# ---- design 1 ----
Design 1, met2 routing:
Scale bar: 20 um.
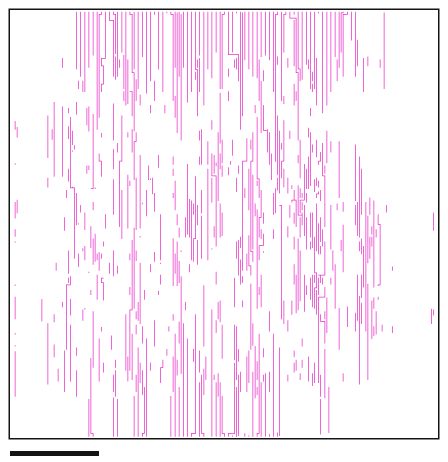

[src/rtl/accum_window_ctrl.sv]
// accum_window_ctrl: sequencer for the shared accumulator datapath.
// Chops a valid/ready sample stream into windows of N samples, steers the
// external accumulator (load/en/abs/in) to form the window sum or |sum|,
// and presents each result through a hold register on a valid/ready port.
// Optional feature macro: ACC_OVF_EN adds the m_ovf signed-overflow flag.
module accum_window_ctrl #(
  parameter int WIDTH = 32,
  parameter int LEN_W = 8
) (
  input  logic             clk,
  input  logic             reset,
  input  logic [LEN_W-1:0] cfg_len,
  input  logic             cfg_abs,
  input  logic             s_valid,
  output logic             s_ready,
  input  logic [WIDTH-1:0] s_data,
  output logic             acc_load,
  output logic             acc_en,
  output logic             acc_abs,
  output logic [WIDTH-1:0] acc_in,
  input  logic [WIDTH-1:0] acc_out,
  output logic             m_valid,
  input  logic             m_ready,
  output logic [WIDTH-1:0] m_data,
`ifdef ACC_OVF_EN
  output logic             m_ovf,
`endif
  output logic             busy
);

  typedef enum logic [1:0] {IDLE, ACCUM, FINAL, LATCH} state_t;

  state_t           state, state_n;
  logic [LEN_W-1:0] cnt, len, eff_len;
  logic             abs_mode;
  logic             accept;   // sample handshake this cycle
  logic             last;     // current ACCUM handshake completes the window
  logic             reload;   // hold register captures acc_out this cycle

  // A length of 0 behaves as a single-sample window.
  assign eff_len = (cfg_len == '0) ? LEN_W'(1) : cfg_len;
  assign last    = (cnt == len - LEN_W'(1));
  assign busy    = (state != IDLE);

  // Next state and combinational accumulator controls.
  always_comb begin
    // NOTE: every output gets a default first so no path leaves a signal
    // unassigned, which would otherwise infer a latch.
    state_n  = state;
    s_ready  = 1'b0;
    accept   = 1'b0;
    reload   = 1'b0;
    acc_load = 1'b0;
    acc_en   = 1'b0;
    acc_abs  = 1'b0;
    acc_in   = '0;
    case (state)
      IDLE: begin
        s_ready = 1'b1;
        if (s_valid) begin
          accept   = 1'b1;
          acc_load = 1'b1;
          acc_en   = 1'b1;
          acc_in   = s_data;
          state_n  = (eff_len == LEN_W'(1)) ? FINAL : ACCUM;
        end
      end
      ACCUM: begin
        s_ready = 1'b1;
        if (s_valid) begin
          accept = 1'b1;
          acc_en = 1'b1;
          acc_in = s_data;
          if (last) state_n = FINAL;
        end
      end
      FINAL: begin
        // acc_in stays 0, so the enabled step only applies the abs operation.
        if (abs_mode) begin
          acc_abs = 1'b1;
          acc_en  = 1'b1;
        end
        state_n = LATCH;
      end
      LATCH: begin
        if (!m_valid || m_ready) begin
          reload  = 1'b1;
          state_n = IDLE;
        end
      end
      default: state_n = IDLE;
    endcase
    // While reset is held the controller accepts nothing and drives nothing.
    if (reset) begin
      s_ready  = 1'b0;
      accept   = 1'b0;
      reload   = 1'b0;
      acc_load = 1'b0;
      acc_en   = 1'b0;
      acc_abs  = 1'b0;
      acc_in   = '0;
    end
  end

  // State register plus per-window length/mode capture and sample counter.
  always_ff @(posedge clk or posedge reset) begin
    // NOTE: sequential state uses non-blocking assignments so every register
    // samples pre-edge values regardless of statement order.
    if (reset) begin
      state    <= IDLE;
      cnt      <= '0;
      len      <= LEN_W'(1);
      abs_mode <= 1'b0;
    end else begin
      state <= state_n;
      if (accept) begin
        if (state == IDLE) begin
          len      <= eff_len;
          abs_mode <= cfg_abs;
          cnt      <= (eff_len == LEN_W'(1)) ? '0 : LEN_W'(1);
        end else begin
          // Wrap on the final sample so cnt never exceeds len-1.
          cnt <= last ? '0 : cnt + LEN_W'(1);
        end
      end
    end
  end

  // Result hold register; a reload in LATCH wins over a same-cycle consume.
  always_ff @(posedge clk or posedge reset) begin
    if (reset) begin
      m_valid <= 1'b0;
      m_data  <= '0;
    end else if (reload) begin
      m_valid <= 1'b1;
      m_data  <= acc_out;
    end else if (m_ready) begin
      m_valid <= 1'b0;
    end
  end

`ifdef ACC_OVF_EN
  logic             ovf_flag;
  logic [WIDTH-1:0] add_sum;
  logic             add_ovf, abs_ovf;

  // Signed overflow: operands share a sign and the wrapped sum does not.
  assign add_sum = acc_out + s_data;
  assign add_ovf = (acc_out[WIDTH-1] == s_data[WIDTH-1]) &&
                   (add_sum[WIDTH-1] != s_data[WIDTH-1]);
  assign abs_ovf = (acc_out == {1'b1, {(WIDTH-1){1'b0}}});

  // Sticky per-window overflow flag, captured alongside m_data.
  always_ff @(posedge clk or posedge reset) begin
    if (reset) begin
      ovf_flag <= 1'b0;
      m_ovf    <= 1'b0;
    end else begin
      if (accept && state == IDLE)                    ovf_flag <= 1'b0;
      else if (accept && state == ACCUM && add_ovf)   ovf_flag <= 1'b1;
      else if (state == FINAL && abs_mode && abs_ovf) ovf_flag <= 1'b1;
      if (reload) m_ovf <= ovf_flag;
    end
  end
`else
  // Overflow tracking is not built; results carry no overflow indication.
`endif

endmodule

[config.mk]
export PLATFORM = sky130hd
export DESIGN_NAME = accum_window_ctrl
export DESIGN_NICKNAME = d
export VERILOG_FILES = /design/src/rtl/accum_window_ctrl.sv
export SDC_FILE = /design/constraint.sdc
export NUM_CORES = 1
export LEC_CHECK = 0
export CORE_MARGIN = 8
export CORE_UTILIZATION = 42
export DETAILED_ROUTE_END_ITERATION = 6
export PLACE_DENSITY_LB_ADDON = 0.2
export SLEW_MARGIN = 20
export SYNTH_ARGS = -nofsm -noshare
export SYNTH_HDL_FRONTEND = slang
export SYNTH_SLANG_ARGS = --single-unit
[constraint.sdc]
create_clock -name clk -period 6.96 [get_ports clk]
set_input_delay 1.392 -clock clk [delete_from_list [all_inputs] [get_ports clk]]
set_output_delay 1.392 -clock clk [all_outputs]
set_load 0.005 [all_outputs]
# ---- design 2 ----
$ cat src/rtl/mux_sel_reg_pkg.sv
// Shared types and helpers for the registered N:1 channel multiplexer.
// Flat buses up to BUS_MAX bits and words up to WORD_MAX bits are supported by chan_slice.
package mux_pkg;

    typedef enum logic {MANUAL = 1'b0, SCAN = 1'b1} state_t;

    localparam int unsigned BUS_MAX  = 1024;
    localparam int unsigned WORD_MAX = 256;

    // Elaboration-time ceil(log2(n)), never less than 1 so a vector always exists.
    function automatic int unsigned bits_for(input int unsigned n);
        int unsigned r;
        r = 0;
        for (int unsigned i = 0; i < 32; i++)
            if ((64'd1 << i) < 64'(n)) r = i + 1;
        return (r == 0) ? 1 : r;
    endfunction

    function automatic logic [WORD_MAX-1:0] chan_slice(input logic [BUS_MAX-1:0] bus,
                                                       input int unsigned idx,
                                                       input int unsigned w);
        return WORD_MAX'(bus >> (idx * w));
    endfunction

endpackage

$ cat src/rtl/mux_scan_ctr.sv
// Scan pointer and dwell counter; tick marks the enabled cycle that ends a dwell.
module mux_scan_ctr
    import mux_pkg::*;
#(
    parameter int unsigned CHANNELS = 4,
    parameter int unsigned DWELL    = 1,
    localparam int unsigned SEL_W   = bits_for(CHANNELS),
    localparam int unsigned DCNT_W  = bits_for(DWELL + 1)
) (
    input  logic             clk,
    input  logic             rst,
    input  logic             load,
    input  logic [SEL_W-1:0] load_val,
    input  logic             adv,
    output logic [SEL_W-1:0] ptr,
    output logic             tick
);

    logic [DCNT_W-1:0] dcnt;

    assign tick = adv && (dcnt == DCNT_W'(DWELL - 1));

    always_ff @(posedge clk or posedge rst) begin
        if (rst) begin
            ptr  <= '0;
            dcnt <= '0;
        end else if (load) begin
            ptr  <= load_val;
            dcnt <= '0;
        end else if (adv) begin
            if (tick) begin
                dcnt <= '0;
                ptr  <= (ptr == SEL_W'(CHANNELS - 1)) ? '0 : ptr + SEL_W'(1);
            end else begin
                dcnt <= dcnt + DCNT_W'(1);
            end
        end
    end

endmodule

$ cat src/rtl/mux_sel_reg.sv
// Registered N:1 multiplexer with manual select or rotating scan select.
module mux_sel_reg
    import mux_pkg::*;
#(
    parameter int unsigned WIDTH    = 8,
    parameter int unsigned CHANNELS = 4,
    parameter int unsigned DWELL    = 1,
    localparam int unsigned SEL_W   = bits_for(CHANNELS)
) (
    input  logic                      clk,
    input  logic                      rst,
    input  logic [CHANNELS*WIDTH-1:0] din,
    input  logic [SEL_W-1:0]          sel,
    input  logic                      mode,
    input  logic                      en,
    output logic [WIDTH-1:0]          dout,
    output logic [SEL_W-1:0]          dout_ch,
    output logic                      dout_vld
);

    localparam logic [SEL_W:0] N_CH = (SEL_W + 1)'(CHANNELS);

    state_t           state;
    logic [SEL_W-1:0] ptr;
    logic [SEL_W-1:0] cap_idx;
    logic [SEL_W-1:0] load_val;
    logic [WIDTH-1:0] cap_word;
    logic             sel_ok;
    logic             load;
    logic             adv;
    logic             tick;

    // mode=0 always means a manual capture, even on the clock leaving SCAN.
    assign sel_ok   = ({1'b0, sel} < N_CH);
    assign load     = (state == MANUAL) && mode;
    assign load_val = sel_ok ? sel : '0;
    assign adv      = (state == SCAN) && mode && en;
    assign cap_idx  = mode ? ptr : sel;
    assign cap_word = WIDTH'(chan_slice(BUS_MAX'(din), 32'(cap_idx), WIDTH));

    mux_scan_ctr #(
        .CHANNELS (CHANNELS),
        .DWELL    (DWELL)
    ) u_scan_ctr (
        .clk      (clk),
        .rst      (rst),
        .load     (load),
        .load_val (load_val),
        .adv      (adv),
        .ptr      (ptr),
        .tick     (tick)
    );

    always_ff @(posedge clk or posedge rst) begin
        if (rst) state <= MANUAL;
        else     state <= mode ? SCAN : MANUAL;
    end

    always_ff @(posedge clk or posedge rst) begin
        if (rst) begin
            dout     <= '0;
            dout_ch  <= '0;
            dout_vld <= 1'b0;
        end else begin
            dout_vld <= 1'b0;
            if (!mode) begin
                if (en && sel_ok) begin
                    dout     <= cap_word;
                    dout_ch  <= cap_idx;
                    dout_vld <= 1'b1;
                end
            end else if (tick) begin
                dout     <= cap_word;
                dout_ch  <= cap_idx;
                dout_vld <= 1'b1;
            end
        end
    end

endmodule

$ cat config.mk
export PLATFORM = sky130hd
export DESIGN_NAME = mux_sel_reg
export DESIGN_NICKNAME = d
export VERILOG_FILES = /design/src/rtl/mux_sel_reg_pkg.sv /design/src/rtl/mux_scan_ctr.sv /design/src/rtl/mux_sel_reg.sv
export SDC_FILE = /design/constraint.sdc
export NUM_CORES = 1
export LEC_CHECK = 0
export ABC_AREA = 1
export ABC_CLOCK_PERIOD_IN_PS = 1980
export CORE_MARGIN = 3
export CORE_UTILIZATION = 44
export DETAILED_ROUTE_END_ITERATION = 10
export PLACE_DENSITY = 0.84
export SLEW_MARGIN = 20
export SYNTH_ARGS = -nofsm -noshare
export SYNTH_HDL_FRONTEND = slang
export SYNTH_SLANG_ARGS = --single-unit
$ cat constraint.sdc
create_clock -name clk -period 1.98 [get_ports clk]
set_input_delay 0.396 -clock clk [delete_from_list [all_inputs] [get_ports clk]]
set_output_delay 0.396 -clock clk [all_outputs]
set_load 0.005 [all_outputs]
# ---- design 3 ----
### src/rtl/even_parity_pkg.sv
// Shared definitions for the even-parity serial link (transmitter, checker, future receiver).
package even_parity_pkg;

  typedef enum logic [2:0] {
    IDLE   = 3'd0,
    START  = 3'd1,
    DATA   = 3'd2,
    PARITY = 3'd3,
    STOP   = 3'd4
  } state_t;

  localparam int unsigned DEFAULT_DATA_W = 8;
  localparam int unsigned FRAME_BITS     = DEFAULT_DATA_W + 3;
  localparam logic        IDLE_LEVEL     = 1'b1;

  // Frame length in bits for a non-default payload width.
  function automatic int unsigned frame_bits(input int unsigned data_w);
    return data_w + 3;
  endfunction

endpackage

### src/rtl/even_parity_serial_tx_bit_tick_counter.sv
// Per-bit down counter: reloads to CLKS_PER_BIT-1 on load and flags tick at zero.
module bit_tick_counter #(
  parameter int unsigned CLKS_PER_BIT = 4
) (
  input  logic clk,
  input  logic rst_n,
  input  logic load,
  output logic tick
);

  localparam int unsigned TW = (CLKS_PER_BIT > 1) ? $clog2(CLKS_PER_BIT) : 1;
  localparam logic [TW-1:0] RELOAD = TW'(CLKS_PER_BIT - 1);

  logic [TW-1:0] timer;

  // Holds at zero when not reloaded, so an idle line never wraps.
  always_ff @(posedge clk or negedge rst_n) begin
    if (!rst_n)
      timer <= '0;
    else if (load)
      timer <= RELOAD;
    else if (timer != '0)
      timer <= timer - 1'b1;
  end

  assign tick = (timer == '0);

endmodule

### src/rtl/even_parity_serial_tx.sv
// Even-parity serial transmitter: start, DATA_W bits LSB first, parity, stop.
module even_parity_serial_tx
  import even_parity_pkg::*;
#(
  parameter int unsigned DATA_W       = 8,
  parameter int unsigned CLKS_PER_BIT = 4
) (
  input  logic              clk,
  input  logic              rst_n,
  input  logic [DATA_W-1:0] data_in,
  input  logic              valid_in,
  output logic              ready_out,
  output logic              tx_out,
  output logic              busy,
  output logic              parity_out
);

  localparam int unsigned IW = (DATA_W > 1) ? $clog2(DATA_W) : 1;
  localparam logic [IW-1:0] LAST_IDX = IW'(DATA_W - 1);

  state_t            state;
  logic [DATA_W-1:0] shift;
  logic [DATA_W-1:0] shift_nxt;
  logic [IW-1:0]     idx;
  logic              tick;
  logic              accept;
  logic              load;

  assign ready_out = (state == IDLE) || ((state == STOP) && tick);
  assign accept    = valid_in && ready_out;
  assign busy      = (state != IDLE);
  assign shift_nxt = shift >> 1;
  assign load      = accept ||
                     (tick && ((state == START) || (state == DATA) || (state == PARITY)));

  bit_tick_counter #(
    .CLKS_PER_BIT(CLKS_PER_BIT)
  ) u_tick (
    .clk  (clk),
    .rst_n(rst_n),
    .load (load),
    .tick (tick)
  );

  // tx_out is loaded with the level of the state being entered, so it is valid
  // for the whole first cycle of each bit.
  always_ff @(posedge clk or negedge rst_n) begin
    if (!rst_n) begin
      state      <= IDLE;
      shift      <= '0;
      idx        <= '0;
      tx_out     <= IDLE_LEVEL;
      parity_out <= 1'b0;
    end else begin
      case (state)
        IDLE: ;
        START: if (tick) begin
          state  <= DATA;
          idx    <= '0;
          tx_out <= shift[0];
        end
        DATA: if (tick) begin
          shift <= shift_nxt;
          if (idx == LAST_IDX) begin
            state  <= PARITY;
            tx_out <= parity_out;
          end else begin
            idx    <= idx + 1'b1;
            tx_out <= shift_nxt[0];
          end
        end
        PARITY: if (tick) begin
          state  <= STOP;
          tx_out <= IDLE_LEVEL;
        end
        STOP: if (tick) begin
          state  <= IDLE;
          tx_out <= IDLE_LEVEL;
        end
        default: begin
          state  <= IDLE;
          tx_out <= IDLE_LEVEL;
        end
      endcase
      // Accept (from IDLE, or STOP on its final cycle) overrides the case above.
      if (accept) begin
        state      <= START;
        shift      <= data_in;
        parity_out <= ^data_in;
        idx        <= '0;
        tx_out     <= 1'b0;
      end
    end
  end

endmodule

### config.mk
export PLATFORM = sky130hd
export DESIGN_NAME = even_parity_serial_tx
export DESIGN_NICKNAME = d
export VERILOG_FILES = /design/src/rtl/even_parity_pkg.sv /design/src/rtl/even_parity_serial_tx_bit_tick_counter.sv /design/src/rtl/even_parity_serial_tx.sv
export SDC_FILE = /design/constraint.sdc
export NUM_CORES = 1
export LEC_CHECK = 0
export ABC_AREA = 1
export CAP_MARGIN = 10
export CORE_MARGIN = 2
export CORE_UTILIZATION = 30
export DETAILED_ROUTE_END_ITERATION = 10
export GPL_TIMING_DRIVEN = 0
export SLEW_MARGIN = 10
export SYNTH_ARGS = -nofsm -noshare
export SYNTH_HDL_FRONTEND = slang
export SYNTH_SLANG_ARGS = --single-unit
### constraint.sdc
create_clock -name clk -period 1.7 [get_ports clk]
set_input_delay 0.34 -clock clk [delete_from_list [all_inputs] [get_ports clk]]
set_output_delay 0.34 -clock clk [all_outputs]
set_load 0.02 [all_outputs]
# ---- design 4 ----
$ cat src/rtl/cla_slice_seq_adder.sv
// Sequential WIDTH-bit add/subtract built from one shared 4-bit carry-lookahead
// slice, processed least-significant nibble first over NSLICE cycles.

module cla_unit4 (
   input  logic [3:0] g,
   input  logic [3:0] p,
   input  logic       c0,
   output logic [4:0] c
);

   // Two-level lookahead: every carry is a direct function of g, p and c0.
   always_comb begin
      c[0] = c0;
      c[1] = g[0] | (p[0] & c0);
      c[2] = g[1] | (p[1] & g[0]) | (p[1] & p[0] & c0);
      c[3] = g[2] | (p[2] & g[1]) | (p[2] & p[1] & g[0])
           | (p[2] & p[1] & p[0] & c0);
      c[4] = g[3] | (p[3] & g[2]) | (p[3] & p[2] & g[1])
           | (p[3] & p[2] & p[1] & g[0])
           | (p[3] & p[2] & p[1] & p[0] & c0);
   end

endmodule

module cla_slice_seq_adder #(
   parameter int WIDTH = 32
) (
   input  logic             clk,
   input  logic             rst,
   input  logic             in_valid,
   output logic             in_ready,
   input  logic [WIDTH-1:0] a,
   input  logic [WIDTH-1:0] b,
   input  logic             sub,
   output logic             out_valid,
   input  logic             out_ready,
   output logic [WIDTH-1:0] sum,
   output logic             cout,
   output logic             overflow,
   output logic             zero,
   output logic             busy
);

   localparam int NSLICE = WIDTH / 4;
   localparam int IDX_W  = (NSLICE > 1) ? $clog2(NSLICE) : 1;

   typedef enum logic [1:0] {
      IDLE,
      RUN,
      DONE
   } state_t;

   state_t             state_q;
   state_t             state_d;
   logic [WIDTH-1:0]   a_q;
   logic [WIDTH-1:0]   b_q;
   logic [WIDTH-1:0]   sum_q;
   logic [WIDTH-1:0]   sum_next;
   logic [IDX_W-1:0]   idx_q;
   logic               carry_q;
   logic               cout_q;
   logic               overflow_q;
   logic               zero_q;
   logic               last_slice;
   logic [3:0]         slice_g;
   logic [3:0]         slice_p;
   logic [3:0]         slice_sum;
   logic [4:0]         slice_c;

   always_ff @(posedge clk) begin
      if (rst) begin
         state_q <= IDLE;
      end else begin
         state_q <= state_d;
      end
   end

   assign last_slice = (idx_q == IDX_W'(NSLICE - 1));

   always_comb begin
      state_d = state_q;
      case (state_q)
         IDLE:    if (in_valid)   state_d = RUN;
         RUN:     if (last_slice) state_d = DONE;
         DONE:    if (out_ready)  state_d = IDLE;
         default: state_d = IDLE;
      endcase
   end

   // Operands shift down one nibble per cycle so the active slice is always
   // bits [3:0]; the sum fills from the top and lands aligned after NSLICE steps.
   assign slice_g = a_q[3:0] & b_q[3:0];
   assign slice_p = a_q[3:0] ^ b_q[3:0];

   cla_unit4 u_cla (
      .g  (slice_g),
      .p  (slice_p),
      .c0 (carry_q),
      .c  (slice_c)
   );

   assign slice_sum = slice_p ^ slice_c[3:0];

   always_comb begin
      sum_next                = sum_q >> 4;
      sum_next[WIDTH-1 -: 4]  = slice_sum;
   end

   always_ff @(posedge clk) begin
      if (rst) begin
         a_q        <= '0;
         b_q        <= '0;
         sum_q      <= '0;
         idx_q      <= '0;
         carry_q    <= 1'b0;
         cout_q     <= 1'b0;
         overflow_q <= 1'b0;
         zero_q     <= 1'b0;
      end else begin
         case (state_q)
            IDLE: begin
               if (in_valid) begin
                  a_q     <= a;
                  b_q     <= sub ? ~b : b;
                  carry_q <= sub;
                  idx_q   <= '0;
               end
            end
            RUN: begin
               a_q     <= a_q >> 4;
               b_q     <= b_q >> 4;
               sum_q   <= sum_next;
               carry_q <= slice_c[4];
               if (last_slice) begin
                  cout_q     <= slice_c[4];
                  overflow_q <= slice_c[3] ^ slice_c[4];
                  zero_q     <= (sum_next == '0);
               end else begin
                  idx_q <= idx_q + IDX_W'(1);
               end
            end
            default: begin
            end
         endcase
      end
   end

   assign in_ready  = (state_q == IDLE);
   assign out_valid = (state_q == DONE);
   assign busy      = (state_q != IDLE);
   assign sum       = sum_q;
   assign cout      = cout_q;
   assign overflow  = overflow_q;
   assign zero      = zero_q;

endmodule

$ cat config.mk
export PLATFORM = sky130hd
export DESIGN_NAME = cla_slice_seq_adder
export DESIGN_NICKNAME = d
export VERILOG_FILES = /design/src/rtl/cla_slice_seq_adder.sv
export SDC_FILE = /design/constraint.sdc
export NUM_CORES = 1
export LEC_CHECK = 0
export CAP_MARGIN = 10
export CORE_ASPECT_RATIO = 1.4
export CORE_MARGIN = 2
export CORE_UTILIZATION = 45
export CTS_CLUSTER_SIZE = 24
export DETAILED_ROUTE_END_ITERATION = 8
export PLACE_DENSITY = 0.86
export SYNTH_ARGS = -nofsm -noshare
export SYNTH_HDL_FRONTEND = slang
export SYNTH_HIERARCHICAL = 1
export SYNTH_SLANG_ARGS = --single-unit
$ cat constraint.sdc
create_clock -name clk -period 1.86 [get_ports clk]
set_input_delay 0.372 -clock clk [delete_from_list [all_inputs] [get_ports clk]]
set_output_delay 0.372 -clock clk [all_outputs]
set_load 0.02 [all_outputs]

==> gallery <==
Metal layers overlaid.
Only two layers are drawn.
shot_01.png
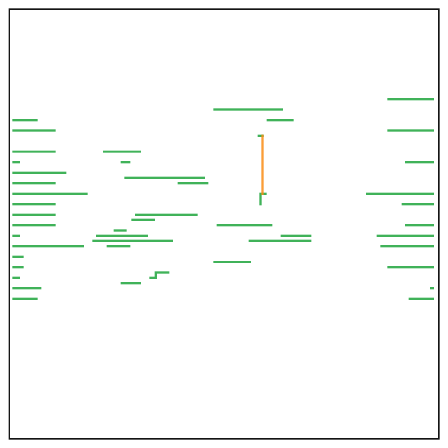
shot_02.png
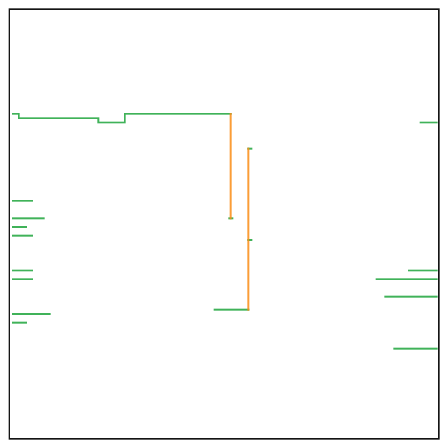
shot_03.png
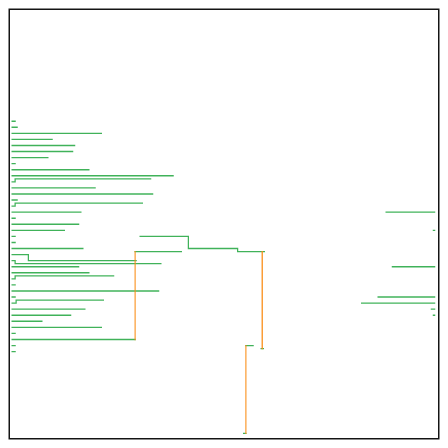
shot_04.png
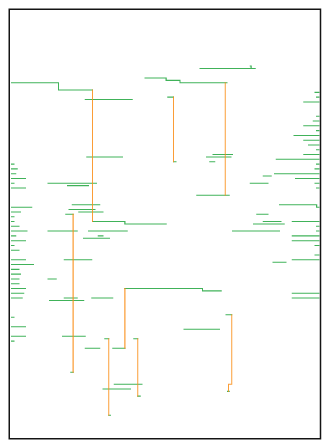
shot_04.png is design 4.
shot_03.png is design 1.
shot_01.png is design 2.
shot_02.png is design 3.

Key to shot_04.png:
[orange] met4 | wire length: 210 um
[green] met3 | wire length: 557 um

Design 4, sequential cells colored by netlist name:
Other sequential cells in the stronger gray, the rest of the logic in the fainter gray.
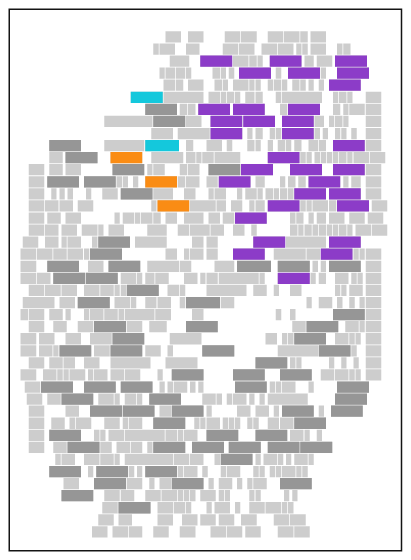
[cyan] state_q | placed flops: 2
[orange] idx_q | placed flops: 3
[purple] sum | placed flops: 32

==> ds_physical_params.txt, design 4 <==
Summary of implementation characteristics

Parameter                              Value

Status
  Run status .................. finished with violations
  Violated checks .................. negative setup slack

Drt
  Residual DRC .................. 0
  Post-detailed-route count of antenna-violating nets .................. 0

Timing
  Count of endpoints failing hold in the final timing report .................. 0
  Transition time of the tightest slew-check pin .................. 0.425 ns
  Post-layout worst setup margin .................. -0.0341 ns
  Worst Clk Skew .................. 0.0104 ns
  Total of endpoints with negative setup slack in the final report .................. 1
  Period utilisation layout .................. 102%
  Max-slew violation total from the final report .................. 0
  Relative max-transition margin .................. 71.6%

CTS
  TritonCTS buffer count .................. 9
  Number of clock sinks .................. 105

Synthesis
  Sequential share of the synthesized area .................. 47.2%
  Number of register bits inferred by synthesis .................. 105
  Aoi share .................. 18.8%
  Number of synthesized flops with an enable pin .................. 0

Worst hold path
  WHS Path Cells .................. 5
  Launch point of the worst hold path .................. rst

Layout
  Share of post-route cells with drive strength above 1 .................. 8.25%
  Final instance area .................. 6090 um^2

Critical path
  Worst setup path startpoint .................. b_q[0]$_SDFFE_PP0P_
  Register-to-register path setup slack .................. -0.03 ns
  Arrival time reported for the critical path endpoint .................. 2.19 ns
  CP required .................. 2.15 ns
  Worst R2R End .................. zero$_SDFFE_PP0P_

Floorplanning
  Number of top-level pins .................. 107

Global routing
  Routing usage on met2 .................. 35.4%
  Largest net degree at the start of global routing .................. 106

Pwr
  VDD IR max .................. 0.495 mV
## design 4: routing by layer
| metal | vias to the layer above | routed length, um |
|---|---|---|
| met3 | 16 | 556 |
| met5 | - | 0 |
| li1 | 2022 | - |
| met1 | 1926 | 4370 |
| met4 | 0 | 210 |
| met2 | 145 | 5630 |
## design 4: stage by stage
step / util [%] / power [mW] / instances / hold slack [ns]
after global routing: 63.6 / 5.60 / 750 / 0.467
final: 63.6 / 5.38 / 750 / 0.439
after detailed placement: 59.9 / 3.38 / 734 / 0.450
after floorplan: - / 3.01 / 523 / 0.455
after CTS: 63.5 / 5.41 / 750 / 0.436
after global placement: 59.9 / 3.35 / 734 / 0.447
## design 4: layout make-up
cell class	instances	area share (%)
Multi-Input combinational cell	369	35.6
Sequential cell	105	34.6
Timing Repair Buffer	127	21.6
Clock buffer	10	3.93
Tap cell	132	2.71
Clock inverter	6	1.46
Inverter	1	0.0617
## design 4: where the power goes
part	leakage, nW	switching (mW)	internal [mW]
Sequential	0.861	0.0903	2.39
Clock	0.155	0.817	1.22
Combinational	1.32	0.433	0.440
## design 4: what timing repair did
item	in CTS	in global routing
setup endpoints to repair	3	3
gates resized	5	2
endpoints found under the hold margin	0	0
Design 2, wires at chosen ports, followed through buffers:
Scale bar: 20 um.
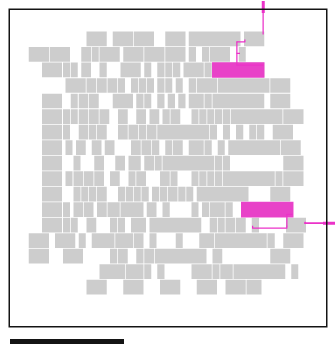
[magenta] dout_ch | direction: output | edge: 1 top, 1 right | end cells: 2 | wire: 27.6 um

==> ds_physical_params.txt, design 2 <==
Summary of implementation characteristics

Parameter                              Value

Drt
  Met1 WL .................. 1.15 mm
  Per-cell routed wire length .................. 10.9 um
  Post-detailed-route count of antenna-violating nets .................. 0
  Number of iterations in the first detailed-routing pass .................. 5

Global routing
  Number of global-route vias before repair .................. 1092
  Antenna violations before repair .................. 0

Pwr
  Power per unit of standard cell area .................. 659 nW/um^2
  Comb. pwr .................. 464 uW
  Power drawn by the sequential cells .................. 413 uW

Synthesis
  Post-synthesis share of cell area spent on full adders, half adders and majority gates .................. 1.17%
  Number of distinct library cell variants in the gate-level netlist after synthesis .................. 16
  Yosys cell count .................. 167

Layout
  Most common logic cells in the final layout .................. nand2_1, clkdlybuf4s50_1, nand3_1
  Final instance count without filler cells .................. 245

Critical path
  Critical Path Source Type .................. flip-flop
  Type of the worst setup path .................. reg -> out
  Worst setup path startpoint .................. dout[6]$_DFFE_PP0P_
  Critical path, cell by cell .................. clkdlybuf4s50_1

Timing
  Setup repair after global routing missed its margin .................. false
  Period utilisation layout .................. 78.7%
  Total of endpoints with negative setup slack in the final report .................. 0
  Final Critical Period .................. 1.56 ns

Status
  Run status .................. complete, no violations

Floorplanning
  Std cell rows .................. 17
  Placeable core region .................. 2250 um^2

Placed design
  Inst Count DP .................. 241

Flow run
  Max-capacitance violation count .................. 0
==> design 2: worst register-to-register path, stage by stage, from the launching register on <==
cell,delay (ns)
dfrtp_1,0.45
inv_1,0.08
nand2_1,0.22
nand3_1,0.12
nand3_1,0.09
nand2_1,0.06
nand2_1,0.06
nand2_1,0.05
==> design 2: Yosys cell counts <==
cell type   n  share of area, %
o21ai_1     2              0.93
ha_1        1               1.2
and3_1      1              0.58
nand2_2     1              0.58
buf_2       1              0.47
nand3_1    40                19
nand2_4     2               2.1
nand2_1    53                19
o211ai_1    1              0.70
inv_2       1              0.35
o21ai_0     5               2.3
inv_4       1              0.58
o21ai_2     2               1.6
inv_1      38                13
dfrtp_1    15                35
buf_6       3               3.1
==> design 2: final cells by class <==
cell class	count	area, um^2
Multi-Input combinational cell	108	507
Timing Repair Buffer	50	495
Inverter	40	153
Clock buffer	4	26.3
Sequential cell	15	375
Tap cell	28	35.0
Fill cell	214	663
==> design 2: state kept, by name (all words and copies together) (netlist names) <==
signal           cells
dout_ch              2
u_scan_ctr.dcnt      1
dout_vld             1
dout                 8
u_scan_ctr.ptr       2
state                1
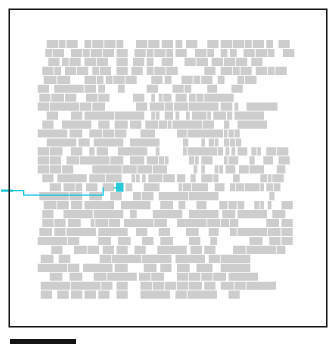
Design 1: wires at chosen ports, followed through buffers
Scale bar: 20 um.
[cyan] m_ready | direction: input | edge: left | end cells: 1 | wire: 33.2 um

## Picture notes: 'met2 routing' of design 1
share of all routed wire: 51%
wire length on this layer: 3900 um
nets with wire on the layer: 395
longest straight run: 33.0 um

==> ds_physical_params.txt, design 1 <==
Summary of implementation characteristics

Parameter                              Value

Drt
  Per-cell routed wire length .................. 16.5 um
  Uppermost routed layer .................. met4

Synthesis
  Yosys cell count .................. 239
  Synthesis area per yosys .................. 2690 um^2
  Number of register bits inferred by synthesis .................. 52
  Mean cell area of the mapped netlist .................. 11.3 um^2
  Top-area cell share .................. 47.5%

Pwr
  Psw .................. 492 uW
  Switching Share .................. 32.0%
  Static Leakage .................. 1.80 nW
  Power per unit of standard cell area .................. 354 nW/um^2

Global routing
  Congestion Overflow GR .................. 0

Timing
  Hold Worst Slack .................. 0.513 ns
  Max-slew violation total from the final report .................. 0
  Setup repair after global routing missed its margin .................. false

Floorplanning
  Die outline height .................. 96.0 um

Layout
  Inverter tally of the final layout excluding the clock network .................. 9
  Buffer share of cell area .................. 34.3%

Status
  Run status .................. complete, no violations

Flow run
  Warning total across the stage logs .................. 31

CTS
  Number of clock sinks .................. 52
  Clock tree root driver cell .................. clkbuf_8

Placed design
  Inst Count DP .................. 456
design 1: worst max-delay path by stage:
stage               start      to  slack [ns]  depth (start not counted)
floorplan           reset  acc_en        2.57                          3
global placement    reset  acc_en        2.15                          6
detailed placement  reset  acc_en        2.13                          6
CTS                 reset  acc_en        2.12                          6
global route        reset  acc_en        1.94                          6
finish              reset  acc_en        2.17                          6
design 1: worst max-delay path: cells and delay by family:
kind | cells | cell delay (ns)
buffers and inverters | 4 | 1.56
AND-OR/OR-AND | 1 | 0.13
AND/OR/NAND/NOR | 1 | 0.29
design 1: power by group through the flow:
stage               logic, mW  registers [mW]  clock network [mW]
floorplan               0.395           0.553                   0
global placement        0.760           0.566                   0
detailed placement      0.774           0.576                   0
CTS                     0.782           0.571               0.207
global route            0.843           0.594               0.220
finish                  0.767           0.569               0.203
design 1: cells by family (layout without fill, tap and decap cells):
kind of cell,count (synthesis),count (layout),synth area share (%)
and+or+nand+nor,81,81,17.0
DFF,52,52,48.4
muxes,45,45,18.6
AOI/OAI and AO/OA,28,28,7.54
buffers and inverters,19,167,2.75
adders and majority gates,8,8,3.72
xor gates and xnor gates,6,6,1.95
Design 3, sequential cells colored by netlist name:
Other sequential cells in the stronger gray, the rest of the logic in the fainter gray.
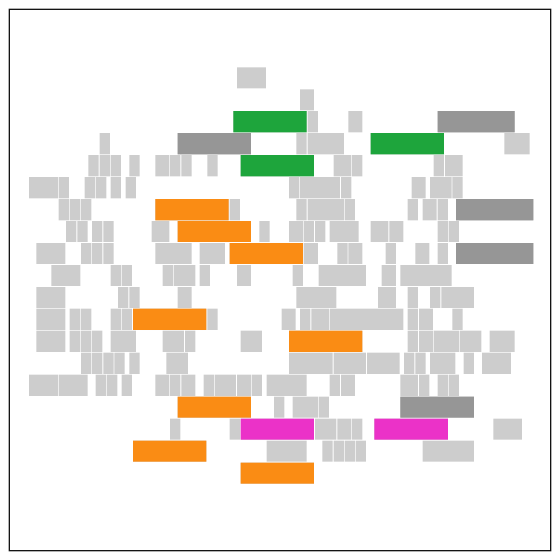
[orange] shift | placed flops: 8
[green] idx | placed flops: 3
[magenta] u_tick.timer | placed flops: 2
not colored: 5

==> ds_physical_params.txt, design 3 <==
Summary of implementation characteristics

Parameter                              Value

Critical path
  Critical Path End Type .................. primary output
  Arrival time reported for the critical path endpoint .................. 1.25 ns
  CP required .................. 1.36 ns
  Register-to-register path setup slack .................. 0.18 ns

CTS
  Post-CTS Setup Repair Bufs .................. 0
  Number of resized instances in the post-cts repair step .................. 8
  CTS HTree Levels .................. 1
  Worst-case clock buffer depth .................. 2

Drt
  Post-detailed-route count of antenna-violating nets .................. 0
  Aggregate routed wire length .................. 2.42 mm

Synthesis
  Post-synthesis share of cell area spent on full adders, half adders and majority gates .................. 3.16%
  Xor/xnor cell area share of the yosys netlist .................. 0.738%

Status
  Run status .................. complete, no violations

Layout
  Relative area change from synthesis to final layout .................. 23.7%

Placed design
  Inst Count DP .................. 223
  Post-placement setup slack .................. -0.153 ns

Timing
  Hold Worst Slack .................. 0.471 ns

Floorplanning
  Die outline height .................. 66.9 um
[design 3: cell type report]
cell class,count,area [um^2]
Multi-Input combinational cell,114,621
Sequential cell,18,454
Buffer,3,37.5
Timing Repair Buffer,15,143
Tap cell,48,60.1
Clock buffer,4,55.1
Fill cell,410,2280
Inverter,26,97.6
[design 3: power groups by stage]
stage | combinational (mW) | sequential, mW | clock (mW)
floorplan | 1.00 | 0.762 | 0
global placement | 1.33 | 0.753 | 0
global route | 1.60 | 0.793 | 0.381
detailed placement | 1.35 | 0.756 | 0
finish | 1.39 | 0.761 | 0.355
CTS | 1.33 | 0.757 | 0.363
[design 3: metal layers]
metal,global-route usage [%],routed length (um),vias to the layer above
li1,-,-,546
met1,15.7,1160,473
met2,20.4,1120,17
met3,3.04,100,5
met4,5.36,41,0
met5,0,0,-
[design 3: registers in the layout, indices dropped and copies added, names as in the netlist]
name,flops
shift,8
idx,3
state,3
u_tick.timer,2
parity_out,1
tx_out,1
[design 3: worst min-delay path, stage by stage, from the launching register on]
cell and delay (ns):
dfstp_2 0.37, nand2b_1 0.06, nand2_1 0.05

# ---- design 5 ----
Design 5, met2 routing:
Scale bar: 50 um.
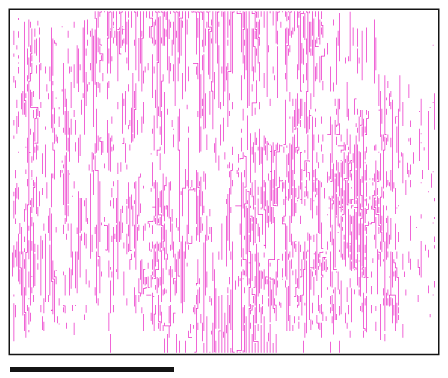

$ cat src/rtl/ahb_lite_master.sv
`default_nettype none
// ============================================================================
// Module   : ahb_lite_master
// Brief    : Single-channel AHB-Lite initiator turning a command/stream
//            interface into SINGLE/INCR bursts with wait, BUSY and ERROR support.
// Revision : 1.0
// ============================================================================
module ahb_lite_master #(
    parameter int         AW    = 32,
    parameter logic [3:0] HPROT = 4'b0011
) (
    input  logic          clk,
    input  logic          rst,
    input  logic          cmd_valid,
    output logic          cmd_ready,
    input  logic          cmd_write,
    input  logic [AW-1:0] cmd_addr,
    input  logic [2:0]    cmd_size,
    input  logic [3:0]    cmd_len,
    input  logic          wd_valid,
    output logic          wd_ready,
    input  logic [31:0]   wd_data,
    output logic          rd_valid,
    output logic [31:0]   rd_data,
    output logic          rd_last,
    output logic          done,
    output logic          err,
    output logic [AW-1:0] haddr,
    output logic [1:0]    htrans,
    output logic          hwrite,
    output logic [2:0]    hsize,
    output logic [2:0]    hburst,
    output logic [3:0]    hprot,
    output logic [31:0]   hwdata,
    input  logic          hready,
    input  logic [31:0]   hrdata,
    input  logic          hresp
);

    localparam logic [1:0] c_HT_IDLE   = 2'b00;
    localparam logic [1:0] c_HT_BUSY   = 2'b01;
    localparam logic [1:0] c_HT_NONSEQ = 2'b10;
    localparam logic [1:0] c_HT_SEQ    = 2'b11;

    typedef enum logic [1:0] {
        ST_IDLE  = 2'd0,
        ST_ISSUE = 2'd1,
        ST_DRAIN = 2'd2,
        ST_ERR   = 2'd3
    } state_t;

    state_t          r_state;
    state_t          w_next;

    logic            r_write;
    logic [AW-1:0]   r_addr;
    logic [2:0]      r_size;
    logic [3:0]      r_len;
    logic [3:0]      r_cnt;
    logic [3:0]      r_dcnt;
    logic            r_pending;
    logic [31:0]     r_hwdata;
    logic            r_rd_valid;
    logic [31:0]     r_rd_data;
    logic            r_rd_last;
    logic            r_done;
    logic            r_err;

    logic            w_hs;
    logic            w_dp_ok;
    logic            w_dp_err;
    logic            w_restart;
    logic            w_stall;
    logic            w_issue;
    logic [1:0]      w_htrans;
    logic [2:0]      w_size;
    logic [2:0]      w_step;
    logic [AW-1:0]   w_incr;
    logic            w_fin_ok;
    logic            w_fin_err;

    // cmd_ready stays low during the done cycle, giving one idle cycle between commands
    assign cmd_ready = (r_state == ST_IDLE) && !r_done && !rst;
    assign w_hs      = cmd_valid && cmd_ready;
    assign w_dp_ok   = r_pending && hready && !hresp;
    assign w_dp_err  = r_pending && hresp;
    assign w_restart = (r_cnt == 4'd0) || (r_addr[9:0] == 10'd0);
    assign w_stall   = r_write && !wd_valid;
    assign w_size    = (cmd_size > 3'd2) ? 3'd2 : cmd_size;
    assign w_step    = (r_size == 3'd0) ? 3'b001 : ((r_size == 3'd1) ? 3'b010 : 3'b100);
    assign w_incr    = {{(AW-3){1'b0}}, w_step};

    assign w_fin_ok  = (r_state == ST_DRAIN) && w_dp_ok;
    assign w_fin_err = (((r_state == ST_ISSUE) || (r_state == ST_DRAIN)) && w_dp_err && hready)
                     || ((r_state == ST_ERR) && hready);

    always_ff @(posedge clk) begin
        if (rst) begin
            r_state <= ST_IDLE;
        end else begin
            r_state <= w_next;
        end
    end

    always_comb begin
        w_next   = r_state;
        w_htrans = c_HT_IDLE;
        w_issue  = 1'b0;
        case (r_state)
            ST_IDLE: begin
                if (w_hs) begin
                    w_next = ST_ISSUE;
                end
            end
            ST_ISSUE: begin
                if (w_stall) begin
                    w_htrans = (r_cnt == 4'd0) ? c_HT_IDLE : c_HT_BUSY;
                end else begin
                    w_htrans = w_restart ? c_HT_NONSEQ : c_HT_SEQ;
                end
                // an address presented while an ERROR is signalled is never accepted
                w_issue = hready && w_htrans[1] && !w_dp_err;
                if (w_dp_err) begin
                    w_next = hready ? ST_IDLE : ST_ERR;
                end else if (w_issue && (r_cnt == r_len)) begin
                    w_next = ST_DRAIN;
                end
            end
            ST_DRAIN: begin
                if (w_dp_err) begin
                    w_next = hready ? ST_IDLE : ST_ERR;
                end else if (w_dp_ok) begin
                    w_next = ST_IDLE;
                end
            end
            ST_ERR: begin
                if (hready) begin
                    w_next = ST_IDLE;
                end
            end
            default: w_next = ST_IDLE;
        endcase
    end

    always_ff @(posedge clk) begin
        if (rst) begin
            r_write    <= 1'b0;
            r_addr     <= '0;
            r_size     <= 3'd0;
            r_len      <= 4'd0;
            r_cnt      <= 4'd0;
            r_dcnt     <= 4'd0;
            r_pending  <= 1'b0;
            r_hwdata   <= 32'd0;
            r_rd_valid <= 1'b0;
            r_rd_data  <= 32'd0;
            r_rd_last  <= 1'b0;
            r_done     <= 1'b0;
            r_err      <= 1'b0;
        end else begin
            r_done     <= w_fin_ok || w_fin_err;
            r_err      <= w_fin_err;
            r_rd_valid <= w_dp_ok && !r_write;
            r_rd_last  <= w_dp_ok && !r_write && (r_dcnt == r_len);
            if (w_dp_ok && !r_write) begin
                r_rd_data <= hrdata;
            end
            if (w_dp_ok) begin
                r_dcnt <= r_dcnt + 4'd1;
            end
            if (w_issue) begin
                r_pending <= 1'b1;
            end else if (hready) begin
                r_pending <= 1'b0;
            end
            if (w_hs) begin
                r_write <= cmd_write;
                r_addr  <= cmd_addr;
                r_size  <= w_size;
                r_len   <= cmd_len;
                r_cnt   <= 4'd0;
                r_dcnt  <= 4'd0;
            end else if (w_issue) begin
                r_addr <= r_addr + w_incr;
                r_cnt  <= r_cnt + 4'd1;
                if (r_write) begin
                    r_hwdata <= wd_data;
                end
            end
        end
    end

    assign wd_ready = r_write && hready && wd_valid && (r_state == ST_ISSUE) && !w_dp_err && !rst;
    assign rd_valid = r_rd_valid;
    assign rd_data  = r_rd_data;
    assign rd_last  = r_rd_last;
    assign done     = r_done;
    assign err      = r_err;
    assign haddr    = r_addr;
    assign htrans   = w_htrans;
    assign hwrite   = r_write;
    assign hsize    = r_size;
    assign hburst   = (r_len == 4'd0) ? 3'b000 : 3'b001;
    assign hprot    = HPROT;
    assign hwdata   = r_hwdata;

endmodule
`default_nettype wire

$ cat config.mk
export PLATFORM = sky130hd
export DESIGN_NAME = ahb_lite_master
export DESIGN_NICKNAME = d
export VERILOG_FILES = /design/src/rtl/ahb_lite_master.sv
export SDC_FILE = /design/constraint.sdc
export NUM_CORES = 1
export LEC_CHECK = 0
export ABC_AREA = 1
export CORE_ASPECT_RATIO = 0.8
export CORE_UTILIZATION = 44
export CTS_CLUSTER_DIAMETER = 30
export DETAILED_ROUTE_END_ITERATION = 7
export GPL_TIMING_DRIVEN = 1
export PLACE_DENSITY = 0.76
export SYNTH_ARGS = -nofsm -noshare
export SYNTH_HDL_FRONTEND = slang
export SYNTH_SLANG_ARGS = --single-unit
$ cat constraint.sdc
create_clock -name clk -period 2.37 [get_ports clk]
set_input_delay 0.474 -clock clk [delete_from_list [all_inputs] [get_ports clk]]
set_output_delay 0.474 -clock clk [all_outputs]
set_load 0.01 [all_outputs]
# ---- design 6 ----
==> src/rtl/fetch_control_block.sv <==
// Fetch control: owns the PC / program-memory address, applies freeze and replay stalls,
// and sequences jumps with a one-cycle squash of the wrong-path fetch.
module fetch_control_block #(
    parameter int                     PC_WIDTH    = 8,
    parameter int                     INSTR_WIDTH = 32,
    parameter logic [PC_WIDTH-1:0]    RESET_PC    = '0,
    parameter logic [INSTR_WIDTH-1:0] NOP         = '0
) (
    input  logic                   clk,
    input  logic                   reset,
    input  logic                   stall,
    input  logic                   stall_pm,
    input  logic                   jmp_en,
    input  logic [PC_WIDTH-1:0]    jmp_addr,
    input  logic [INSTR_WIDTH-1:0] pm_data,
    output logic [PC_WIDTH-1:0]    pm_addr,
    output logic [INSTR_WIDTH-1:0] instr_out,
    output logic                   instr_valid,
    output logic                   jmp_pending,
    output logic [15:0]            stall_cycles
);

    logic [PC_WIDTH-1:0]    pc;
    logic [PC_WIDTH-1:0]    pend_addr;
    logic [INSTR_WIDTH-1:0] hold_reg;
    logic                   squash;

    assign pm_addr = pc;

    // A squashed slot never reaches decode, so it must never be latched as the replay copy.
    always_comb begin
        instr_out   = pm_data;
        instr_valid = 1'b1;
        if (squash) begin
            instr_out   = NOP;
            instr_valid = 1'b0;
        end else if (stall_pm) begin
            instr_out = hold_reg;
        end
    end

    // NOTE: all state here uses non-blocking assignments so every register samples pre-edge values.
    always_ff @(posedge clk) begin
        if (reset) begin
            pc           <= RESET_PC;
            hold_reg     <= NOP;
            squash       <= 1'b1;
            jmp_pending  <= 1'b0;
            pend_addr    <= '0;
            stall_cycles <= '0;
        end else begin
            if (!stall_pm && !squash)
                hold_reg <= instr_out;

            if (stall && stall_cycles != 16'hFFFF)
                stall_cycles <= stall_cycles + 16'd1;

            if (stall) begin
                // PC and squash freeze; the latest jump seen during the stall is remembered.
                if (jmp_en) begin
                    jmp_pending <= 1'b1;
                    pend_addr   <= jmp_addr;
                end
            end else if (jmp_pending) begin
                pc          <= pend_addr;
                jmp_pending <= 1'b0;
                squash      <= 1'b1;
            end else if (jmp_en) begin
                pc     <= jmp_addr;
                squash <= 1'b1;
            end else begin
                pc     <= pc + PC_WIDTH'(1);
                squash <= 1'b0;
            end
        end
    end

endmodule

==> config.mk <==
export PLATFORM = sky130hd
export DESIGN_NAME = fetch_control_block
export DESIGN_NICKNAME = d
export VERILOG_FILES = /design/src/rtl/fetch_control_block.sv
export SDC_FILE = /design/constraint.sdc
export NUM_CORES = 1
export LEC_CHECK = 0
export CORE_ASPECT_RATIO = 0.6
export CORE_MARGIN = 10
export CORE_UTILIZATION = 35
export DETAILED_ROUTE_END_ITERATION = 16
export SYNTH_ARGS = -nofsm -noshare
export SYNTH_HDL_FRONTEND = slang
export SYNTH_SLANG_ARGS = --single-unit
==> constraint.sdc <==
create_clock -name clk -period 1.6 [get_ports clk]
set_input_delay 0.16 -clock clk [delete_from_list [all_inputs] [get_ports clk]]
set_output_delay 0.16 -clock clk [all_outputs]
set_load 0.02 [all_outputs]
Design 6, cell placement:
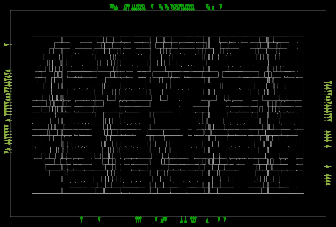
std cell rows: 27
utilization after layout: 54.2%

==> ds_physical_params.txt, design 6 <==
Summary of implementation characteristics

Parameter                              Value

Status
  Run status .................. complete, no violations

Layout
  Final instance count without filler cells .................. 699
  Max reg flops .................. 32
  Net total in the final layout .................. 611

CTS
  Post-cts hold buffer count .................. 0
  Clock-pin slew reported for the worst setup and hold paths after clock tree synthesis .................. 0.06 ns
  Clock tree root driver cell .................. clkbuf_16

Global routing
  Number of global-route vias before repair .................. 3547
  Routing usage on met2 .................. 21.8%

Placed design
  Post-placement setup slack .................. -0.123 ns
  Post-detailed-placement cell area .................. 4810 um^2
  Inst Count DP .................. 683

Critical path
  Worst R2R End .................. stall_cycles[8]$_SDFFE_PP0P_
  Type of the worst setup path .................. reg -> out
  CP required .................. 1.44 ns
  Critical path destination .................. stall_cycles[9]
  Startpoint of the most critical register-to-register path .................. stall_cycles[0]$_SDFFE_PP0P_
  R2R cell count .................. 5
  CP top delay family .................. buffers and inverters
  Register-to-register path setup slack .................. 0.07 ns

Timing
  Setup repair after global routing missed its margin .................. false
  Final Critical Period .................. 1.54 ns

Synthesis
  Number of synthesized flops with an enable pin .................. 0
  Top flip-flop cell by instance count after synthesis .................. dfxtp_1

Floorplanning
  Floorplan die width .................. 148 um
  Placeable core region .................. 9360 um^2
  Die outline height .................. 96.7 um

Pwr
  Power per unit of standard cell area .................. 834 nW/um^2

Drt
  Met3 WL .................. 753 um
  Per-cell routed wire length .................. 15.7 um
  Uppermost routed layer .................. met4
  Via-to-Cell Ratio .................. 5.09

Flow run
  Warning total across the stage logs .................. 26
[design 6: placed cells by master (no fill, tap or decap), types with 5 or more instances in the layout]
cell and count:
buf_4 34, a211oi_1 7, nor3_1 14, dlymetal6s2s_1 10, clkdlybuf4s50_1 50, dlygate4sd2_1 40, mux2i_1 35, nor2_1 44
nor2b_1 5, nand2_1 90, nand3_1 16, a21oi_1 58, dfxtp_1 61, inv_1 8, clkbuf_16 9, o21ai_0 7
[design 6: cell type report]
cell class / count / area (um^2)
well taps: 130 / 163
clock buffers: 13 / 250
repair buffers: 139 / 1300
flip-flops and latches: 66 / 1330
fillers: 897 / 4290
clock inverters: 3 / 15.0
multi-input cells: 339 / 1980
inverters: 9 / 33.8
[design 6: logic make-up after synthesis]
logic type | synth area share [%]
muxes | 10.9
AOI/OAI and AO/OA | 16.3
DFF | 38.5
and+or+nand+nor | 28.7
adders and majority gates | 0.729
buffers and inverters | 4.92
[design 6: where the power goes]
part           total [mW]  internal, mW  switching, mW
clock                1.79          1.08          0.704
combinational       0.678         0.332          0.346
sequential           1.76          1.71         0.0527
total                4.23          3.13           1.10
[design 6: timing repair]
action,in CTS,in global routing
gates resized,41,14
endpoints found under the setup margin,40,29
gates cloned,0,0
pin swaps,0,0
Design 5, wires at chosen ports, followed through buffers:
Scale bar: 50 um.
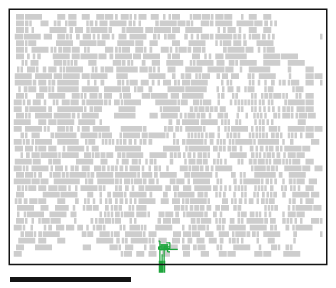
[green] cmd_size | direction: input | edge: bottom | end cells: 2 | wire: 40.0 um

About 'met2 routing' of design 5:
longest straight run: 45.4 um
main direction: vertical
nets with wire on the layer: 958
share of all routed wire: 45%

==> ds_physical_params.txt, design 5 <==
Summary of implementation characteristics

Parameter                              Value

Timing
  Max-slew violation total from the final report .................. 0

CTS
  TritonCTS buffer count .................. 17
  CTS HTree Levels .................. 4
  Worst-case clock buffer depth .................. 2

Drt
  Post-detailed-route count of antenna-violating nets .................. 0
  Met1 WL .................. 7.85 mm
  Uppermost routed layer .................. met4

Pwr
  Share of total power in combinational logic .................. 25.3%

Critical path
  Critical Path End Type .................. primary output
  Critical path, cell by cell .................. inv_1 -> ha_1 -> buf_4 -> o21ai_0 -> a31oi_1 -> dlygate4sd2_1

Synthesis
  Syn Inst Count .................. 865
  Multiplexer share of the synthesized area .................. 0%
  Synthesis area per yosys .................. 5810 um^2
  Mean cell area of the mapped netlist .................. 6.72 um^2

Global routing
  Number of global-route vias before repair .................. 6077
  GRT Overall Usage .................. 27.3%

Layout
  Fill cell total of the finished layout .................. 1181
  Area used by sequential logic in the layout .................. 2380 um^2
  Leading cell type in the layout, fill and taps excluded .................. nor2_1
  Fraction of area in multi-input gates .................. 34.0%
  Clock distribution area overhead in the final layout .................. 7.05%
  Flops .................. 119

Placed design
  Final weighted congestion in routability-driven placement .................. 0.954

Status
  Run status .................. complete, no violations

Floorplanning
  Placeable core region .................. 12900 um^2
design 5: worst paths after layout:
kind | slack [ns] | startpoint | end
setup / recovery | 0.14 | r_state[1]$_SDFFE_PP0P_ | htrans[0]
hold / removal | 0.46 | hsize[2]$_SDFFE_PP0P_ | hsize[2]$_SDFFE_PP0P_
setup reg to reg | 0.22 | hsize[1]$_SDFFE_PP0P_ | haddr[14]$_SDFFE_PP0P_
hold reg to reg | 0.46 | hsize[2]$_SDFFE_PP0P_ | hsize[2]$_SDFFE_PP0P_
design 5: metrics by stage:
stage	setup slack, ns	utilization (%)	total power [mW]	instances	instance area, um^2
2_1_floorplan	0.424	-	3.29	869	5830
3_3_place_gp	-0.107	63.6	4.02	1240	8190
3_5_place_dp	-0.139	63.6	4.04	1240	8190
4_1_cts	0.00657	68.4	6.74	1272	8810
5_1_grt	0.0412	68.5	7.05	1272	8820
6_report	0.142	68.5	6.73	1272	8820
design 5: registers in the layout (all words and copies together) (netlist names), 2 cells and up:
register / cells
r_state: 2
r_cnt: 4
r_dcnt: 4
haddr: 32
hsize: 3
hwdata: 32
r_len: 4
rd_data: 32
design 5: what timing repair did:
item,CTS,global route
resized,2,3
setup endpoints to repair,2,2
hold buffers,0,0
cloned,0,0

# ---- design 7 ----
Design 7, metal layers overlaid:
Only two layers are drawn.
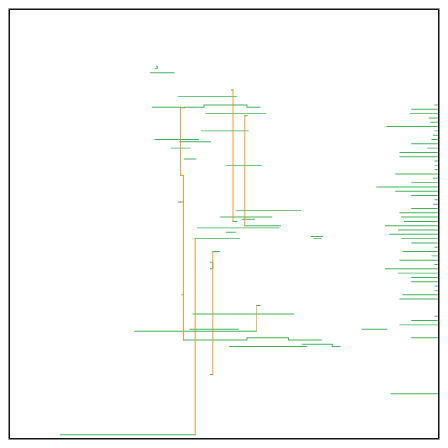

==> config.mk <==
export PLATFORM = sky130hd
export DESIGN_NAME = dom_tree_builder_flat
export DESIGN_NICKNAME = d
export VERILOG_FILES = /design/src/rtl/dom_tree_builder_if.sv /design/src/rtl/dom_tree_builder.sv /design/src/flat_wrapper.sv
export SDC_FILE = /design/constraint.sdc
export NUM_CORES = 1
export LEC_CHECK = 0
export CAP_MARGIN = 20
export CORE_MARGIN = 8
export CORE_UTILIZATION = 50
export DETAILED_ROUTE_END_ITERATION = 10
export PLACE_DENSITY = 0.71
export SYNTH_ARGS = -nofsm -noshare
export SYNTH_HDL_FRONTEND = slang
export SYNTH_SLANG_ARGS = --single-unit
==> constraint.sdc <==
create_clock -name clock -period 3.2 [get_ports clock]
set_input_delay 0.48 -clock clock [delete_from_list [all_inputs] [get_ports clock]]
set_output_delay 0.48 -clock clock [all_outputs]
set_load 0.005 [all_outputs]
==> src/rtl/dom_tree_builder_if.sv <==
// Parser-to-DOM-builder bundle: per-tag parser results in, node/close/attribute records out.
`ifndef DOM_TREE_DEFS
`define DOM_TREE_DEFS
`define ELE_TAG_BITES 5
`define ATTRIBUTE_TYPE_BITES 4
`define ATTRIBUTE_VAL_BITES 8
`define TAG_BODY 1
`define TAG_DIV 2
`define TAG_P 3
`define TAG_IMG 4
`define TAG_A 5
`endif

interface dom_tree_builder_if #(
  parameter int unsigned NODE_ID_BITS = 6,
  parameter int unsigned DEPTH_BITS   = 4
);
  // Parser side
  logic                              element_done;
  logic [`ELE_TAG_BITES-1:0]         element_tag;
  logic                              is_closing_tag;
  logic                              has_attribute;
  logic [`ATTRIBUTE_TYPE_BITES-1:0]  attribute_type;
  logic [`ATTRIBUTE_VAL_BITES-1:0]   attribute_value;
  // Builder side
  logic                              node_valid;
  logic [NODE_ID_BITS-1:0]           node_id;
  logic [NODE_ID_BITS-1:0]           node_parent_id;
  logic [`ELE_TAG_BITES-1:0]         node_tag;
  logic [DEPTH_BITS-1:0]             node_depth;
  logic                              close_valid;
  logic [NODE_ID_BITS-1:0]           close_id;
  logic                              attr_valid;
  logic [NODE_ID_BITS-1:0]           attr_node_id;
  logic [`ATTRIBUTE_TYPE_BITES-1:0]  attr_type;
  logic [`ATTRIBUTE_VAL_BITES-1:0]   attr_value;
  logic                              doc_done;
  logic                              err_overflow;
  logic                              err_underflow;
  logic                              err_mismatch;
  logic                              err_node_full;

  modport master (
    output element_done, element_tag, is_closing_tag, has_attribute, attribute_type,
           attribute_value,
    input  node_valid, node_id, node_parent_id, node_tag, node_depth, close_valid, close_id,
           attr_valid, attr_node_id, attr_type, attr_value, doc_done, err_overflow,
           err_underflow, err_mismatch, err_node_full
  );

  modport slave (
    input  element_done, element_tag, is_closing_tag, has_attribute, attribute_type,
           attribute_value,
    output node_valid, node_id, node_parent_id, node_tag, node_depth, close_valid, close_id,
           attr_valid, attr_node_id, attr_type, attr_value, doc_done, err_overflow,
           err_underflow, err_mismatch, err_node_full
  );
endinterface

==> src/rtl/dom_tree_builder.sv <==
// Builds DOM node records from parser tag events using an open-element stack.
`ifndef DOM_TREE_DEFS
`define DOM_TREE_DEFS
`define ELE_TAG_BITES 5
`define ATTRIBUTE_TYPE_BITES 4
`define ATTRIBUTE_VAL_BITES 8
`define TAG_BODY 1
`define TAG_DIV 2
`define TAG_P 3
`define TAG_IMG 4
`define TAG_A 5
`endif

module dom_tree_builder #(
  parameter int unsigned MAX_DEPTH    = 8,
  parameter int unsigned DEPTH_BITS   = 4,
  parameter int unsigned NODE_ID_BITS = 6
) (
  input logic               clock,
  input logic               reset_n,
  dom_tree_builder_if.slave bus
);

  localparam int unsigned IdxBits = (MAX_DEPTH > 1) ? $clog2(MAX_DEPTH) : 1;
  localparam int unsigned TagBits = `ELE_TAG_BITES;
  localparam int unsigned AtBits  = `ATTRIBUTE_TYPE_BITES;
  localparam int unsigned AvBits  = `ATTRIBUTE_VAL_BITES;
  localparam logic [TagBits-1:0] TagBody = TagBits'(`TAG_BODY);
  localparam logic [TagBits-1:0] TagImg  = TagBits'(`TAG_IMG);

  typedef enum logic [1:0] {StIdle, StOpen, StClose} state_e;

  state_e                  state_q;
  logic                    done_q;
  logic                    attr_q;
  logic [TagBits-1:0]      tag_q;
  logic [DEPTH_BITS-1:0]   depth_q;
  logic [NODE_ID_BITS-1:0] next_id_q;
  logic [NODE_ID_BITS-1:0] stack_id_q  [MAX_DEPTH];
  logic [TagBits-1:0]      stack_tag_q [MAX_DEPTH];

  logic                    node_valid_q;
  logic [NODE_ID_BITS-1:0] node_id_q;
  logic [NODE_ID_BITS-1:0] node_parent_id_q;
  logic [TagBits-1:0]      node_tag_q;
  logic [DEPTH_BITS-1:0]   node_depth_q;
  logic                    close_valid_q;
  logic [NODE_ID_BITS-1:0] close_id_q;
  logic                    attr_valid_q;
  logic [NODE_ID_BITS-1:0] attr_node_id_q;
  logic [AtBits-1:0]       attr_type_q;
  logic [AvBits-1:0]       attr_value_q;
  logic                    doc_done_q;
  logic                    err_overflow_q;
  logic                    err_underflow_q;
  logic                    err_mismatch_q;
  logic                    err_node_full_q;

  logic                    done_rise;
  logic                    attr_rise;
  logic [IdxBits-1:0]      top_idx;
  logic [IdxBits-1:0]      push_idx;
  logic [NODE_ID_BITS-1:0] top_id;
  logic [TagBits-1:0]      top_tag;
  logic                    stack_empty;
  logic                    stack_full;
  logic                    ids_gone;

  // Rise detection and stack-top lookup.
  always_comb begin
    done_rise   = bus.element_done & ~done_q;
    attr_rise   = bus.has_attribute & ~attr_q;
    top_idx     = IdxBits'(depth_q - 1'b1);
    push_idx    = IdxBits'(depth_q);
    top_id      = stack_id_q[top_idx];
    top_tag     = stack_tag_q[top_idx];
    stack_empty = (depth_q == '0);
    stack_full  = (depth_q == DEPTH_BITS'(MAX_DEPTH));
    // next_id wraps to 0 after the last valid id; 0 therefore means "exhausted"
    ids_gone    = (next_id_q == '0);
  end

  // Control FSM, stack and all registered outputs.
  always_ff @(posedge clock or negedge reset_n) begin
    if (!reset_n) begin
      state_q          <= StIdle;
      done_q           <= 1'b0;
      attr_q           <= 1'b0;
      tag_q            <= '0;
      depth_q          <= '0;
      next_id_q        <= NODE_ID_BITS'(1);
      for (int i = 0; i < MAX_DEPTH; i++) begin
        stack_id_q[i]  <= '0;
        stack_tag_q[i] <= '0;
      end
      node_valid_q     <= 1'b0;
      node_id_q        <= '0;
      node_parent_id_q <= '0;
      node_tag_q       <= '0;
      node_depth_q     <= '0;
      close_valid_q    <= 1'b0;
      close_id_q       <= '0;
      attr_valid_q     <= 1'b0;
      attr_node_id_q   <= '0;
      attr_type_q      <= '0;
      attr_value_q     <= '0;
      doc_done_q       <= 1'b0;
      err_overflow_q   <= 1'b0;
      err_underflow_q  <= 1'b0;
      err_mismatch_q   <= 1'b0;
      err_node_full_q  <= 1'b0;
    end else begin
      done_q        <= bus.element_done;
      attr_q        <= bus.has_attribute;
      node_valid_q  <= 1'b0;
      close_valid_q <= 1'b0;
      attr_valid_q  <= 1'b0;

      // Attribute belongs to the element about to be opened, i.e. the current next_id.
      if (attr_rise && !bus.is_closing_tag && !ids_gone) begin
        attr_valid_q   <= 1'b1;
        attr_node_id_q <= next_id_q;
        attr_type_q    <= bus.attribute_type;
        attr_value_q   <= bus.attribute_value;
      end

      case (state_q)
        StIdle: begin
          if (done_rise) begin
            tag_q   <= bus.element_tag;
            state_q <= bus.is_closing_tag ? StClose : StOpen;
          end
        end
        StOpen: begin
          state_q <= StIdle;
          if (ids_gone) begin
            err_node_full_q <= 1'b1;
          end else if (stack_full) begin
            err_overflow_q <= 1'b1;
          end else begin
            node_valid_q     <= 1'b1;
            node_id_q        <= next_id_q;
            node_parent_id_q <= stack_empty ? '0 : top_id;
            node_tag_q       <= tag_q;
            node_depth_q     <= depth_q;
            next_id_q        <= next_id_q + 1'b1;
            // Void elements never get a closing tag, so they are not pushed.
            if (tag_q != TagImg) begin
              stack_id_q[push_idx]  <= next_id_q;
              stack_tag_q[push_idx] <= tag_q;
              depth_q               <= depth_q + 1'b1;
            end
          end
        end
        StClose: begin
          state_q <= StIdle;
          if (stack_empty) begin
            err_underflow_q <= 1'b1;
          end else begin
            // Pop even on mismatch so a stray close tag cannot wedge the stack.
            depth_q       <= depth_q - 1'b1;
            close_valid_q <= 1'b1;
            close_id_q    <= top_id;
            if (top_tag != tag_q) begin
              err_mismatch_q <= 1'b1;
            end
            if ((depth_q == DEPTH_BITS'(1)) && (top_tag == TagBody)) begin
              doc_done_q <= 1'b1;
            end
          end
        end
        default: state_q <= StIdle;
      endcase
    end
  end

  assign bus.node_valid     = node_valid_q;
  assign bus.node_id        = node_id_q;
  assign bus.node_parent_id = node_parent_id_q;
  assign bus.node_tag       = node_tag_q;
  assign bus.node_depth     = node_depth_q;
  assign bus.close_valid    = close_valid_q;
  assign bus.close_id       = close_id_q;
  assign bus.attr_valid     = attr_valid_q;
  assign bus.attr_node_id   = attr_node_id_q;
  assign bus.attr_type      = attr_type_q;
  assign bus.attr_value     = attr_value_q;
  assign bus.doc_done       = doc_done_q;
  assign bus.err_overflow   = err_overflow_q;
  assign bus.err_underflow  = err_underflow_q;
  assign bus.err_mismatch   = err_mismatch_q;
  assign bus.err_node_full  = err_node_full_q;

endmodule

==> src/flat_wrapper.sv <==
// flat-port wrapper written by rule: the top's interface ports become plain ports
module dom_tree_builder_flat 
#(
  parameter int unsigned MAX_DEPTH    = 8,
  parameter int unsigned DEPTH_BITS   = 4,
  parameter int unsigned NODE_ID_BITS = 6
)
  (clock, reset_n, bus_element_done, bus_element_tag, bus_is_closing_tag, bus_has_attribute, bus_attribute_type, bus_attribute_value, bus_node_valid, bus_node_id, bus_node_parent_id, bus_node_tag, bus_node_depth, bus_close_valid, bus_close_id, bus_attr_valid, bus_attr_node_id, bus_attr_type, bus_attr_value, bus_doc_done, bus_err_overflow, bus_err_underflow, bus_err_mismatch, bus_err_node_full);
  dom_tree_builder_if #(.NODE_ID_BITS(NODE_ID_BITS), .DEPTH_BITS(DEPTH_BITS)) bus_i ();
  input logic clock;
  input logic reset_n;
  input wire logic [$bits(bus_i.element_done)-1:0] bus_element_done;
  input wire logic [$bits(bus_i.element_tag)-1:0] bus_element_tag;
  input wire logic [$bits(bus_i.is_closing_tag)-1:0] bus_is_closing_tag;
  input wire logic [$bits(bus_i.has_attribute)-1:0] bus_has_attribute;
  input wire logic [$bits(bus_i.attribute_type)-1:0] bus_attribute_type;
  input wire logic [$bits(bus_i.attribute_value)-1:0] bus_attribute_value;
  output wire logic [$bits(bus_i.node_valid)-1:0] bus_node_valid;
  output wire logic [$bits(bus_i.node_id)-1:0] bus_node_id;
  output wire logic [$bits(bus_i.node_parent_id)-1:0] bus_node_parent_id;
  output wire logic [$bits(bus_i.node_tag)-1:0] bus_node_tag;
  output wire logic [$bits(bus_i.node_depth)-1:0] bus_node_depth;
  output wire logic [$bits(bus_i.close_valid)-1:0] bus_close_valid;
  output wire logic [$bits(bus_i.close_id)-1:0] bus_close_id;
  output wire logic [$bits(bus_i.attr_valid)-1:0] bus_attr_valid;
  output wire logic [$bits(bus_i.attr_node_id)-1:0] bus_attr_node_id;
  output wire logic [$bits(bus_i.attr_type)-1:0] bus_attr_type;
  output wire logic [$bits(bus_i.attr_value)-1:0] bus_attr_value;
  output wire logic [$bits(bus_i.doc_done)-1:0] bus_doc_done;
  output wire logic [$bits(bus_i.err_overflow)-1:0] bus_err_overflow;
  output wire logic [$bits(bus_i.err_underflow)-1:0] bus_err_underflow;
  output wire logic [$bits(bus_i.err_mismatch)-1:0] bus_err_mismatch;
  output wire logic [$bits(bus_i.err_node_full)-1:0] bus_err_node_full;
  assign bus_i.element_done = bus_element_done;
  assign bus_i.element_tag = bus_element_tag;
  assign bus_i.is_closing_tag = bus_is_closing_tag;
  assign bus_i.has_attribute = bus_has_attribute;
  assign bus_i.attribute_type = bus_attribute_type;
  assign bus_i.attribute_value = bus_attribute_value;
  assign bus_node_valid = bus_i.node_valid;
  assign bus_node_id = bus_i.node_id;
  assign bus_node_parent_id = bus_i.node_parent_id;
  assign bus_node_tag = bus_i.node_tag;
  assign bus_node_depth = bus_i.node_depth;
  assign bus_close_valid = bus_i.close_valid;
  assign bus_close_id = bus_i.close_id;
  assign bus_attr_valid = bus_i.attr_valid;
  assign bus_attr_node_id = bus_i.attr_node_id;
  assign bus_attr_type = bus_i.attr_type;
  assign bus_attr_value = bus_i.attr_value;
  assign bus_doc_done = bus_i.doc_done;
  assign bus_err_overflow = bus_i.err_overflow;
  assign bus_err_underflow = bus_i.err_underflow;
  assign bus_err_mismatch = bus_i.err_mismatch;
  assign bus_err_node_full = bus_i.err_node_full;
  dom_tree_builder #(.MAX_DEPTH(MAX_DEPTH), .DEPTH_BITS(DEPTH_BITS), .NODE_ID_BITS(NODE_ID_BITS)) u_core (.clock(clock), .reset_n(reset_n), .bus(bus_i));
endmodule
# ---- design 8 ----
`src/rtl/pipe_mem_pkg.sv`:
```
// Shared types and constants for the IF/MEM memory arbiter.
package pipe_mem_pkg;

    // Arbiter sequencing state
    typedef enum logic [1:0] {
        IDLE   = 2'd0,
        IFETCH = 2'd1,
        DACC   = 2'd2
    } arb_st_t;

    localparam int DEF_AW = 32;
    localparam int DEF_DW = 32;

    // Word returned to IF on an aborted fetch: sll $0,$0,0 (a NOP)
    localparam logic [31:0] NOP_WORD = 32'h0000_0000;

endpackage

```
`src/rtl/pipe_mem_arb_wdog.sv`:
```
// Access watchdog: counts cycles an access waits for m_ready and flags
// expiry on the last permitted cycle when no completion arrives.
module pipe_mem_wdog #(
    parameter int TIMEOUT = 15
) (
    input  logic clock,
    input  logic reset,
    input  logic clear,
    input  logic enable,
    input  logic m_ready,
    output logic expire
);

    localparam int CW = (TIMEOUT > 1) ? $clog2(TIMEOUT) : 1;
    localparam logic [CW-1:0] LAST = CW'(TIMEOUT - 1);

    logic [CW-1:0] cnt;

    // A completion on the final cycle takes precedence over expiry
    assign expire = enable & ~m_ready & (cnt == LAST);

    // Wait-cycle counter, restarted while no access is in flight
    always_ff @(posedge clock or posedge reset) begin
        if (reset) begin
            cnt <= '0;
        end else if (clear) begin
            cnt <= '0;
        end else if (enable && !m_ready && !expire) begin
            cnt <= cnt + 1'b1;
        end
    end

endmodule

```
`src/rtl/pipe_mem_arb.sv`:
```
// Shares one single-port variable-latency memory between instruction fetch
// and the MEM stage. Serialises requests (data first), holds results until
// the pipeline advances, and drives the global stall.
module pipe_mem_arb
    import pipe_mem_pkg::*;
#(
    parameter int AW      = DEF_AW,
    parameter int DW      = DEF_DW,
    parameter int TIMEOUT = 15
) (
    input  logic          clock,
    input  logic          reset,
    input  logic          if_req,
    input  logic [AW-1:0] if_addr,
    output logic [DW-1:0] if_rdata,
    input  logic          d_req,
    input  logic          d_we,
    input  logic [AW-1:0] d_addr,
    input  logic [DW-1:0] d_wdata,
    output logic [DW-1:0] d_rdata,
    output logic          m_req,
    output logic          m_we,
    output logic [AW-1:0] m_addr,
    output logic [DW-1:0] m_wdata,
    input  logic [DW-1:0] m_rdata,
    input  logic          m_ready,
    output logic          stall,
    output logic          err
);

    arb_st_t st;
    logic    if_done;
    logic    d_done;
    logic    if_pend;
    logic    d_pend;
    logic    expire;

    assign if_pend = if_req & ~if_done;
    assign d_pend  = d_req & ~d_done;
    assign stall   = if_pend | d_pend;

    pipe_mem_wdog #(
        .TIMEOUT (TIMEOUT)
    ) u_wdog (
        .clock   (clock),
        .reset   (reset),
        .clear   (st == IDLE),
        .enable  (st != IDLE),
        .m_ready (m_ready),
        .expire  (expire)
    );

    // Sequencer: arbitration, completion capture, abort and advance handling
    always_ff @(posedge clock or posedge reset) begin
        if (reset) begin
            st       <= IDLE;
            if_done  <= 1'b0;
            d_done   <= 1'b0;
            if_rdata <= '0;
            d_rdata  <= '0;
            err      <= 1'b0;
        end else begin
            // Advance cycle: pipeline moves on, both ports become eligible again
            if (!stall) begin
                if_done <= 1'b0;
                d_done  <= 1'b0;
            end
            case (st)
                IDLE: begin
                    if (stall) begin
                        // Data has fixed priority; a served port stays done
                        // until the advance, so IF cannot starve
                        if (d_pend) begin
                            st <= DACC;
                        end else begin
                            st <= IFETCH;
                        end
                    end
                end
                IFETCH: begin
                    if (m_ready) begin
                        if_rdata <= m_rdata;
                        if_done  <= 1'b1;
                        st       <= IDLE;
                    end else if (expire) begin
                        if_rdata <= DW'(NOP_WORD);
                        if_done  <= 1'b1;
                        err      <= 1'b1;
                        st       <= IDLE;
                    end
                end
                DACC: begin
                    if (m_ready) begin
                        if (!d_we) begin
                            d_rdata <= m_rdata;
                        end
                        d_done <= 1'b1;
                        st     <= IDLE;
                    end else if (expire) begin
                        d_rdata <= '0;
                        d_done  <= 1'b1;
                        err     <= 1'b1;
                        st      <= IDLE;
                    end
                end
                default: begin
                    st <= IDLE;
                end
            endcase
        end
    end

    // Memory port decode from registered state and the held request inputs
    always_comb begin
        m_req   = 1'b0;
        m_we    = 1'b0;
        m_addr  = '0;
        m_wdata = '0;
        case (st)
            IFETCH: begin
                m_req  = 1'b1;
                m_addr = if_addr;
            end
            DACC: begin
                m_req   = 1'b1;
                m_we    = d_we;
                m_addr  = d_addr;
                m_wdata = d_wdata;
            end
            default: begin
                m_req = 1'b0;
            end
        endcase
    end

endmodule

```
`config.mk`:
```
export PLATFORM = sky130hd
export DESIGN_NAME = pipe_mem_arb
export DESIGN_NICKNAME = d
export VERILOG_FILES = /design/src/rtl/pipe_mem_pkg.sv /design/src/rtl/pipe_mem_arb_wdog.sv /design/src/rtl/pipe_mem_arb.sv
export SDC_FILE = /design/constraint.sdc
export NUM_CORES = 1
export LEC_CHECK = 0
export CORE_MARGIN = 5
export CORE_UTILIZATION = 37
export DETAILED_ROUTE_END_ITERATION = 10
export GPL_TIMING_DRIVEN = 1
export PLACE_DENSITY_LB_ADDON = 0.1
export SKIP_LAST_GASP = 1
export SLEW_MARGIN = 20
export SYNTH_ARGS = -nofsm -noshare
export SYNTH_HDL_FRONTEND = slang
export SYNTH_SLANG_ARGS = --single-unit
export TNS_END_PERCENT = 100
```
`constraint.sdc`:
```
create_clock -name clock -period 4.8 [get_ports clock]
set_input_delay 0.96 -clock clock [delete_from_list [all_inputs] [get_ports clock]]
set_output_delay 0.96 -clock clock [all_outputs]
set_load 0.01 [all_outputs]
```
# ---- design 9 ----
===== src/rtl/uart_rx_param.sv =====
// Parameterised UART receiver with a receive FIFO.
//
// Ports:
//   clk_i        - system clock, rising edge
//   reset_i      - synchronous active-high reset
//   rx_i         - asynchronous serial line, idle high
//   data_o       - FIFO head word, LSB is the first received bit (0 when empty)
//   valid_o      - FIFO non-empty
//   ready_i      - consumer pops the head when valid_o && ready_i
//   parity_err_o - one-cycle pulse: frame discarded for bad parity
//   frame_err_o  - one-cycle pulse: frame discarded for a low stop bit
//   overrun_o    - one-cycle pulse: good frame dropped because the FIFO was full
//   count_o      - FIFO occupancy, 0..FIFO_DEPTH
module uart_rx_param #(
    parameter int unsigned CLK_FREQ   = 100_000_000,
    parameter int unsigned BAUD       = 9600,
    parameter int unsigned DATA_BITS  = 8,
    parameter int unsigned PARITY     = 0,
    parameter int unsigned STOP_BITS  = 1,
    parameter int unsigned FIFO_DEPTH = 4
) (
    input  logic                         clk_i,
    input  logic                         reset_i,
    input  logic                         rx_i,
    input  logic                         ready_i,
    output logic [DATA_BITS-1:0]         data_o,
    output logic                         valid_o,
    output logic                         parity_err_o,
    output logic                         frame_err_o,
    output logic                         overrun_o,
    output logic [$clog2(FIFO_DEPTH):0]  count_o
);

    localparam int unsigned ClksPerBit = CLK_FREQ / BAUD;
    localparam int unsigned HalfBit    = (ClksPerBit / 2 > 0) ? ClksPerBit / 2 : 1;
    localparam int unsigned CntW       = $clog2(ClksPerBit + 1);
    localparam int unsigned PtrW       = $clog2(FIFO_DEPTH);

    typedef enum logic [2:0] {
        StIdle, StStart, StData, StParity, StStop, StWaitIdle
    } state_e;

    logic                 rx_meta_q, rx_s_q;
    state_e               state_q, state_d;
    logic [CntW-1:0]      clk_cnt_q, clk_cnt_d;
    logic [3:0]           bit_cnt_q, bit_cnt_d;
    logic [DATA_BITS-1:0] shift_q, shift_d;
    logic                 par_bad_q, par_bad_d;
    logic                 frm_bad_q, frm_bad_d;
    logic                 push_req;
    logic                 parity_err_d, frame_err_d, overrun_d;
    logic                 parity_err_q, frame_err_q, overrun_q;
    logic                 bit_tick;

    logic [DATA_BITS-1:0] mem_q [FIFO_DEPTH];
    logic [PtrW-1:0]      wr_ptr_q, rd_ptr_q;
    logic [PtrW:0]        count_q, count_d;
    logic                 full, empty, push, pop;

    // Synchronizer resets to the idle line level so reset never fakes a start bit.
    always_ff @(posedge clk_i) begin
        if (reset_i) begin
            rx_meta_q <= 1'b1;
            rx_s_q    <= 1'b1;
        end else begin
            rx_meta_q <= rx_i;
            rx_s_q    <= rx_meta_q;
        end
    end

    assign bit_tick = (clk_cnt_q == CntW'(ClksPerBit - 1));

    always_comb begin
        state_d      = state_q;
        clk_cnt_d    = clk_cnt_q + 1'b1;
        bit_cnt_d    = bit_cnt_q;
        shift_d      = shift_q;
        par_bad_d    = par_bad_q;
        frm_bad_d    = frm_bad_q;
        push_req     = 1'b0;
        parity_err_d = 1'b0;
        frame_err_d  = 1'b0;
        unique case (state_q)
            StIdle: begin
                clk_cnt_d = '0;
                bit_cnt_d = '0;
                par_bad_d = 1'b0;
                frm_bad_d = 1'b0;
                if (!rx_s_q) state_d = StStart;
            end
            StStart: begin
                // Re-check at mid start bit; a high line here was only a glitch.
                if (clk_cnt_q == CntW'(HalfBit - 1)) begin
                    clk_cnt_d = '0;
                    state_d   = rx_s_q ? StIdle : StData;
                end
            end
            StData: begin
                if (bit_tick) begin
                    clk_cnt_d = '0;
                    shift_d   = {rx_s_q, shift_q[DATA_BITS-1:1]};
                    bit_cnt_d = bit_cnt_q + 1'b1;
                    if (bit_cnt_q == 4'(DATA_BITS - 1)) begin
                        bit_cnt_d = '0;
                        state_d   = (PARITY != 0) ? StParity : StStop;
                    end
                end
            end
            StParity: begin
                if (bit_tick) begin
                    clk_cnt_d = '0;
                    state_d   = StStop;
                    if (PARITY == 1) par_bad_d = ~(^shift_q ^ rx_s_q);
                    else             par_bad_d = ^shift_q ^ rx_s_q;
                end
            end
            StStop: begin
                if (bit_tick) begin
                    clk_cnt_d = '0;
                    bit_cnt_d = bit_cnt_q + 1'b1;
                    if (!rx_s_q) frm_bad_d = 1'b1;
                    if (bit_cnt_q == 4'(STOP_BITS - 1)) begin
                        bit_cnt_d = '0;
                        // Framing error takes precedence over parity error.
                        if (frm_bad_q || !rx_s_q) begin
                            frame_err_d = 1'b1;
                            state_d     = StWaitIdle;
                        end else if (par_bad_q) begin
                            parity_err_d = 1'b1;
                            state_d      = StIdle;
                        end else begin
                            push_req = 1'b1;
                            state_d  = StIdle;
                        end
                    end
                end
            end
            StWaitIdle: begin
                clk_cnt_d = '0;
                if (rx_s_q) state_d = StIdle;
            end
            default: state_d = StIdle;
        endcase
    end

    always_ff @(posedge clk_i) begin
        if (reset_i) begin
            state_q      <= StIdle;
            clk_cnt_q    <= '0;
            bit_cnt_q    <= '0;
            shift_q      <= '0;
            par_bad_q    <= 1'b0;
            frm_bad_q    <= 1'b0;
            parity_err_q <= 1'b0;
            frame_err_q  <= 1'b0;
            overrun_q    <= 1'b0;
        end else begin
            state_q      <= state_d;
            clk_cnt_q    <= clk_cnt_d;
            bit_cnt_q    <= bit_cnt_d;
            shift_q      <= shift_d;
            par_bad_q    <= par_bad_d;
            frm_bad_q    <= frm_bad_d;
            parity_err_q <= parity_err_d;
            frame_err_q  <= frame_err_d;
            overrun_q    <= overrun_d;
        end
    end

    // Receive FIFO. A pop in the same cycle frees the slot, so a full FIFO still accepts.
    assign full      = (count_q == (PtrW + 1)'(FIFO_DEPTH));
    assign empty     = (count_q == '0);
    assign pop       = !empty && ready_i;
    assign push      = push_req && (!full || pop);
    assign overrun_d = push_req && full && !pop;

    always_comb begin
        count_d = count_q;
        if (push && !pop)      count_d = count_q + 1'b1;
        else if (pop && !push) count_d = count_q - 1'b1;
    end

    always_ff @(posedge clk_i) begin
        if (reset_i) begin
            wr_ptr_q <= '0;
            rd_ptr_q <= '0;
            count_q  <= '0;
        end else begin
            if (push) wr_ptr_q <= wr_ptr_q + 1'b1;
            if (pop)  rd_ptr_q <= rd_ptr_q + 1'b1;
            count_q <= count_d;
        end
    end

    always_ff @(posedge clk_i) begin
        if (push) mem_q[wr_ptr_q] <= shift_q;
    end

    assign data_o       = empty ? '0 : mem_q[rd_ptr_q];
    assign valid_o      = !empty;
    assign count_o      = count_q;
    assign parity_err_o = parity_err_q;
    assign frame_err_o  = frame_err_q;
    assign overrun_o    = overrun_q;

endmodule

===== config.mk =====
export PLATFORM = sky130hd
export DESIGN_NAME = uart_rx_param
export DESIGN_NICKNAME = d
export VERILOG_FILES = /design/src/rtl/uart_rx_param.sv
export SDC_FILE = /design/constraint.sdc
export NUM_CORES = 1
export LEC_CHECK = 0
export CORE_MARGIN = 2
export CORE_UTILIZATION = 55
export DETAILED_ROUTE_END_ITERATION = 10
export PLACE_DENSITY = 0.74
export SETUP_SLACK_MARGIN = 0.2
export SLEW_MARGIN = 10
export SYNTH_ARGS = -nofsm -noshare
export SYNTH_HDL_FRONTEND = slang
export SYNTH_SLANG_ARGS = --single-unit

===== constraint.sdc =====
create_clock -name clk_i -period 8.26 [get_ports clk_i]
set_clock_uncertainty 0.2 [all_clocks]
set_input_delay 1.239 -clock clk_i [delete_from_list [all_inputs] [get_ports clk_i]]
set_output_delay 1.239 -clock clk_i [all_outputs]
set_load 0.005 [all_outputs]


## Gallery

Met2 routing.
picture 1
Scale bar: 20 um.
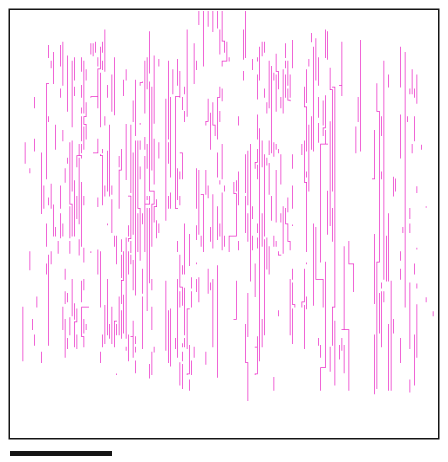
picture 2
Scale bar: 50 um.
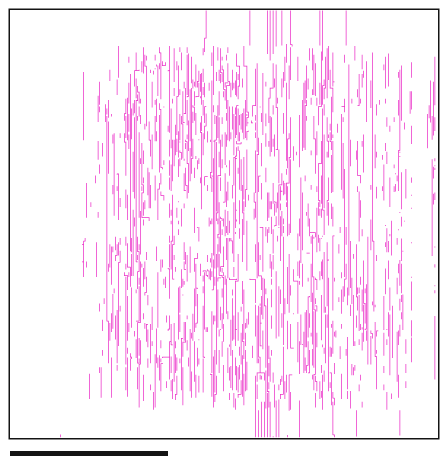
picture 3
Scale bar: 20 um.
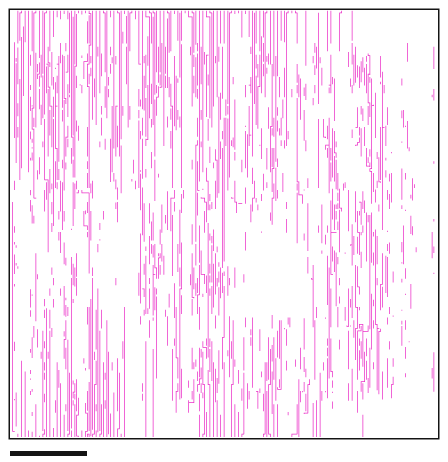
design 9: picture 1
design 8: picture 3
design 7: picture 2
- smallest die: picture 1

Key to picture 1:
nets with wire on the layer: 278
wire length on this layer: 2830 um
longest straight run: 50.0 um
share of all routed wire: 49%
main direction: vertical

Design 9, wires at chosen ports, followed through buffers:
Scale bar: 20 um.
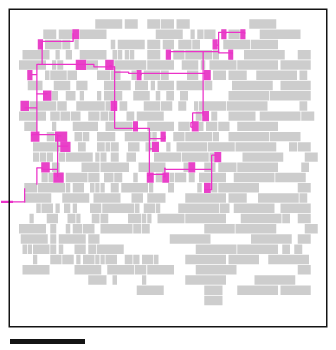
[magenta] reset_i | direction: input | edge: left | end cells: 30 | wire: 262 um

==> ds_physical_params.txt, design 9 <==
Summary of implementation characteristics

Parameter                              Value

Status
  Run status .................. complete, no violations

Global routing
  Routing usage on met2 .................. 29.5%
  Antenna violations before repair .................. 0

Timing
  Setup repair after global routing missed its margin .................. false
  Total of endpoints with negative setup slack in the final report .................. 0
  Hold Worst Slack .................. 0.218 ns
  Peak clock frequency supported by timing .................. 276 MHz

Placed design
  Inst Count DP .................. 388

CTS
  Later-pin clock latency in the skew report .................. 0.35 ns
  TritonCTS clock tree .................. yes
  Post-cts hold buffer count .................. 0
  Number of clock sinks .................. 77

Critical path
  Startpoint of the most critical register-to-register path .................. clk_cnt_q[0]$_SDFF_PP0_
  Critical Path Source Type .................. flip-flop

Synthesis
  Number of register bits inferred by synthesis .................. 77
  Number of synthesized flops with an enable pin .................. 32
  Top-area cell share .................. 27.3%
  Aoi share .................. 7.01%
  Multiplexer share of the synthesized area .................. 6.58%
  Xor/xnor cell area share of the yosys netlist .................. 6.37%
  Top cells by area, synth .................. edfxtp_1, dfxtp_1, mux4_2

Layout
  Count of inserted antenna diode cells .................. 0
  Net total in the final layout .................. 335

Pwr
  Switching Share .................. 27.1%
  Largest power group .................. sequential cells

Floorplanning
  Placeable core region .................. 6280 um^2
  Number of top-level pins .................. 19

Drt
  Vias post-DR .................. 2206
  Met2 WL post-DR .................. 2.83 mm

Worst hold path
  Class of the most critical hold timing path .................. reg -> reg
[design 9: critical path: stages (launching register included)]
cell and delay [ns]:
dfxtp_1 0.66, mux4_2 0.58, and2_1 0.17, clkdlybuf4s50_1 0.43
[design 9: final timing paths]
kind | endpoint | cells past startpoint | slack, ns
max | data_o[4] | 3 | 4.63
min | rx_s_q$_SDFF_PP1_ | 1 | 0.22
min reg2reg | rx_s_q$_SDFF_PP1_ | 1 | 0.22
max reg2reg | count_o[2]$_SDFFE_PP0P_ | 10 | 5.03
[design 9: state kept, by name, indices dropped and copies added, names as in the netlist, named ones only]
name and cells:
frame_err_o 1, par_bad_q 1, parity_err_o 1, count_o 3, state_q 3, frm_bad_q 1, overrun_o 1, rd_ptr_q 2
wr_ptr_q 2, mem_q 32, rx_s_q 1, rx_meta_q 1, bit_cnt_q 4, clk_cnt_q 14, shift_q 8
[design 9: layout make-up]
cell class	count	area (um^2)	area share (%)
Clock inverter	6	71.3	1.82
Sequential cell	77	1860	47.4
Clock buffer	10	138	3.50
Multi-Input combinational cell	208	1550	39.5
Tap cell	77	96.3	2.45
Inverter	8	30.0	0.764
Timing Repair Buffer	18	180	4.59
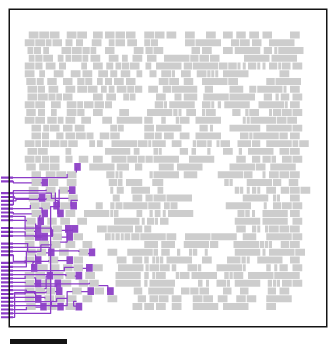
Design 8: wires at chosen ports, followed through buffers
Scale bar: 20 um.
[purple] d_wdata | direction: input | edge: left | end cells: 32 | wire: 576 um

==> ds_physical_params.txt, design 8 <==
Summary of implementation characteristics

Parameter                              Value

Status
  Run status .................. complete, no violations

Global routing
  Number of global-route vias before repair .................. 3914

Timing
  Final Critical Period .................. 3.43 ns
  Peak clock frequency supported by timing .................. 291 MHz
  Hold Worst Slack .................. 0.472 ns

Layout
  Count of inserted antenna diode cells .................. 0
  Share of post-route cells with drive strength above 1 .................. 6.53%
  Final instance count without filler cells .................. 761
  Relative area change from synthesis to final layout .................. 76.1%

Floorplanning
  Floorplan die width .................. 111 um
  Die outline height .................. 111 um
  Number of top-level pins .................. 266
  Std cell rows .................. 36
  Chip footprint .................. 12300 um^2

Critical path
  Register-to-register path setup slack .................. 2.43 ns
  Worst R2R End .................. d_rdata[28]$_DFFE_PP0P_
  Delay contributed by the slowest stage of the critical path .................. 0.81 ns
  Critical Path Source Type .................. flip-flop
  R2R cell count .................. 6
  Number of buffers and inverters on the critical path .................. 2

Synthesis
  Dominant kind of combinational cell .................. AND-OR/OR-AND gates
  Biggest area consumer among synthesized cells .................. dfrtp_1
  Async set-reset flop share out of synthesis .................. 100%
  Number of register bits inferred by synthesis .................. 73
  Sequential share of the synthesized area .................. 48.6%
  Number of synthesized flops with an enable pin .................. 0
  Aoi share .................. 21.9%
  Multiplexer share of the synthesized area .................. 0.300%
  Yosys cell count .................. 375
  Xor/xnor cell area share of the yosys netlist .................. 0.233%

CTS
  Number of resized instances in the post-cts repair step .................. 0
  Clock-pin slew reported for the worst setup and hold paths after clock tree synthesis .................. 0.08 ns
  Later-pin clock latency in the skew report .................. 0.34 ns
  CTS HTree Levels .................. 3

Pwr
  Power per unit of standard cell area .................. 526 nW/um^2

Drt
  Per-cell routed wire length .................. 18.4 um
  Vias post-DR .................. 3820
  Post-detailed-route count of antenna-violating nets .................. 0

Placed design
  Post-placement setup slack .................. 1.44 ns
  Estimated wirelength of the detail-placed design .................. 10.8 mm

Worst hold path
  WHS Path Cells .................. 1
==> design 8: where the power goes <==
group          leakage [nW]  total, mW  switching, mW  internal, mW
Sequential            0.922       1.03          0.152         0.881
Combinational          1.74       1.98          0.855          1.12
Clock                0.0840      0.470          0.231         0.239
Total                  2.74       3.48           1.24          2.24
==> design 8: routing by layer <==
layer  routed length (um)  global-route usage, %
met3                 1280                   8.19
met2                 6990                   38.1
met5                    0                      0
met1                 5190                   25.0
met4                  524                   9.03
==> design 8: area by class of cell <==
cell class / count / area [um^2] / area share, %
timing repair buffer: 270 / 2700 / 40.8
multi-input combinational: 264 / 1710 / 25.8
tap: 133 / 166 / 2.52
clock buffer: 9 / 124 / 1.87
sequential: 73 / 1830 / 27.6
inverter: 6 / 25.0 / 0.378
clock inverter: 6 / 68.8 / 1.04
==> design 8: flip-flops by register name, indices dropped and copies added (netlist names) <==
| name | flops |
|---|---|
| u_wdog.cnt | 4 |
| st | 2 |
| d_done | 1 |
| if_rdata | 32 |
| if_done | 1 |
| d_rdata | 32 |
| err | 1 |
Design 7, sequential cells colored by netlist name:
Other sequential cells in the stronger gray, the rest of the logic in the fainter gray.
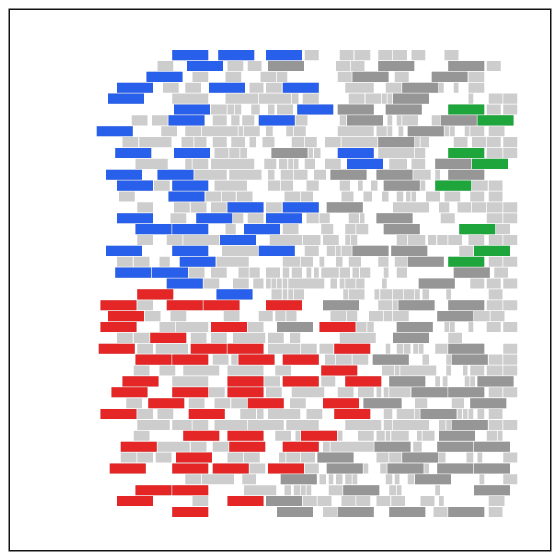
[red] u_core.stack_id_q | placed flops: 48
[green] u_core.bus.attr_value | placed flops: 8
[blue] u_core.stack_tag_q | placed flops: 40

About 'metal layers overlaid' of design 7:
[green] met3 | wire length: 853 um
[orange] met4 | wire length: 259 um

==> ds_physical_params.txt, design 7 <==
Summary of implementation characteristics

Parameter                              Value

Status
  Run status .................. complete, no violations

Floorplanning
  Chip footprint .................. 18200 um^2
  Starting density of the core .................. 51.0%

Layout
  Buffer share of cell area .................. 10.6%
  Fraction of area in multi-input gates .................. 33.1%
  Net total in the final layout .................. 632
  Leading cell type in the layout, fill and taps excluded .................. dfrtp_1

Timing
  Count of endpoints failing hold in the final timing report .................. 0
  Period utilisation layout .................. 85.4%
  Final setup TNS .................. 0 ns
  Setup repair after global routing missed its margin .................. false
  Max-slew violation total from the final report .................. 0
  Total of endpoints with negative setup slack in the final report .................. 0
  Relative max-transition margin .................. 53.0%
  Post-layout worst setup margin .................. 0.467 ns

Placed design
  Final weighted congestion in routability-driven placement .................. 0.836

Critical path
  Slowest-stage cell, CP .................. dfstp_2
  CP required .................. 3.49 ns
  Arrival time reported for the critical path endpoint .................. 3.02 ns
  Maximum net fanout on the critical path .................. 12

Global routing
  GRT Overall Usage .................. 17.8%
  First-pass GRT wire length .................. 25.6 mm
  Number of global-route vias before repair .................. 4682

Worst hold path
  Class of the most critical hold timing path .................. in -> async

CTS
  Later-pin clock latency in the skew report .................. 0.41 ns
  Worst-case clock buffer depth .................. 2
  Post-CTS Setup Repair Bufs .................. 0
  Post-cts hold buffer count .................. 0

Synthesis
  Yosys cell count .................. 524
  Biggest area consumer among synthesized cells .................. dfrtp_1

Pwr
  Static Leakage .................. 4.05 nW

Drt
  Iter 0 DRT Violations .................. 299
## design 7: report_power, final
group / total [mW] / switching (mW) / internal (mW)
clock network: 1.94 / 0.781 / 1.15
logic: 1.29 / 0.705 / 0.582
registers: 2.30 / 0.187 / 2.11
## design 7: logic make-up after synthesis
kind of cell,count (synthesis),synth area share (%)
mux,141,25.5
xor+xnor,20,2.47
buf+inv,50,3.21
flops,160,56.5
simple gates,95,6.18
compound gates,50,4.68
fa+ha+maj,8,1.41
## design 7: layer usage
metal / vias to the layer above / share of wire [%] / GRT usage, %
li1: 1996 / - / -
met1: 2241 / 46 / 23.5
met2: 121 / 47 / 27.9
met3: 14 / 5.5 / 4.57
met4: 0 / 1.7 / 6.54
met5: - / 0 / 0
## design 7: stage by stage
stage | cell area, um^2 | cells
finish | 8610 | 793
global route | 8610 | 793
CTS | 8610 | 793
detailed placement | 8050 | 763
global placement | 8050 | 763
floorplan | 7090 | 524
## design 7: worst max-delay path, delay by kind of cell (launching register included)
family	cells	cell delay, ns
mux	1	0.35
flops	1	0.65
buf+inv	2	0.37
fa+ha+maj	1	0.21
simple gates	2	0.32
compound gates	2	0.70

# ---- design 10 ----
Design 10, met2 routing:
Scale bar: 50 um.
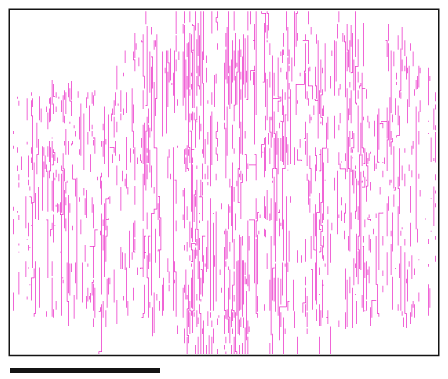

<file path="src/rtl/fetch_buffer.sv">
// Instruction-fetch buffer: issues one memory read per accepted PC, pairs each
// returned word with its PC, and queues the pairs in order for decode.
// A flush empties the queue and discards every fetch still in flight.
module fetch_buffer #(
  parameter int ADDR_W = 8,
  parameter int DATA_W = 32,
  parameter int DEPTH  = 4
) (
  input  logic              clk,
  input  logic              rst_n,
  input  logic [ADDR_W-1:0] pc_in,
  input  logic              pc_valid,
  output logic              pc_ready,
  output logic              imem_req,
  output logic [ADDR_W-1:0] imem_addr,
  input  logic              imem_gnt,
  input  logic              imem_rvalid,
  input  logic [DATA_W-1:0] imem_rdata,
  input  logic              flush,
  output logic              ir_valid,
  input  logic              ir_ready,
  output logic [DATA_W-1:0] ir_data,
  output logic [ADDR_W-1:0] ir_pc,
  output logic [ADDR_W-1:0] ir_pc_plus4,
  output logic              busy
);

  localparam int PW = $clog2(DEPTH);
  localparam int CW = PW + 1;
  localparam logic [CW:0] DEPTH_C = (CW+1)'(DEPTH);

  // Pending-PC FIFO: PCs of granted requests whose data has not returned.
  logic [ADDR_W-1:0] pend_mem [DEPTH];
  logic [PW-1:0]     pend_wr;
  logic [PW-1:0]     pend_rd;

  // Instruction FIFO: {word, PC} pairs waiting for decode.
  logic [DATA_W-1:0] ir_data_mem [DEPTH];
  logic [ADDR_W-1:0] ir_pc_mem   [DEPTH];
  logic [PW-1:0]     ir_wr;
  logic [PW-1:0]     ir_rd;

  logic [CW-1:0] occ;
  logic [CW-1:0] outstanding;
  logic [CW-1:0] outstanding_next;
  logic [CW-1:0] drop_cnt;

  logic credit;
  logic grant;
  logic rsp;
  logic keep;
  logic pop;

  // Request path, response classification and output view of the queue head.
  always_comb begin
    // Room must exist for every word that could come back, queued or not.
    credit    = ({1'b0, occ} + {1'b0, outstanding}) < DEPTH_C;
    imem_req  = pc_valid & credit & ~flush;
    imem_addr = pc_in;
    pc_ready  = imem_req & imem_gnt;
    grant     = pc_ready;
    // A response with nothing outstanding is a protocol error and is ignored.
    rsp       = imem_rvalid & (outstanding != '0);
    keep      = rsp & (drop_cnt == '0) & ~flush;
    ir_valid  = (occ != '0);
    pop       = ir_valid & ir_ready & ~flush;
    outstanding_next = outstanding + CW'(grant) - CW'(rsp);
    // Head is forced to zero when empty so reset shows clean outputs.
    ir_data     = ir_valid ? ir_data_mem[ir_rd] : '0;
    ir_pc       = ir_valid ? ir_pc_mem[ir_rd] : '0;
    ir_pc_plus4 = ir_valid ? (ir_pc_mem[ir_rd] + ADDR_W'(4)) : '0;
    busy        = (occ != '0) | (outstanding != '0) | (drop_cnt != '0);
  end

  // Pointers, occupancy, in-flight and drop counters.
  always_ff @(posedge clk or negedge rst_n) begin
    // NOTE: non-blocking assignments keep every register sampling pre-edge values.
    if (!rst_n) begin
      pend_wr     <= '0;
      pend_rd     <= '0;
      ir_wr       <= '0;
      ir_rd       <= '0;
      occ         <= '0;
      outstanding <= '0;
      drop_cnt    <= '0;
    end else begin
      outstanding <= outstanding_next;
      if (grant) pend_wr <= pend_wr + PW'(1);
      // The pending PC is retired for every response, discarded or not.
      if (rsp)   pend_rd <= pend_rd + PW'(1);
      if (flush) begin
        drop_cnt <= outstanding_next;
        occ      <= '0;
        ir_rd    <= ir_wr;
      end else begin
        if (rsp && (drop_cnt != '0)) drop_cnt <= drop_cnt - CW'(1);
        if (keep) ir_wr <= ir_wr + PW'(1);
        if (pop)  ir_rd <= ir_rd + PW'(1);
        occ <= occ + CW'(keep) - CW'(pop);
      end
    end
  end

  // FIFO storage writes.
  always_ff @(posedge clk) begin
    // NOTE: storage arrays are not reset; pointers and occ define which entries are live.
    if (grant) pend_mem[pend_wr] <= pc_in;
    if (keep) begin
      ir_data_mem[ir_wr] <= imem_rdata;
      ir_pc_mem[ir_wr]   <= pend_mem[pend_rd];
    end
  end

  // Stray responses are tolerated by the logic but reported.
  assert property (@(posedge clk) disable iff (!rst_n)
                   !(imem_rvalid && (outstanding == '0)))
    else $warning("fetch_buffer: imem_rvalid with no outstanding request");

  // Queue plus in-flight words can never exceed the buffer size.
  assert property (@(posedge clk) disable iff (!rst_n)
                   (({1'b0, occ} + {1'b0, outstanding}) <= DEPTH_C))
    else $error("fetch_buffer: occupancy plus outstanding exceeds DEPTH");

endmodule

</file>
<file path="config.mk">
export PLATFORM = sky130hd
export DESIGN_NAME = fetch_buffer
export DESIGN_NICKNAME = d
export VERILOG_FILES = /design/src/rtl/fetch_buffer.sv
export SDC_FILE = /design/constraint.sdc
export NUM_CORES = 1
export LEC_CHECK = 0
export CAP_MARGIN = 25
export CORE_ASPECT_RATIO = 0.8
export CORE_MARGIN = 2
export CORE_UTILIZATION = 55
export DETAILED_ROUTE_END_ITERATION = 10
export GPL_ROUTABILITY_DRIVEN = 0
export PLACE_DENSITY = 0.78
export SYNTH_ARGS = -nofsm -noshare
export SYNTH_HDL_FRONTEND = slang
export SYNTH_SLANG_ARGS = --single-unit
</file>
<file path="constraint.sdc">
create_clock -name clk -period 3.8 [get_ports clk]
set_input_delay 0.38 -clock clk [delete_from_list [all_inputs] [get_ports clk]]
set_output_delay 0.38 -clock clk [all_outputs]
set_load 0.01 [all_outputs]
</file>
# ---- design 11 ----
## src/rtl/vpg_reconfig_ctrl_pkg.sv

```systemverilog
// Shared types and helpers for the video-mode reconfiguration sequencer.
package vpg_reconfig_ctrl_pkg;

  typedef logic [3:0] mode_t;

  // Mode codes understood by the timing generator and the pixel PLL.
  localparam mode_t Mode640x480p60   = 4'd0;
  localparam mode_t Mode800x600p60   = 4'd1;
  localparam mode_t Mode1024x768p60  = 4'd2;
  localparam mode_t Mode1280x720p60  = 4'd3;
  localparam mode_t Mode1920x1080p60 = 4'd9;
  localparam mode_t MODE_MAX         = 4'd9;

  typedef enum logic [2:0] {
    StHalt,
    StIdle,
    StDrain,
    StHold,
    StReconfig,
    StLock,
    StRelease
  } state_e;

  function automatic int unsigned cnt_width(input int unsigned max_val);
    return (max_val == 0) ? 1 : $clog2(max_val + 1);
  endfunction

  function automatic int unsigned umax(input int unsigned a, input int unsigned b);
    return (a > b) ? a : b;
  endfunction

endpackage

```

## src/rtl/vpg_sync2.sv

```systemverilog
// Two-flop synchroniser for a single asynchronous level.
module vpg_sync2 (
  input  logic clk_i,
  input  logic reset_i,
  input  logic d_i,
  output logic q_o
);

  logic meta_q;
  logic sync_q;

  always_ff @(posedge clk_i or posedge reset_i) begin
    if (reset_i) begin
      meta_q <= 1'b0;
      sync_q <= 1'b0;
    end else begin
      meta_q <= d_i;
      sync_q <= meta_q;
    end
  end

  assign q_o = sync_q;

endmodule

```

## src/rtl/vpg_reconfig_ctrl.sv

```systemverilog
// Sequences a video-mode change: drain frame, hold timing in reset, reprogram and
// lock the pixel PLL, then release timing in the new mode.
module vpg_reconfig_ctrl
  import vpg_reconfig_ctrl_pkg::*;
#(
  parameter int unsigned DRAIN_TIMEOUT  = 4_000_000,
  parameter int unsigned SETTLE_CYCLES  = 16,
  parameter int unsigned LOCK_TIMEOUT   = 1_000_000,
  parameter int unsigned LOCK_STABLE    = 8,
  parameter int unsigned RELEASE_CYCLES = 64,
  parameter int unsigned LOCK_RETRIES   = 2
) (
  input  logic       clk_i,
  input  logic       reset_i,
  input  logic       mode_change_i,
  input  logic [3:0] mode_in_i,
  input  logic       frame_end_i,
  input  logic       pll_busy_i,
  input  logic       pll_locked_i,
  output logic       pll_start_o,
  output logic [3:0] pll_cfg_sel_o,
  output logic       timing_rst_o,
  output logic [3:0] active_mode_o,
  output logic       ready_o,
  output logic       fault_o,
  output logic       bad_mode_o
);

  localparam int unsigned CntMax =
      umax(umax(DRAIN_TIMEOUT, SETTLE_CYCLES), umax(LOCK_TIMEOUT, RELEASE_CYCLES));
  localparam int unsigned CW = cnt_width(CntMax);
  localparam int unsigned SW = cnt_width(LOCK_STABLE);
  localparam int unsigned RW = cnt_width(LOCK_RETRIES);

  // Loads are N-1 so that a wait of N cycles ends on the cycle the counter reads zero.
  localparam logic [CW-1:0] DrainLoad  = CW'(DRAIN_TIMEOUT - 1);
  localparam logic [CW-1:0] SettleLoad = CW'(SETTLE_CYCLES - 1);
  localparam logic [CW-1:0] LockLoad   = CW'(LOCK_TIMEOUT - 1);
  localparam logic [CW-1:0] RelLoad    = CW'(RELEASE_CYCLES - 1);
  localparam logic [SW-1:0] StabLast   = SW'(LOCK_STABLE - 1);
  localparam logic [RW-1:0] RetryMax   = RW'(LOCK_RETRIES);

  state_e        state_q, state_d;
  logic [CW-1:0] cnt_q, cnt_d;
  logic [SW-1:0] stab_q, stab_d;
  logic [RW-1:0] retry_q, retry_d;
  logic          busy_seen_q, busy_seen_d;
  mode_t         pend_q, pend_d;
  logic          pend_vld_q, pend_vld_d;
  mode_t         target_q;
  mode_t         active_q;
  logic          fault_q, fault_d;
  logic          ready_q, timing_rst_q, pll_start_q, bad_mode_q;

  logic          locked_s;
  logic          req_valid, req_bad;
  mode_t         pend_eff;
  logic          pend_eff_vld;
  logic          new_seq, lock_to, lock_fail;

  vpg_sync2 u_lock_sync (
    .clk_i   (clk_i),
    .reset_i (reset_i),
    .d_i     (pll_locked_i),
    .q_o     (locked_s)
  );

  assign req_valid    = mode_change_i && (mode_in_i <= MODE_MAX);
  assign req_bad      = mode_change_i && (mode_in_i > MODE_MAX);
  // A request arriving this cycle counts as pending so IDLE/HALT react without a bubble.
  assign pend_eff     = req_valid ? mode_in_i : pend_q;
  assign pend_eff_vld = req_valid | pend_vld_q;

  always_comb begin
    state_d     = state_q;
    cnt_d       = cnt_q;
    stab_d      = stab_q;
    retry_d     = retry_q;
    busy_seen_d = busy_seen_q;
    new_seq     = 1'b0;
    lock_to     = 1'b0;
    lock_fail   = 1'b0;

    case (state_q)
      StHalt: begin
        if (pend_eff_vld) begin
          state_d = StHold;
          new_seq = 1'b1;
        end
      end
      StIdle: begin
        if (pend_eff_vld) begin
          state_d = StDrain;
          cnt_d   = DrainLoad;
        end
      end
      StDrain: begin
        if (frame_end_i || cnt_q == '0) begin
          state_d = StHold;
          new_seq = 1'b1;
        end else begin
          cnt_d = cnt_q - CW'(1);
        end
      end
      StHold: begin
        if (cnt_q == '0) begin
          state_d     = StReconfig;
          cnt_d       = LockLoad;
          busy_seen_d = 1'b0;
        end else begin
          cnt_d = cnt_q - CW'(1);
        end
      end
      StReconfig: begin
        if (pll_busy_i) busy_seen_d = 1'b1;
        if (cnt_q == '0) lock_to = 1'b1;
        else             cnt_d   = cnt_q - CW'(1);
        if (busy_seen_q && !pll_busy_i) begin
          state_d = StLock;
          stab_d  = '0;
        end
      end
      StLock: begin
        if (cnt_q == '0) lock_to = 1'b1;
        else             cnt_d   = cnt_q - CW'(1);
        stab_d = locked_s ? stab_q + SW'(1) : '0;
        if (locked_s && stab_q == StabLast) begin
          state_d = StRelease;
          cnt_d   = RelLoad;
          lock_to = 1'b0;
        end
      end
      StRelease: begin
        if (cnt_q == '0) state_d = StIdle;
        else             cnt_d   = cnt_q - CW'(1);
      end
      default: state_d = StHalt;
    endcase

    if (new_seq) begin
      cnt_d   = SettleLoad;
      retry_d = '0;
    end

    // Timeout retries keep the latched target; pending stays queued for later.
    if (lock_to) begin
      if (retry_q < RetryMax) begin
        retry_d = retry_q + RW'(1);
        state_d = StHold;
        cnt_d   = SettleLoad;
      end else begin
        state_d   = StHalt;
        lock_fail = 1'b1;
      end
    end

    pend_d     = pend_q;
    pend_vld_d = pend_vld_q;
    if (req_valid) begin
      pend_d     = mode_in_i;
      pend_vld_d = 1'b1;
    end
    if (new_seq) pend_vld_d = 1'b0;

    fault_d = fault_q;
    if (req_valid || (state_q == StHalt && state_d != StHalt)) fault_d = 1'b0;
    if (lock_fail) fault_d = 1'b1;
  end

  always_ff @(posedge clk_i or posedge reset_i) begin
    if (reset_i) begin
      state_q      <= StHalt;
      cnt_q        <= '0;
      stab_q       <= '0;
      retry_q      <= '0;
      busy_seen_q  <= 1'b0;
      pend_q       <= '0;
      pend_vld_q   <= 1'b0;
      target_q     <= '0;
      active_q     <= '0;
      fault_q      <= 1'b0;
      ready_q      <= 1'b0;
      timing_rst_q <= 1'b1;
      pll_start_q  <= 1'b0;
      bad_mode_q   <= 1'b0;
    end else begin
      state_q      <= state_d;
      cnt_q        <= cnt_d;
      stab_q       <= stab_d;
      retry_q      <= retry_d;
      busy_seen_q  <= busy_seen_d;
      pend_q       <= pend_d;
      pend_vld_q   <= pend_vld_d;
      fault_q      <= fault_d;
      if (new_seq) target_q <= pend_eff;
      if (state_d == StRelease && state_q != StRelease) active_q <= target_q;
      ready_q      <= (state_d == StIdle);
      timing_rst_q <= !(state_d inside {StIdle, StDrain});
      pll_start_q  <= (state_d == StReconfig) && (state_q != StReconfig);
      bad_mode_q   <= req_bad;
    end
  end

  assign pll_start_o   = pll_start_q;
  assign pll_cfg_sel_o = target_q;
  assign timing_rst_o  = timing_rst_q;
  assign active_mode_o = active_q;
  assign ready_o       = ready_q;
  assign fault_o       = fault_q;
  assign bad_mode_o    = bad_mode_q;

endmodule

```

## config.mk

```make
export PLATFORM = sky130hd
export DESIGN_NAME = vpg_reconfig_ctrl
export DESIGN_NICKNAME = d
export VERILOG_FILES = /design/src/rtl/vpg_reconfig_ctrl_pkg.sv /design/src/rtl/vpg_sync2.sv /design/src/rtl/vpg_reconfig_ctrl.sv
export SDC_FILE = /design/constraint.sdc
export NUM_CORES = 1
export LEC_CHECK = 0
export CORE_UTILIZATION = 40
export DETAILED_ROUTE_END_ITERATION = 16
export SLEW_MARGIN = 25
export SYNTH_ARGS = -nofsm -noshare
export SYNTH_HDL_FRONTEND = slang
export SYNTH_SLANG_ARGS = --single-unit
```

## constraint.sdc

```tcl
create_clock -name clk_i -period 3.1 [get_ports clk_i]
set_input_delay 0.31 -clock clk_i [delete_from_list [all_inputs] [get_ports clk_i]]
set_output_delay 0.31 -clock clk_i [all_outputs]
set_load 0.05 [all_outputs]
```

# ---- design 12 ----
### config.mk
export PLATFORM = sky130hd
export DESIGN_NAME = alu_arbiter
export DESIGN_NICKNAME = d
export VERILOG_FILES = /design/src/rtl/alu_arbiter.sv
export SDC_FILE = /design/constraint.sdc
export NUM_CORES = 1
export LEC_CHECK = 0
export ABC_CLOCK_PERIOD_IN_PS = 4400
export CORE_AREA = 5 5 46 68
export CTS_CLUSTER_DIAMETER = 200
export DETAILED_ROUTE_END_ITERATION = 10
export DIE_AREA = 0 0 51 73
export PLACE_DENSITY = 0.77
export SLEW_MARGIN = 20
export SYNTH_ARGS = -nofsm -noshare
export SYNTH_HDL_FRONTEND = slang
export SYNTH_SLANG_ARGS = --single-unit
### constraint.sdc
create_clock -name clk -period 4.4 [get_ports clk]
set_input_delay 0.66 -clock clk [delete_from_list [all_inputs] [get_ports clk]]
set_output_delay 0.66 -clock clk [all_outputs]
set_load 0.02 [all_outputs]
### src/rtl/alu_arbiter.sv
// Two-requester round-robin front end for the 5-bit ADD/SUB ALU.
// A request is accepted in IDLE, evaluated in EXEC and reported in DONE.
module alu_arbiter (
    input  logic       clk,
    input  logic       rst,
    input  logic       req0,
    input  logic       req1,
    input  logic [4:0] a0,
    input  logic [4:0] b0,
    input  logic       op0,
    input  logic [4:0] a1,
    input  logic [4:0] b1,
    input  logic       op1,
    output logic       gnt0,
    output logic       gnt1,
    output logic       done0,
    output logic       done1,
    output logic [4:0] result,
    output logic       carry,
    output logic       busy
);

    typedef enum logic [1:0] {
        IDLE = 2'd0,
        EXEC = 2'd1,
        DONE = 2'd2
    } state_t;

    state_t     state_q;
    state_t     state_d;
    logic       ptr_q;
    logic       any_req;
    logic       accept;
    logic       win_d;

    logic       win_p0;
    logic [4:0] a_p0;
    logic [4:0] b_p0;
    logic       op_p0;

    // SUB is a + ~b + 1; bit 5 is the carry out (1 = no borrow).
    function automatic logic [5:0] alu_sum(input logic [4:0] a,
                                           input logic [4:0] b,
                                           input logic       op);
        logic [5:0] b_ext;
        b_ext = {1'b0, (op ? ~b : b)};
        return {1'b0, a} + b_ext + {5'd0, op};
    endfunction

    assign any_req = req0 | req1;
    assign accept  = (state_q == IDLE) && any_req;

    always_comb begin
        state_d = state_q;
        win_d   = 1'b0;
        if (req0 && req1) begin
            win_d = ptr_q;
        end else begin
            win_d = req1;
        end
        case (state_q)
            IDLE:    if (any_req) state_d = EXEC;
            EXEC:    state_d = DONE;
            DONE:    state_d = IDLE;
            default: state_d = IDLE;
        endcase
    end

    always_ff @(posedge clk) begin
        if (rst) begin
            state_q <= IDLE;
            ptr_q   <= 1'b0;
        end else begin
            state_q <= state_d;
            if (accept) begin
                ptr_q <= ~win_d;
            end
        end
    end

    // Stage p0: operand capture on the acceptance edge
    always_ff @(posedge clk) begin
        if (accept) begin
            win_p0 <= win_d;
            a_p0   <= win_d ? a1  : a0;
            b_p0   <= win_d ? b1  : b0;
            op_p0  <= win_d ? op1 : op0;
        end
    end

    // Stage p1: ALU evaluation, result held until the next operation
    always_ff @(posedge clk) begin
        if (rst) begin
            result <= 5'd0;
            carry  <= 1'b0;
        end else if (state_q == EXEC) begin
            {carry, result} <= alu_sum(a_p0, b_p0, op_p0);
        end
    end

    assign gnt0  = (state_q == EXEC) && !win_p0;
    assign gnt1  = (state_q == EXEC) &&  win_p0;
    assign done0 = (state_q == DONE) && !win_p0;
    assign done1 = (state_q == DONE) &&  win_p0;
    assign busy  = (state_q != IDLE);

endmodule

Design 12, wires at chosen ports, followed through buffers:
Scale bar: 20 um.
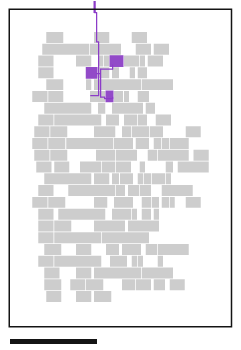
[purple] req1 | direction: input | edge: top | end cells: 3 | wire: 36.9 um

Design 12, metal layers overlaid:
Only two layers are drawn.
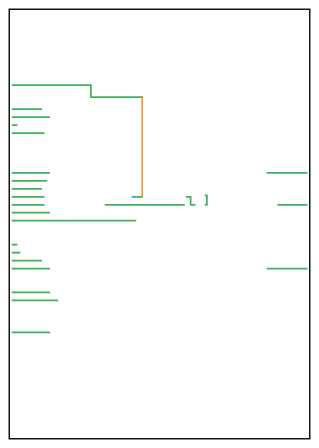
[green] met3 | wire length: 167 um
[orange] met4 | wire length: 17.0 um

==> ds_physical_params.txt, design 12 <==
Summary of implementation characteristics

Parameter                              Value

Synthesis
  Top cells by area, synth .................. edfxtp_1, dfxtp_1, mux2_2
  Simple-Gate Area Share .................. 12.4%
  Sequential share of the synthesized area .................. 47.8%
  Number of synthesized flops with an enable pin .................. 12
  Syn Inst Count .................. 97

Critical path
  Critical Path Source Type .................. flip-flop

Layout
  Clock distribution area overhead in the final layout .................. 2.99%
  Most common logic cells in the final layout .................. clkdlybuf4s50_1, mux2_2, edfxtp_1
  Clock buffer cells .................. 3

Worst hold path
  Class of the most critical hold timing path .................. reg -> reg

Global routing
  Congestion Overflow GR .................. 0

Timing
  Peak clock frequency supported by timing .................. 376 MHz
  Final Critical Period .................. 2.66 ns

Drt
  Met3 WL .................. 166 um

CTS
  Later-pin clock latency in the skew report .................. 0.26 ns

Status
  Run status .................. complete, no violations
## design 12: power by group through the flow
stage	Combinational, mW	Sequential (mW)	Clock, mW
floorplan	0.0976	0.260	0
global placement	0.162	0.253	0
detailed placement	0.168	0.255	0
CTS	0.170	0.251	0.129
global route	0.184	0.253	0.137
finish	0.169	0.250	0.125
## design 12: worst min-delay path by stage
stage | cells after the start | startpoint | endpoint
detailed placement | 2 | result[2]$_SDFFE_PP0N_ | result[2]$_SDFFE_PP0N_
CTS | 2 | result[2]$_SDFFE_PP0N_ | result[2]$_SDFFE_PP0N_
finish | 2 | result[2]$_SDFFE_PP0N_ | result[2]$_SDFFE_PP0N_
global route | 2 | result[2]$_SDFFE_PP0N_ | result[2]$_SDFFE_PP0N_
floorplan | 1 | ptr_q$_SDFFE_PP0P_ | ptr_q$_SDFFE_PP0P_
global placement | 2 | result[2]$_SDFFE_PP0N_ | result[2]$_SDFFE_PP0N_
## design 12: critical path, cell delays in order (launching register included)
cell             delay, ns
dfxtp_1               0.43
nor2b_1               0.51
and2_1                0.20
clkdlybuf4s50_1       0.60
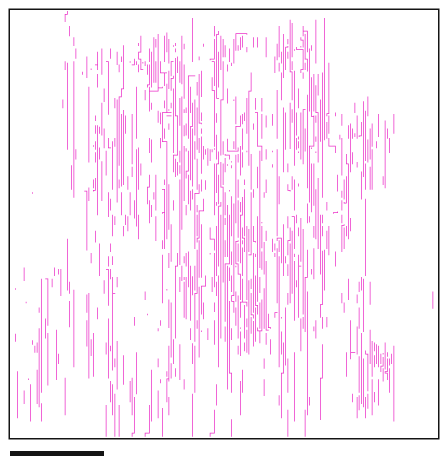
Design 11: met2 routing
Scale bar: 20 um.
share of all routed wire: 42%
nets with wire on the layer: 341
main direction: vertical

==> ds_physical_params.txt, design 11 <==
Summary of implementation characteristics

Parameter                              Value

Status
  Run status .................. complete, no violations

Layout
  Count of inserted antenna diode cells .................. 0
  Relative area change from synthesis to final layout .................. 16.2%
  Utilization after layout .................. 47.9%
  Net total in the final layout .................. 399

Synthesis
  Top cells by area, synth .................. dfrtp_1, mux2_2, nand2_1
  Top flip-flop cell by instance count after synthesis .................. dfrtp_1
  Sequential share of the synthesized area .................. 41.1%
  Async set-reset flop share out of synthesis .................. 100%
  Yosys cell count .................. 351

Timing
  Max-slew violation total from the final report .................. 0
  Transition time of the tightest slew-check pin .................. 0.768 ns
  Period utilisation layout .................. 93.1%
  Peak clock frequency supported by timing .................. 346 MHz

Drt
  Aggregate routed wire length .................. 8.92 mm
  Met3 WL .................. 576 um
  Met1 WL .................. 4.39 mm
  Vias post-DR .................. 2965

Pwr
  Static Leakage .................. 1.48 nW
  Share of total power in combinational logic .................. 21.1%
  Clock group power .................. 444 uW
  Power share of the clock group .................. 28.0%

Global routing
  Global-route met3 utilization .................. 3.94%
  Routing usage on met2 .................. 31.9%

Placed design
  Post-placement setup slack .................. 0.243 ns

Flow run
  Max-capacitance violation count .................. 0

Critical path
  CP top delay family .................. simple AND/OR/NAND/NOR gates

CTS
  Clock tree root driver cell .................. clkbuf_8

Worst hold path
  Class of the most critical hold timing path .................. reg -> reg
-- design 11: registers in the layout (all words and copies together), names as in the netlist, 2 cells and up --
signal,count
active_mode_o,4
cnt_q,22
pend_q,4
pll_cfg_sel_o,4
retry_q,2
stab_q,4
state_q,3
-- design 11: layout make-up --
type | count | area share [%]
inverters | 13 | 1.32
flip-flops and latches | 52 | 35.3
multi-input cells | 273 | 47.6
clock inverters | 3 | 0.781
clock buffers | 5 | 1.87
well taps | 102 | 3.46
repair buffers | 40 | 9.64
-- design 11: worst paths after layout --
path | start | endpoint | slack, ns | cells after the start
setup / recovery | cnt_q[11]$_DFF_PP0_ | cnt_q[0]$_DFF_PP0_ | 0.21 | 9
hold / removal | u_lock_sync.meta_q$_DFF_PP0_ | u_lock_sync.q_o$_DFF_PP0_ | 0.37 | 0
setup reg to reg | cnt_q[11]$_DFF_PP0_ | cnt_q[0]$_DFF_PP0_ | 0.21 | 9
hold reg to reg | u_lock_sync.meta_q$_DFF_PP0_ | u_lock_sync.q_o$_DFF_PP0_ | 0.37 | 0
max in group asynchronous | reset_i | stab_q[1]$_DFFE_PP0P_ | 2.17 | 3
min in group asynchronous | reset_i | cnt_q[11]$_DFF_PP0_ | 0.48 | 3
Design 10, cell placement:
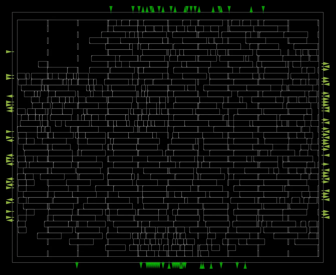
flop share of the area: 59.6%
final instance count without filler cells: 759

About 'met2 routing' of design 10:
longest straight run: 54.4 um
wire length on this layer: 7300 um
main direction: vertical
nets with wire on the layer: 539
share of all routed wire: 49%

==> ds_physical_params.txt, design 10 <==
Summary of implementation characteristics

Parameter                              Value

Status
  Run status .................. complete, no violations

Global routing
  Routing usage on met2 .................. 31.1%
  GRT Overall Usage .................. 18.4%
  Number of global-route vias before repair .................. 4244

Layout
  Largest contributor to cell area by class .................. flip-flops and latches
  Final instance area .................. 10400 um^2
  Share of post-route cells with drive strength above 1 .................. 17.3%
  Utilization after layout .................. 69.0%
  Inverter tally of the final layout excluding the clock network .................. 15

Synthesis
  Simple-Gate Area Share .................. 5.73%
  Biggest area consumer among synthesized cells .................. edfxtp_1
  Top flip-flop cell by instance count after synthesis .................. edfxtp_1
  Number of distinct library cell variants in the gate-level netlist after synthesis .................. 35

Drt
  Met1 WL .................. 6.43 mm
  Met3 WL .................. 704 um
  Uppermost routed layer .................. met4

Critical path
  R2R cell count .................. 7
  Critical Path Source Type .................. flip-flop

Pwr
  Power share of the clock group .................. 26.3%
  Power drawn by the sequential cells .................. 2.93 mW

Timing
  Relative max-transition margin .................. 46.1%
  Count of endpoints failing hold in the final timing report .................. 0
  Hold Worst Slack .................. 0.361 ns
  Transition time of the tightest slew-check pin .................. 0.806 ns
  Setup repair after global routing missed its margin .................. false

Placed design
  Post-detailed-placement cell area .................. 9740 um^2

CTS
  Post-cts hold buffer count .................. 0

Flow run
  Max-capacitance violation count .................. 0
## design 10: kinds of logic after synthesis
family          after synthesis
compound gates                9
xor+xnor                     14
fa+ha+maj                    19
buf+inv                      41
flops                       209
mux                          51
simple gates                 81
## design 10: state kept, by name, indices dropped and copies added (netlist names)
name         flops
ir_pc_mem       32
ir_data_mem    128
occ              3
pend_rd          2
pend_mem        32
ir_rd            2
outstanding      3
drop_cnt         3
ir_wr            2
pend_wr          2
## design 10: worst max-delay path by stage
stage                          from                       to  slack [ns]  depth (start not counted)
5_1_grt        ir_rd[0]$_DFFE_PN0P_           ir_pc_plus4[0]        0.30                          4
2_1_floorplan      occ[2]$_DFF_PN0_  drop_cnt[1]$_DFFE_PN0P_        1.02                          7
6_report       ir_rd[0]$_DFFE_PN0P_                 ir_pc[1]        0.47                          4
3_3_place_gp               pc_valid  drop_cnt[1]$_DFFE_PN0P_        0.94                          7
3_5_place_dp               pc_valid  drop_cnt[1]$_DFFE_PN0P_        0.88                          7
4_1_cts        ir_rd[0]$_DFFE_PN0P_           ir_pc_plus4[1]        0.41                          4

==> notes/layouts.md <==
Pictures saved along the way, in no particular order.

Sequential cells colored by netlist name.
Other sequential cells in the stronger gray, the rest of the logic in the fainter gray.
image #1
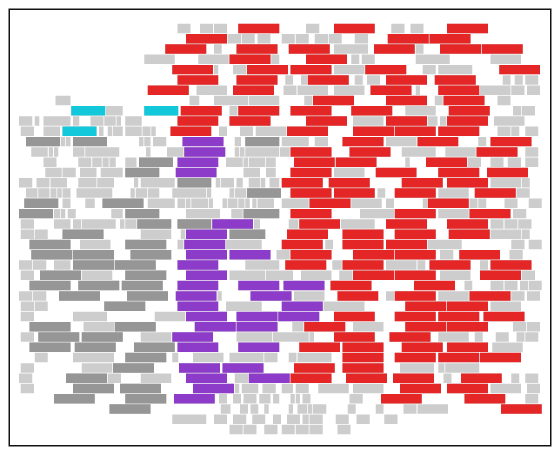
image #2
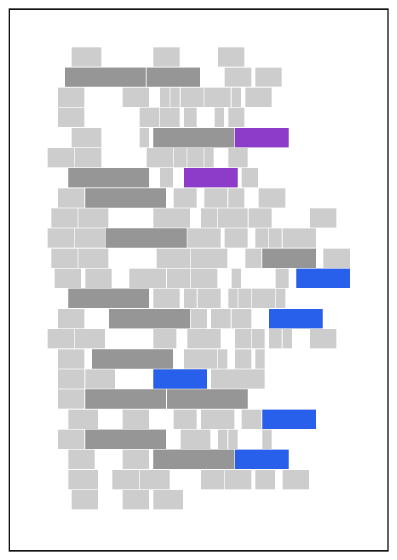
image #3
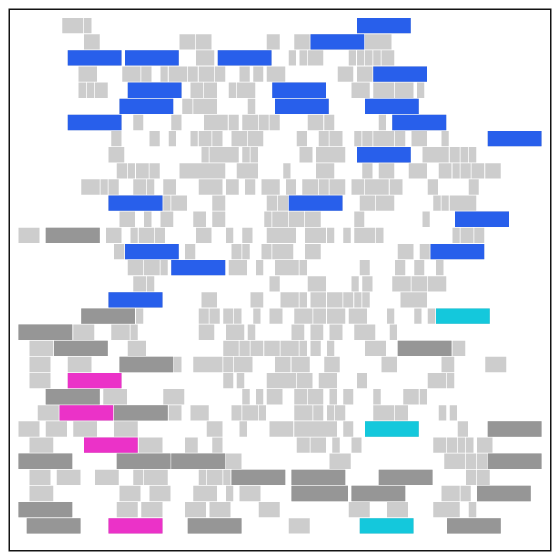
Of these, fewest sequential cells: image #2
Of these, most sequential cells: image #1
- design 10 = image #1
- design 11 = image #3
- design 12 = image #2

Key to image #1:
[red] ir_data_mem | placed flops: 128
[purple] ir_pc_mem | placed flops: 32
[cyan] drop_cnt | placed flops: 3
not colored: 46



==> layout pictures side by side <==
Cell placement.
panel A
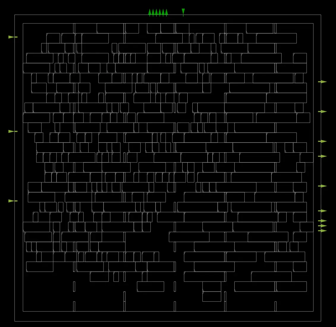
panel B
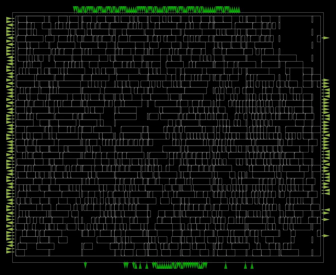
panel C
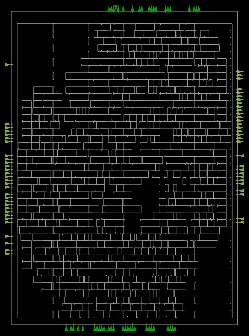
panel D
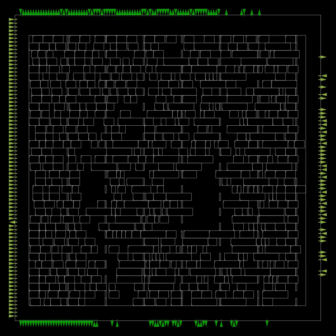
panel E
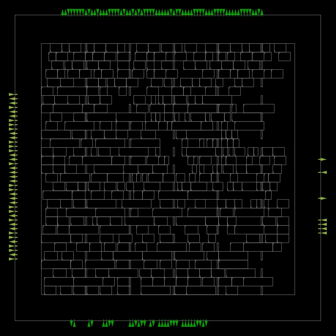
panel F
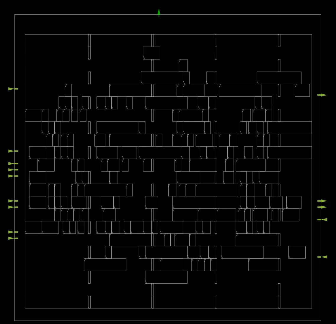
| picture | from |
|---|---|
| panel F | design 3 |
| panel C | design 4 |
| panel D | design 8 |
| panel A | design 9 |
| panel B | design 5 |
| panel E | design 1 |


==> notes/layouts.md <==
Pictures saved along the way, in no particular order.

Sequential cells colored by netlist name.
Other sequential cells in the stronger gray, the rest of the logic in the fainter gray.
(a)
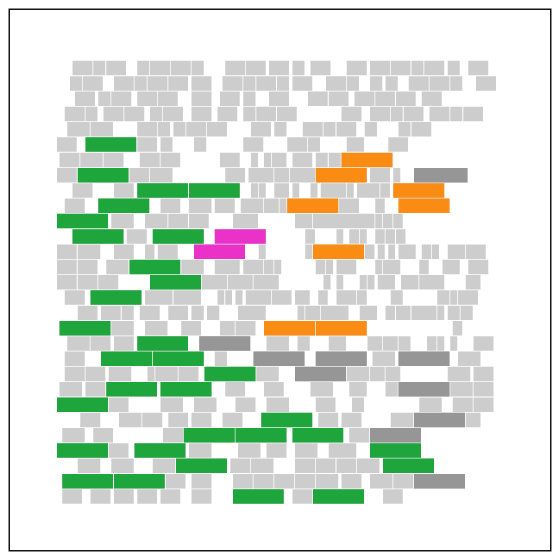
(b)
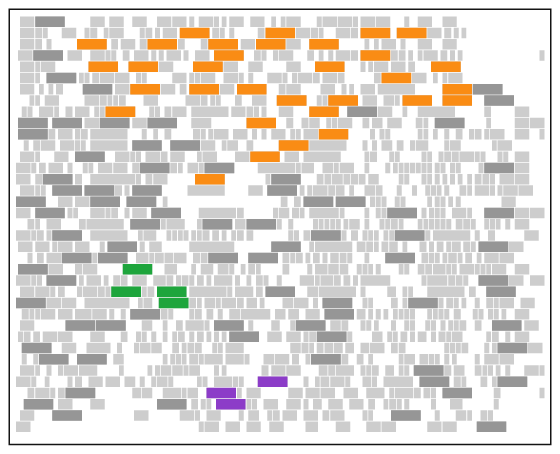
(c)
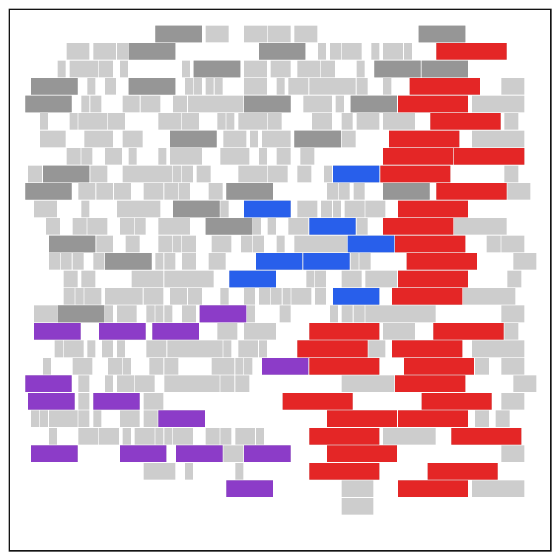
(d)
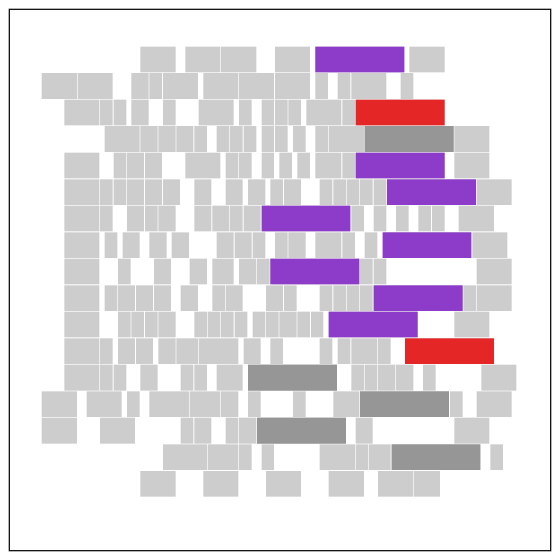
(e)
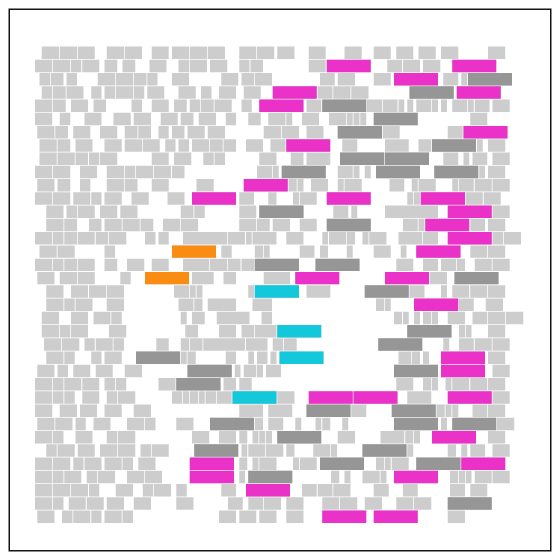
(f)
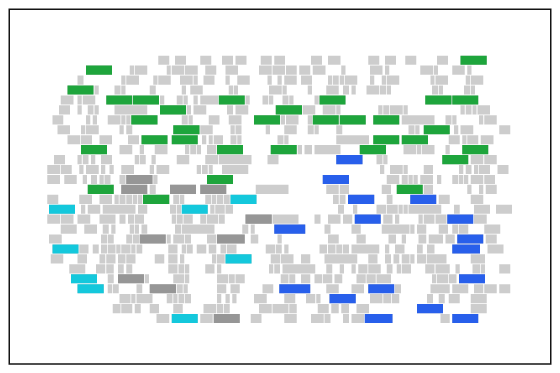
The one with the fewest cells is (d).
The one with the most sequential cells is (b).
design 1: (a)
design 5: (b)
design 2: (d)
design 6: (f)
design 8: (e)
design 9: (c)

No activity file was given, so power comes from the tool's default toggle rates.
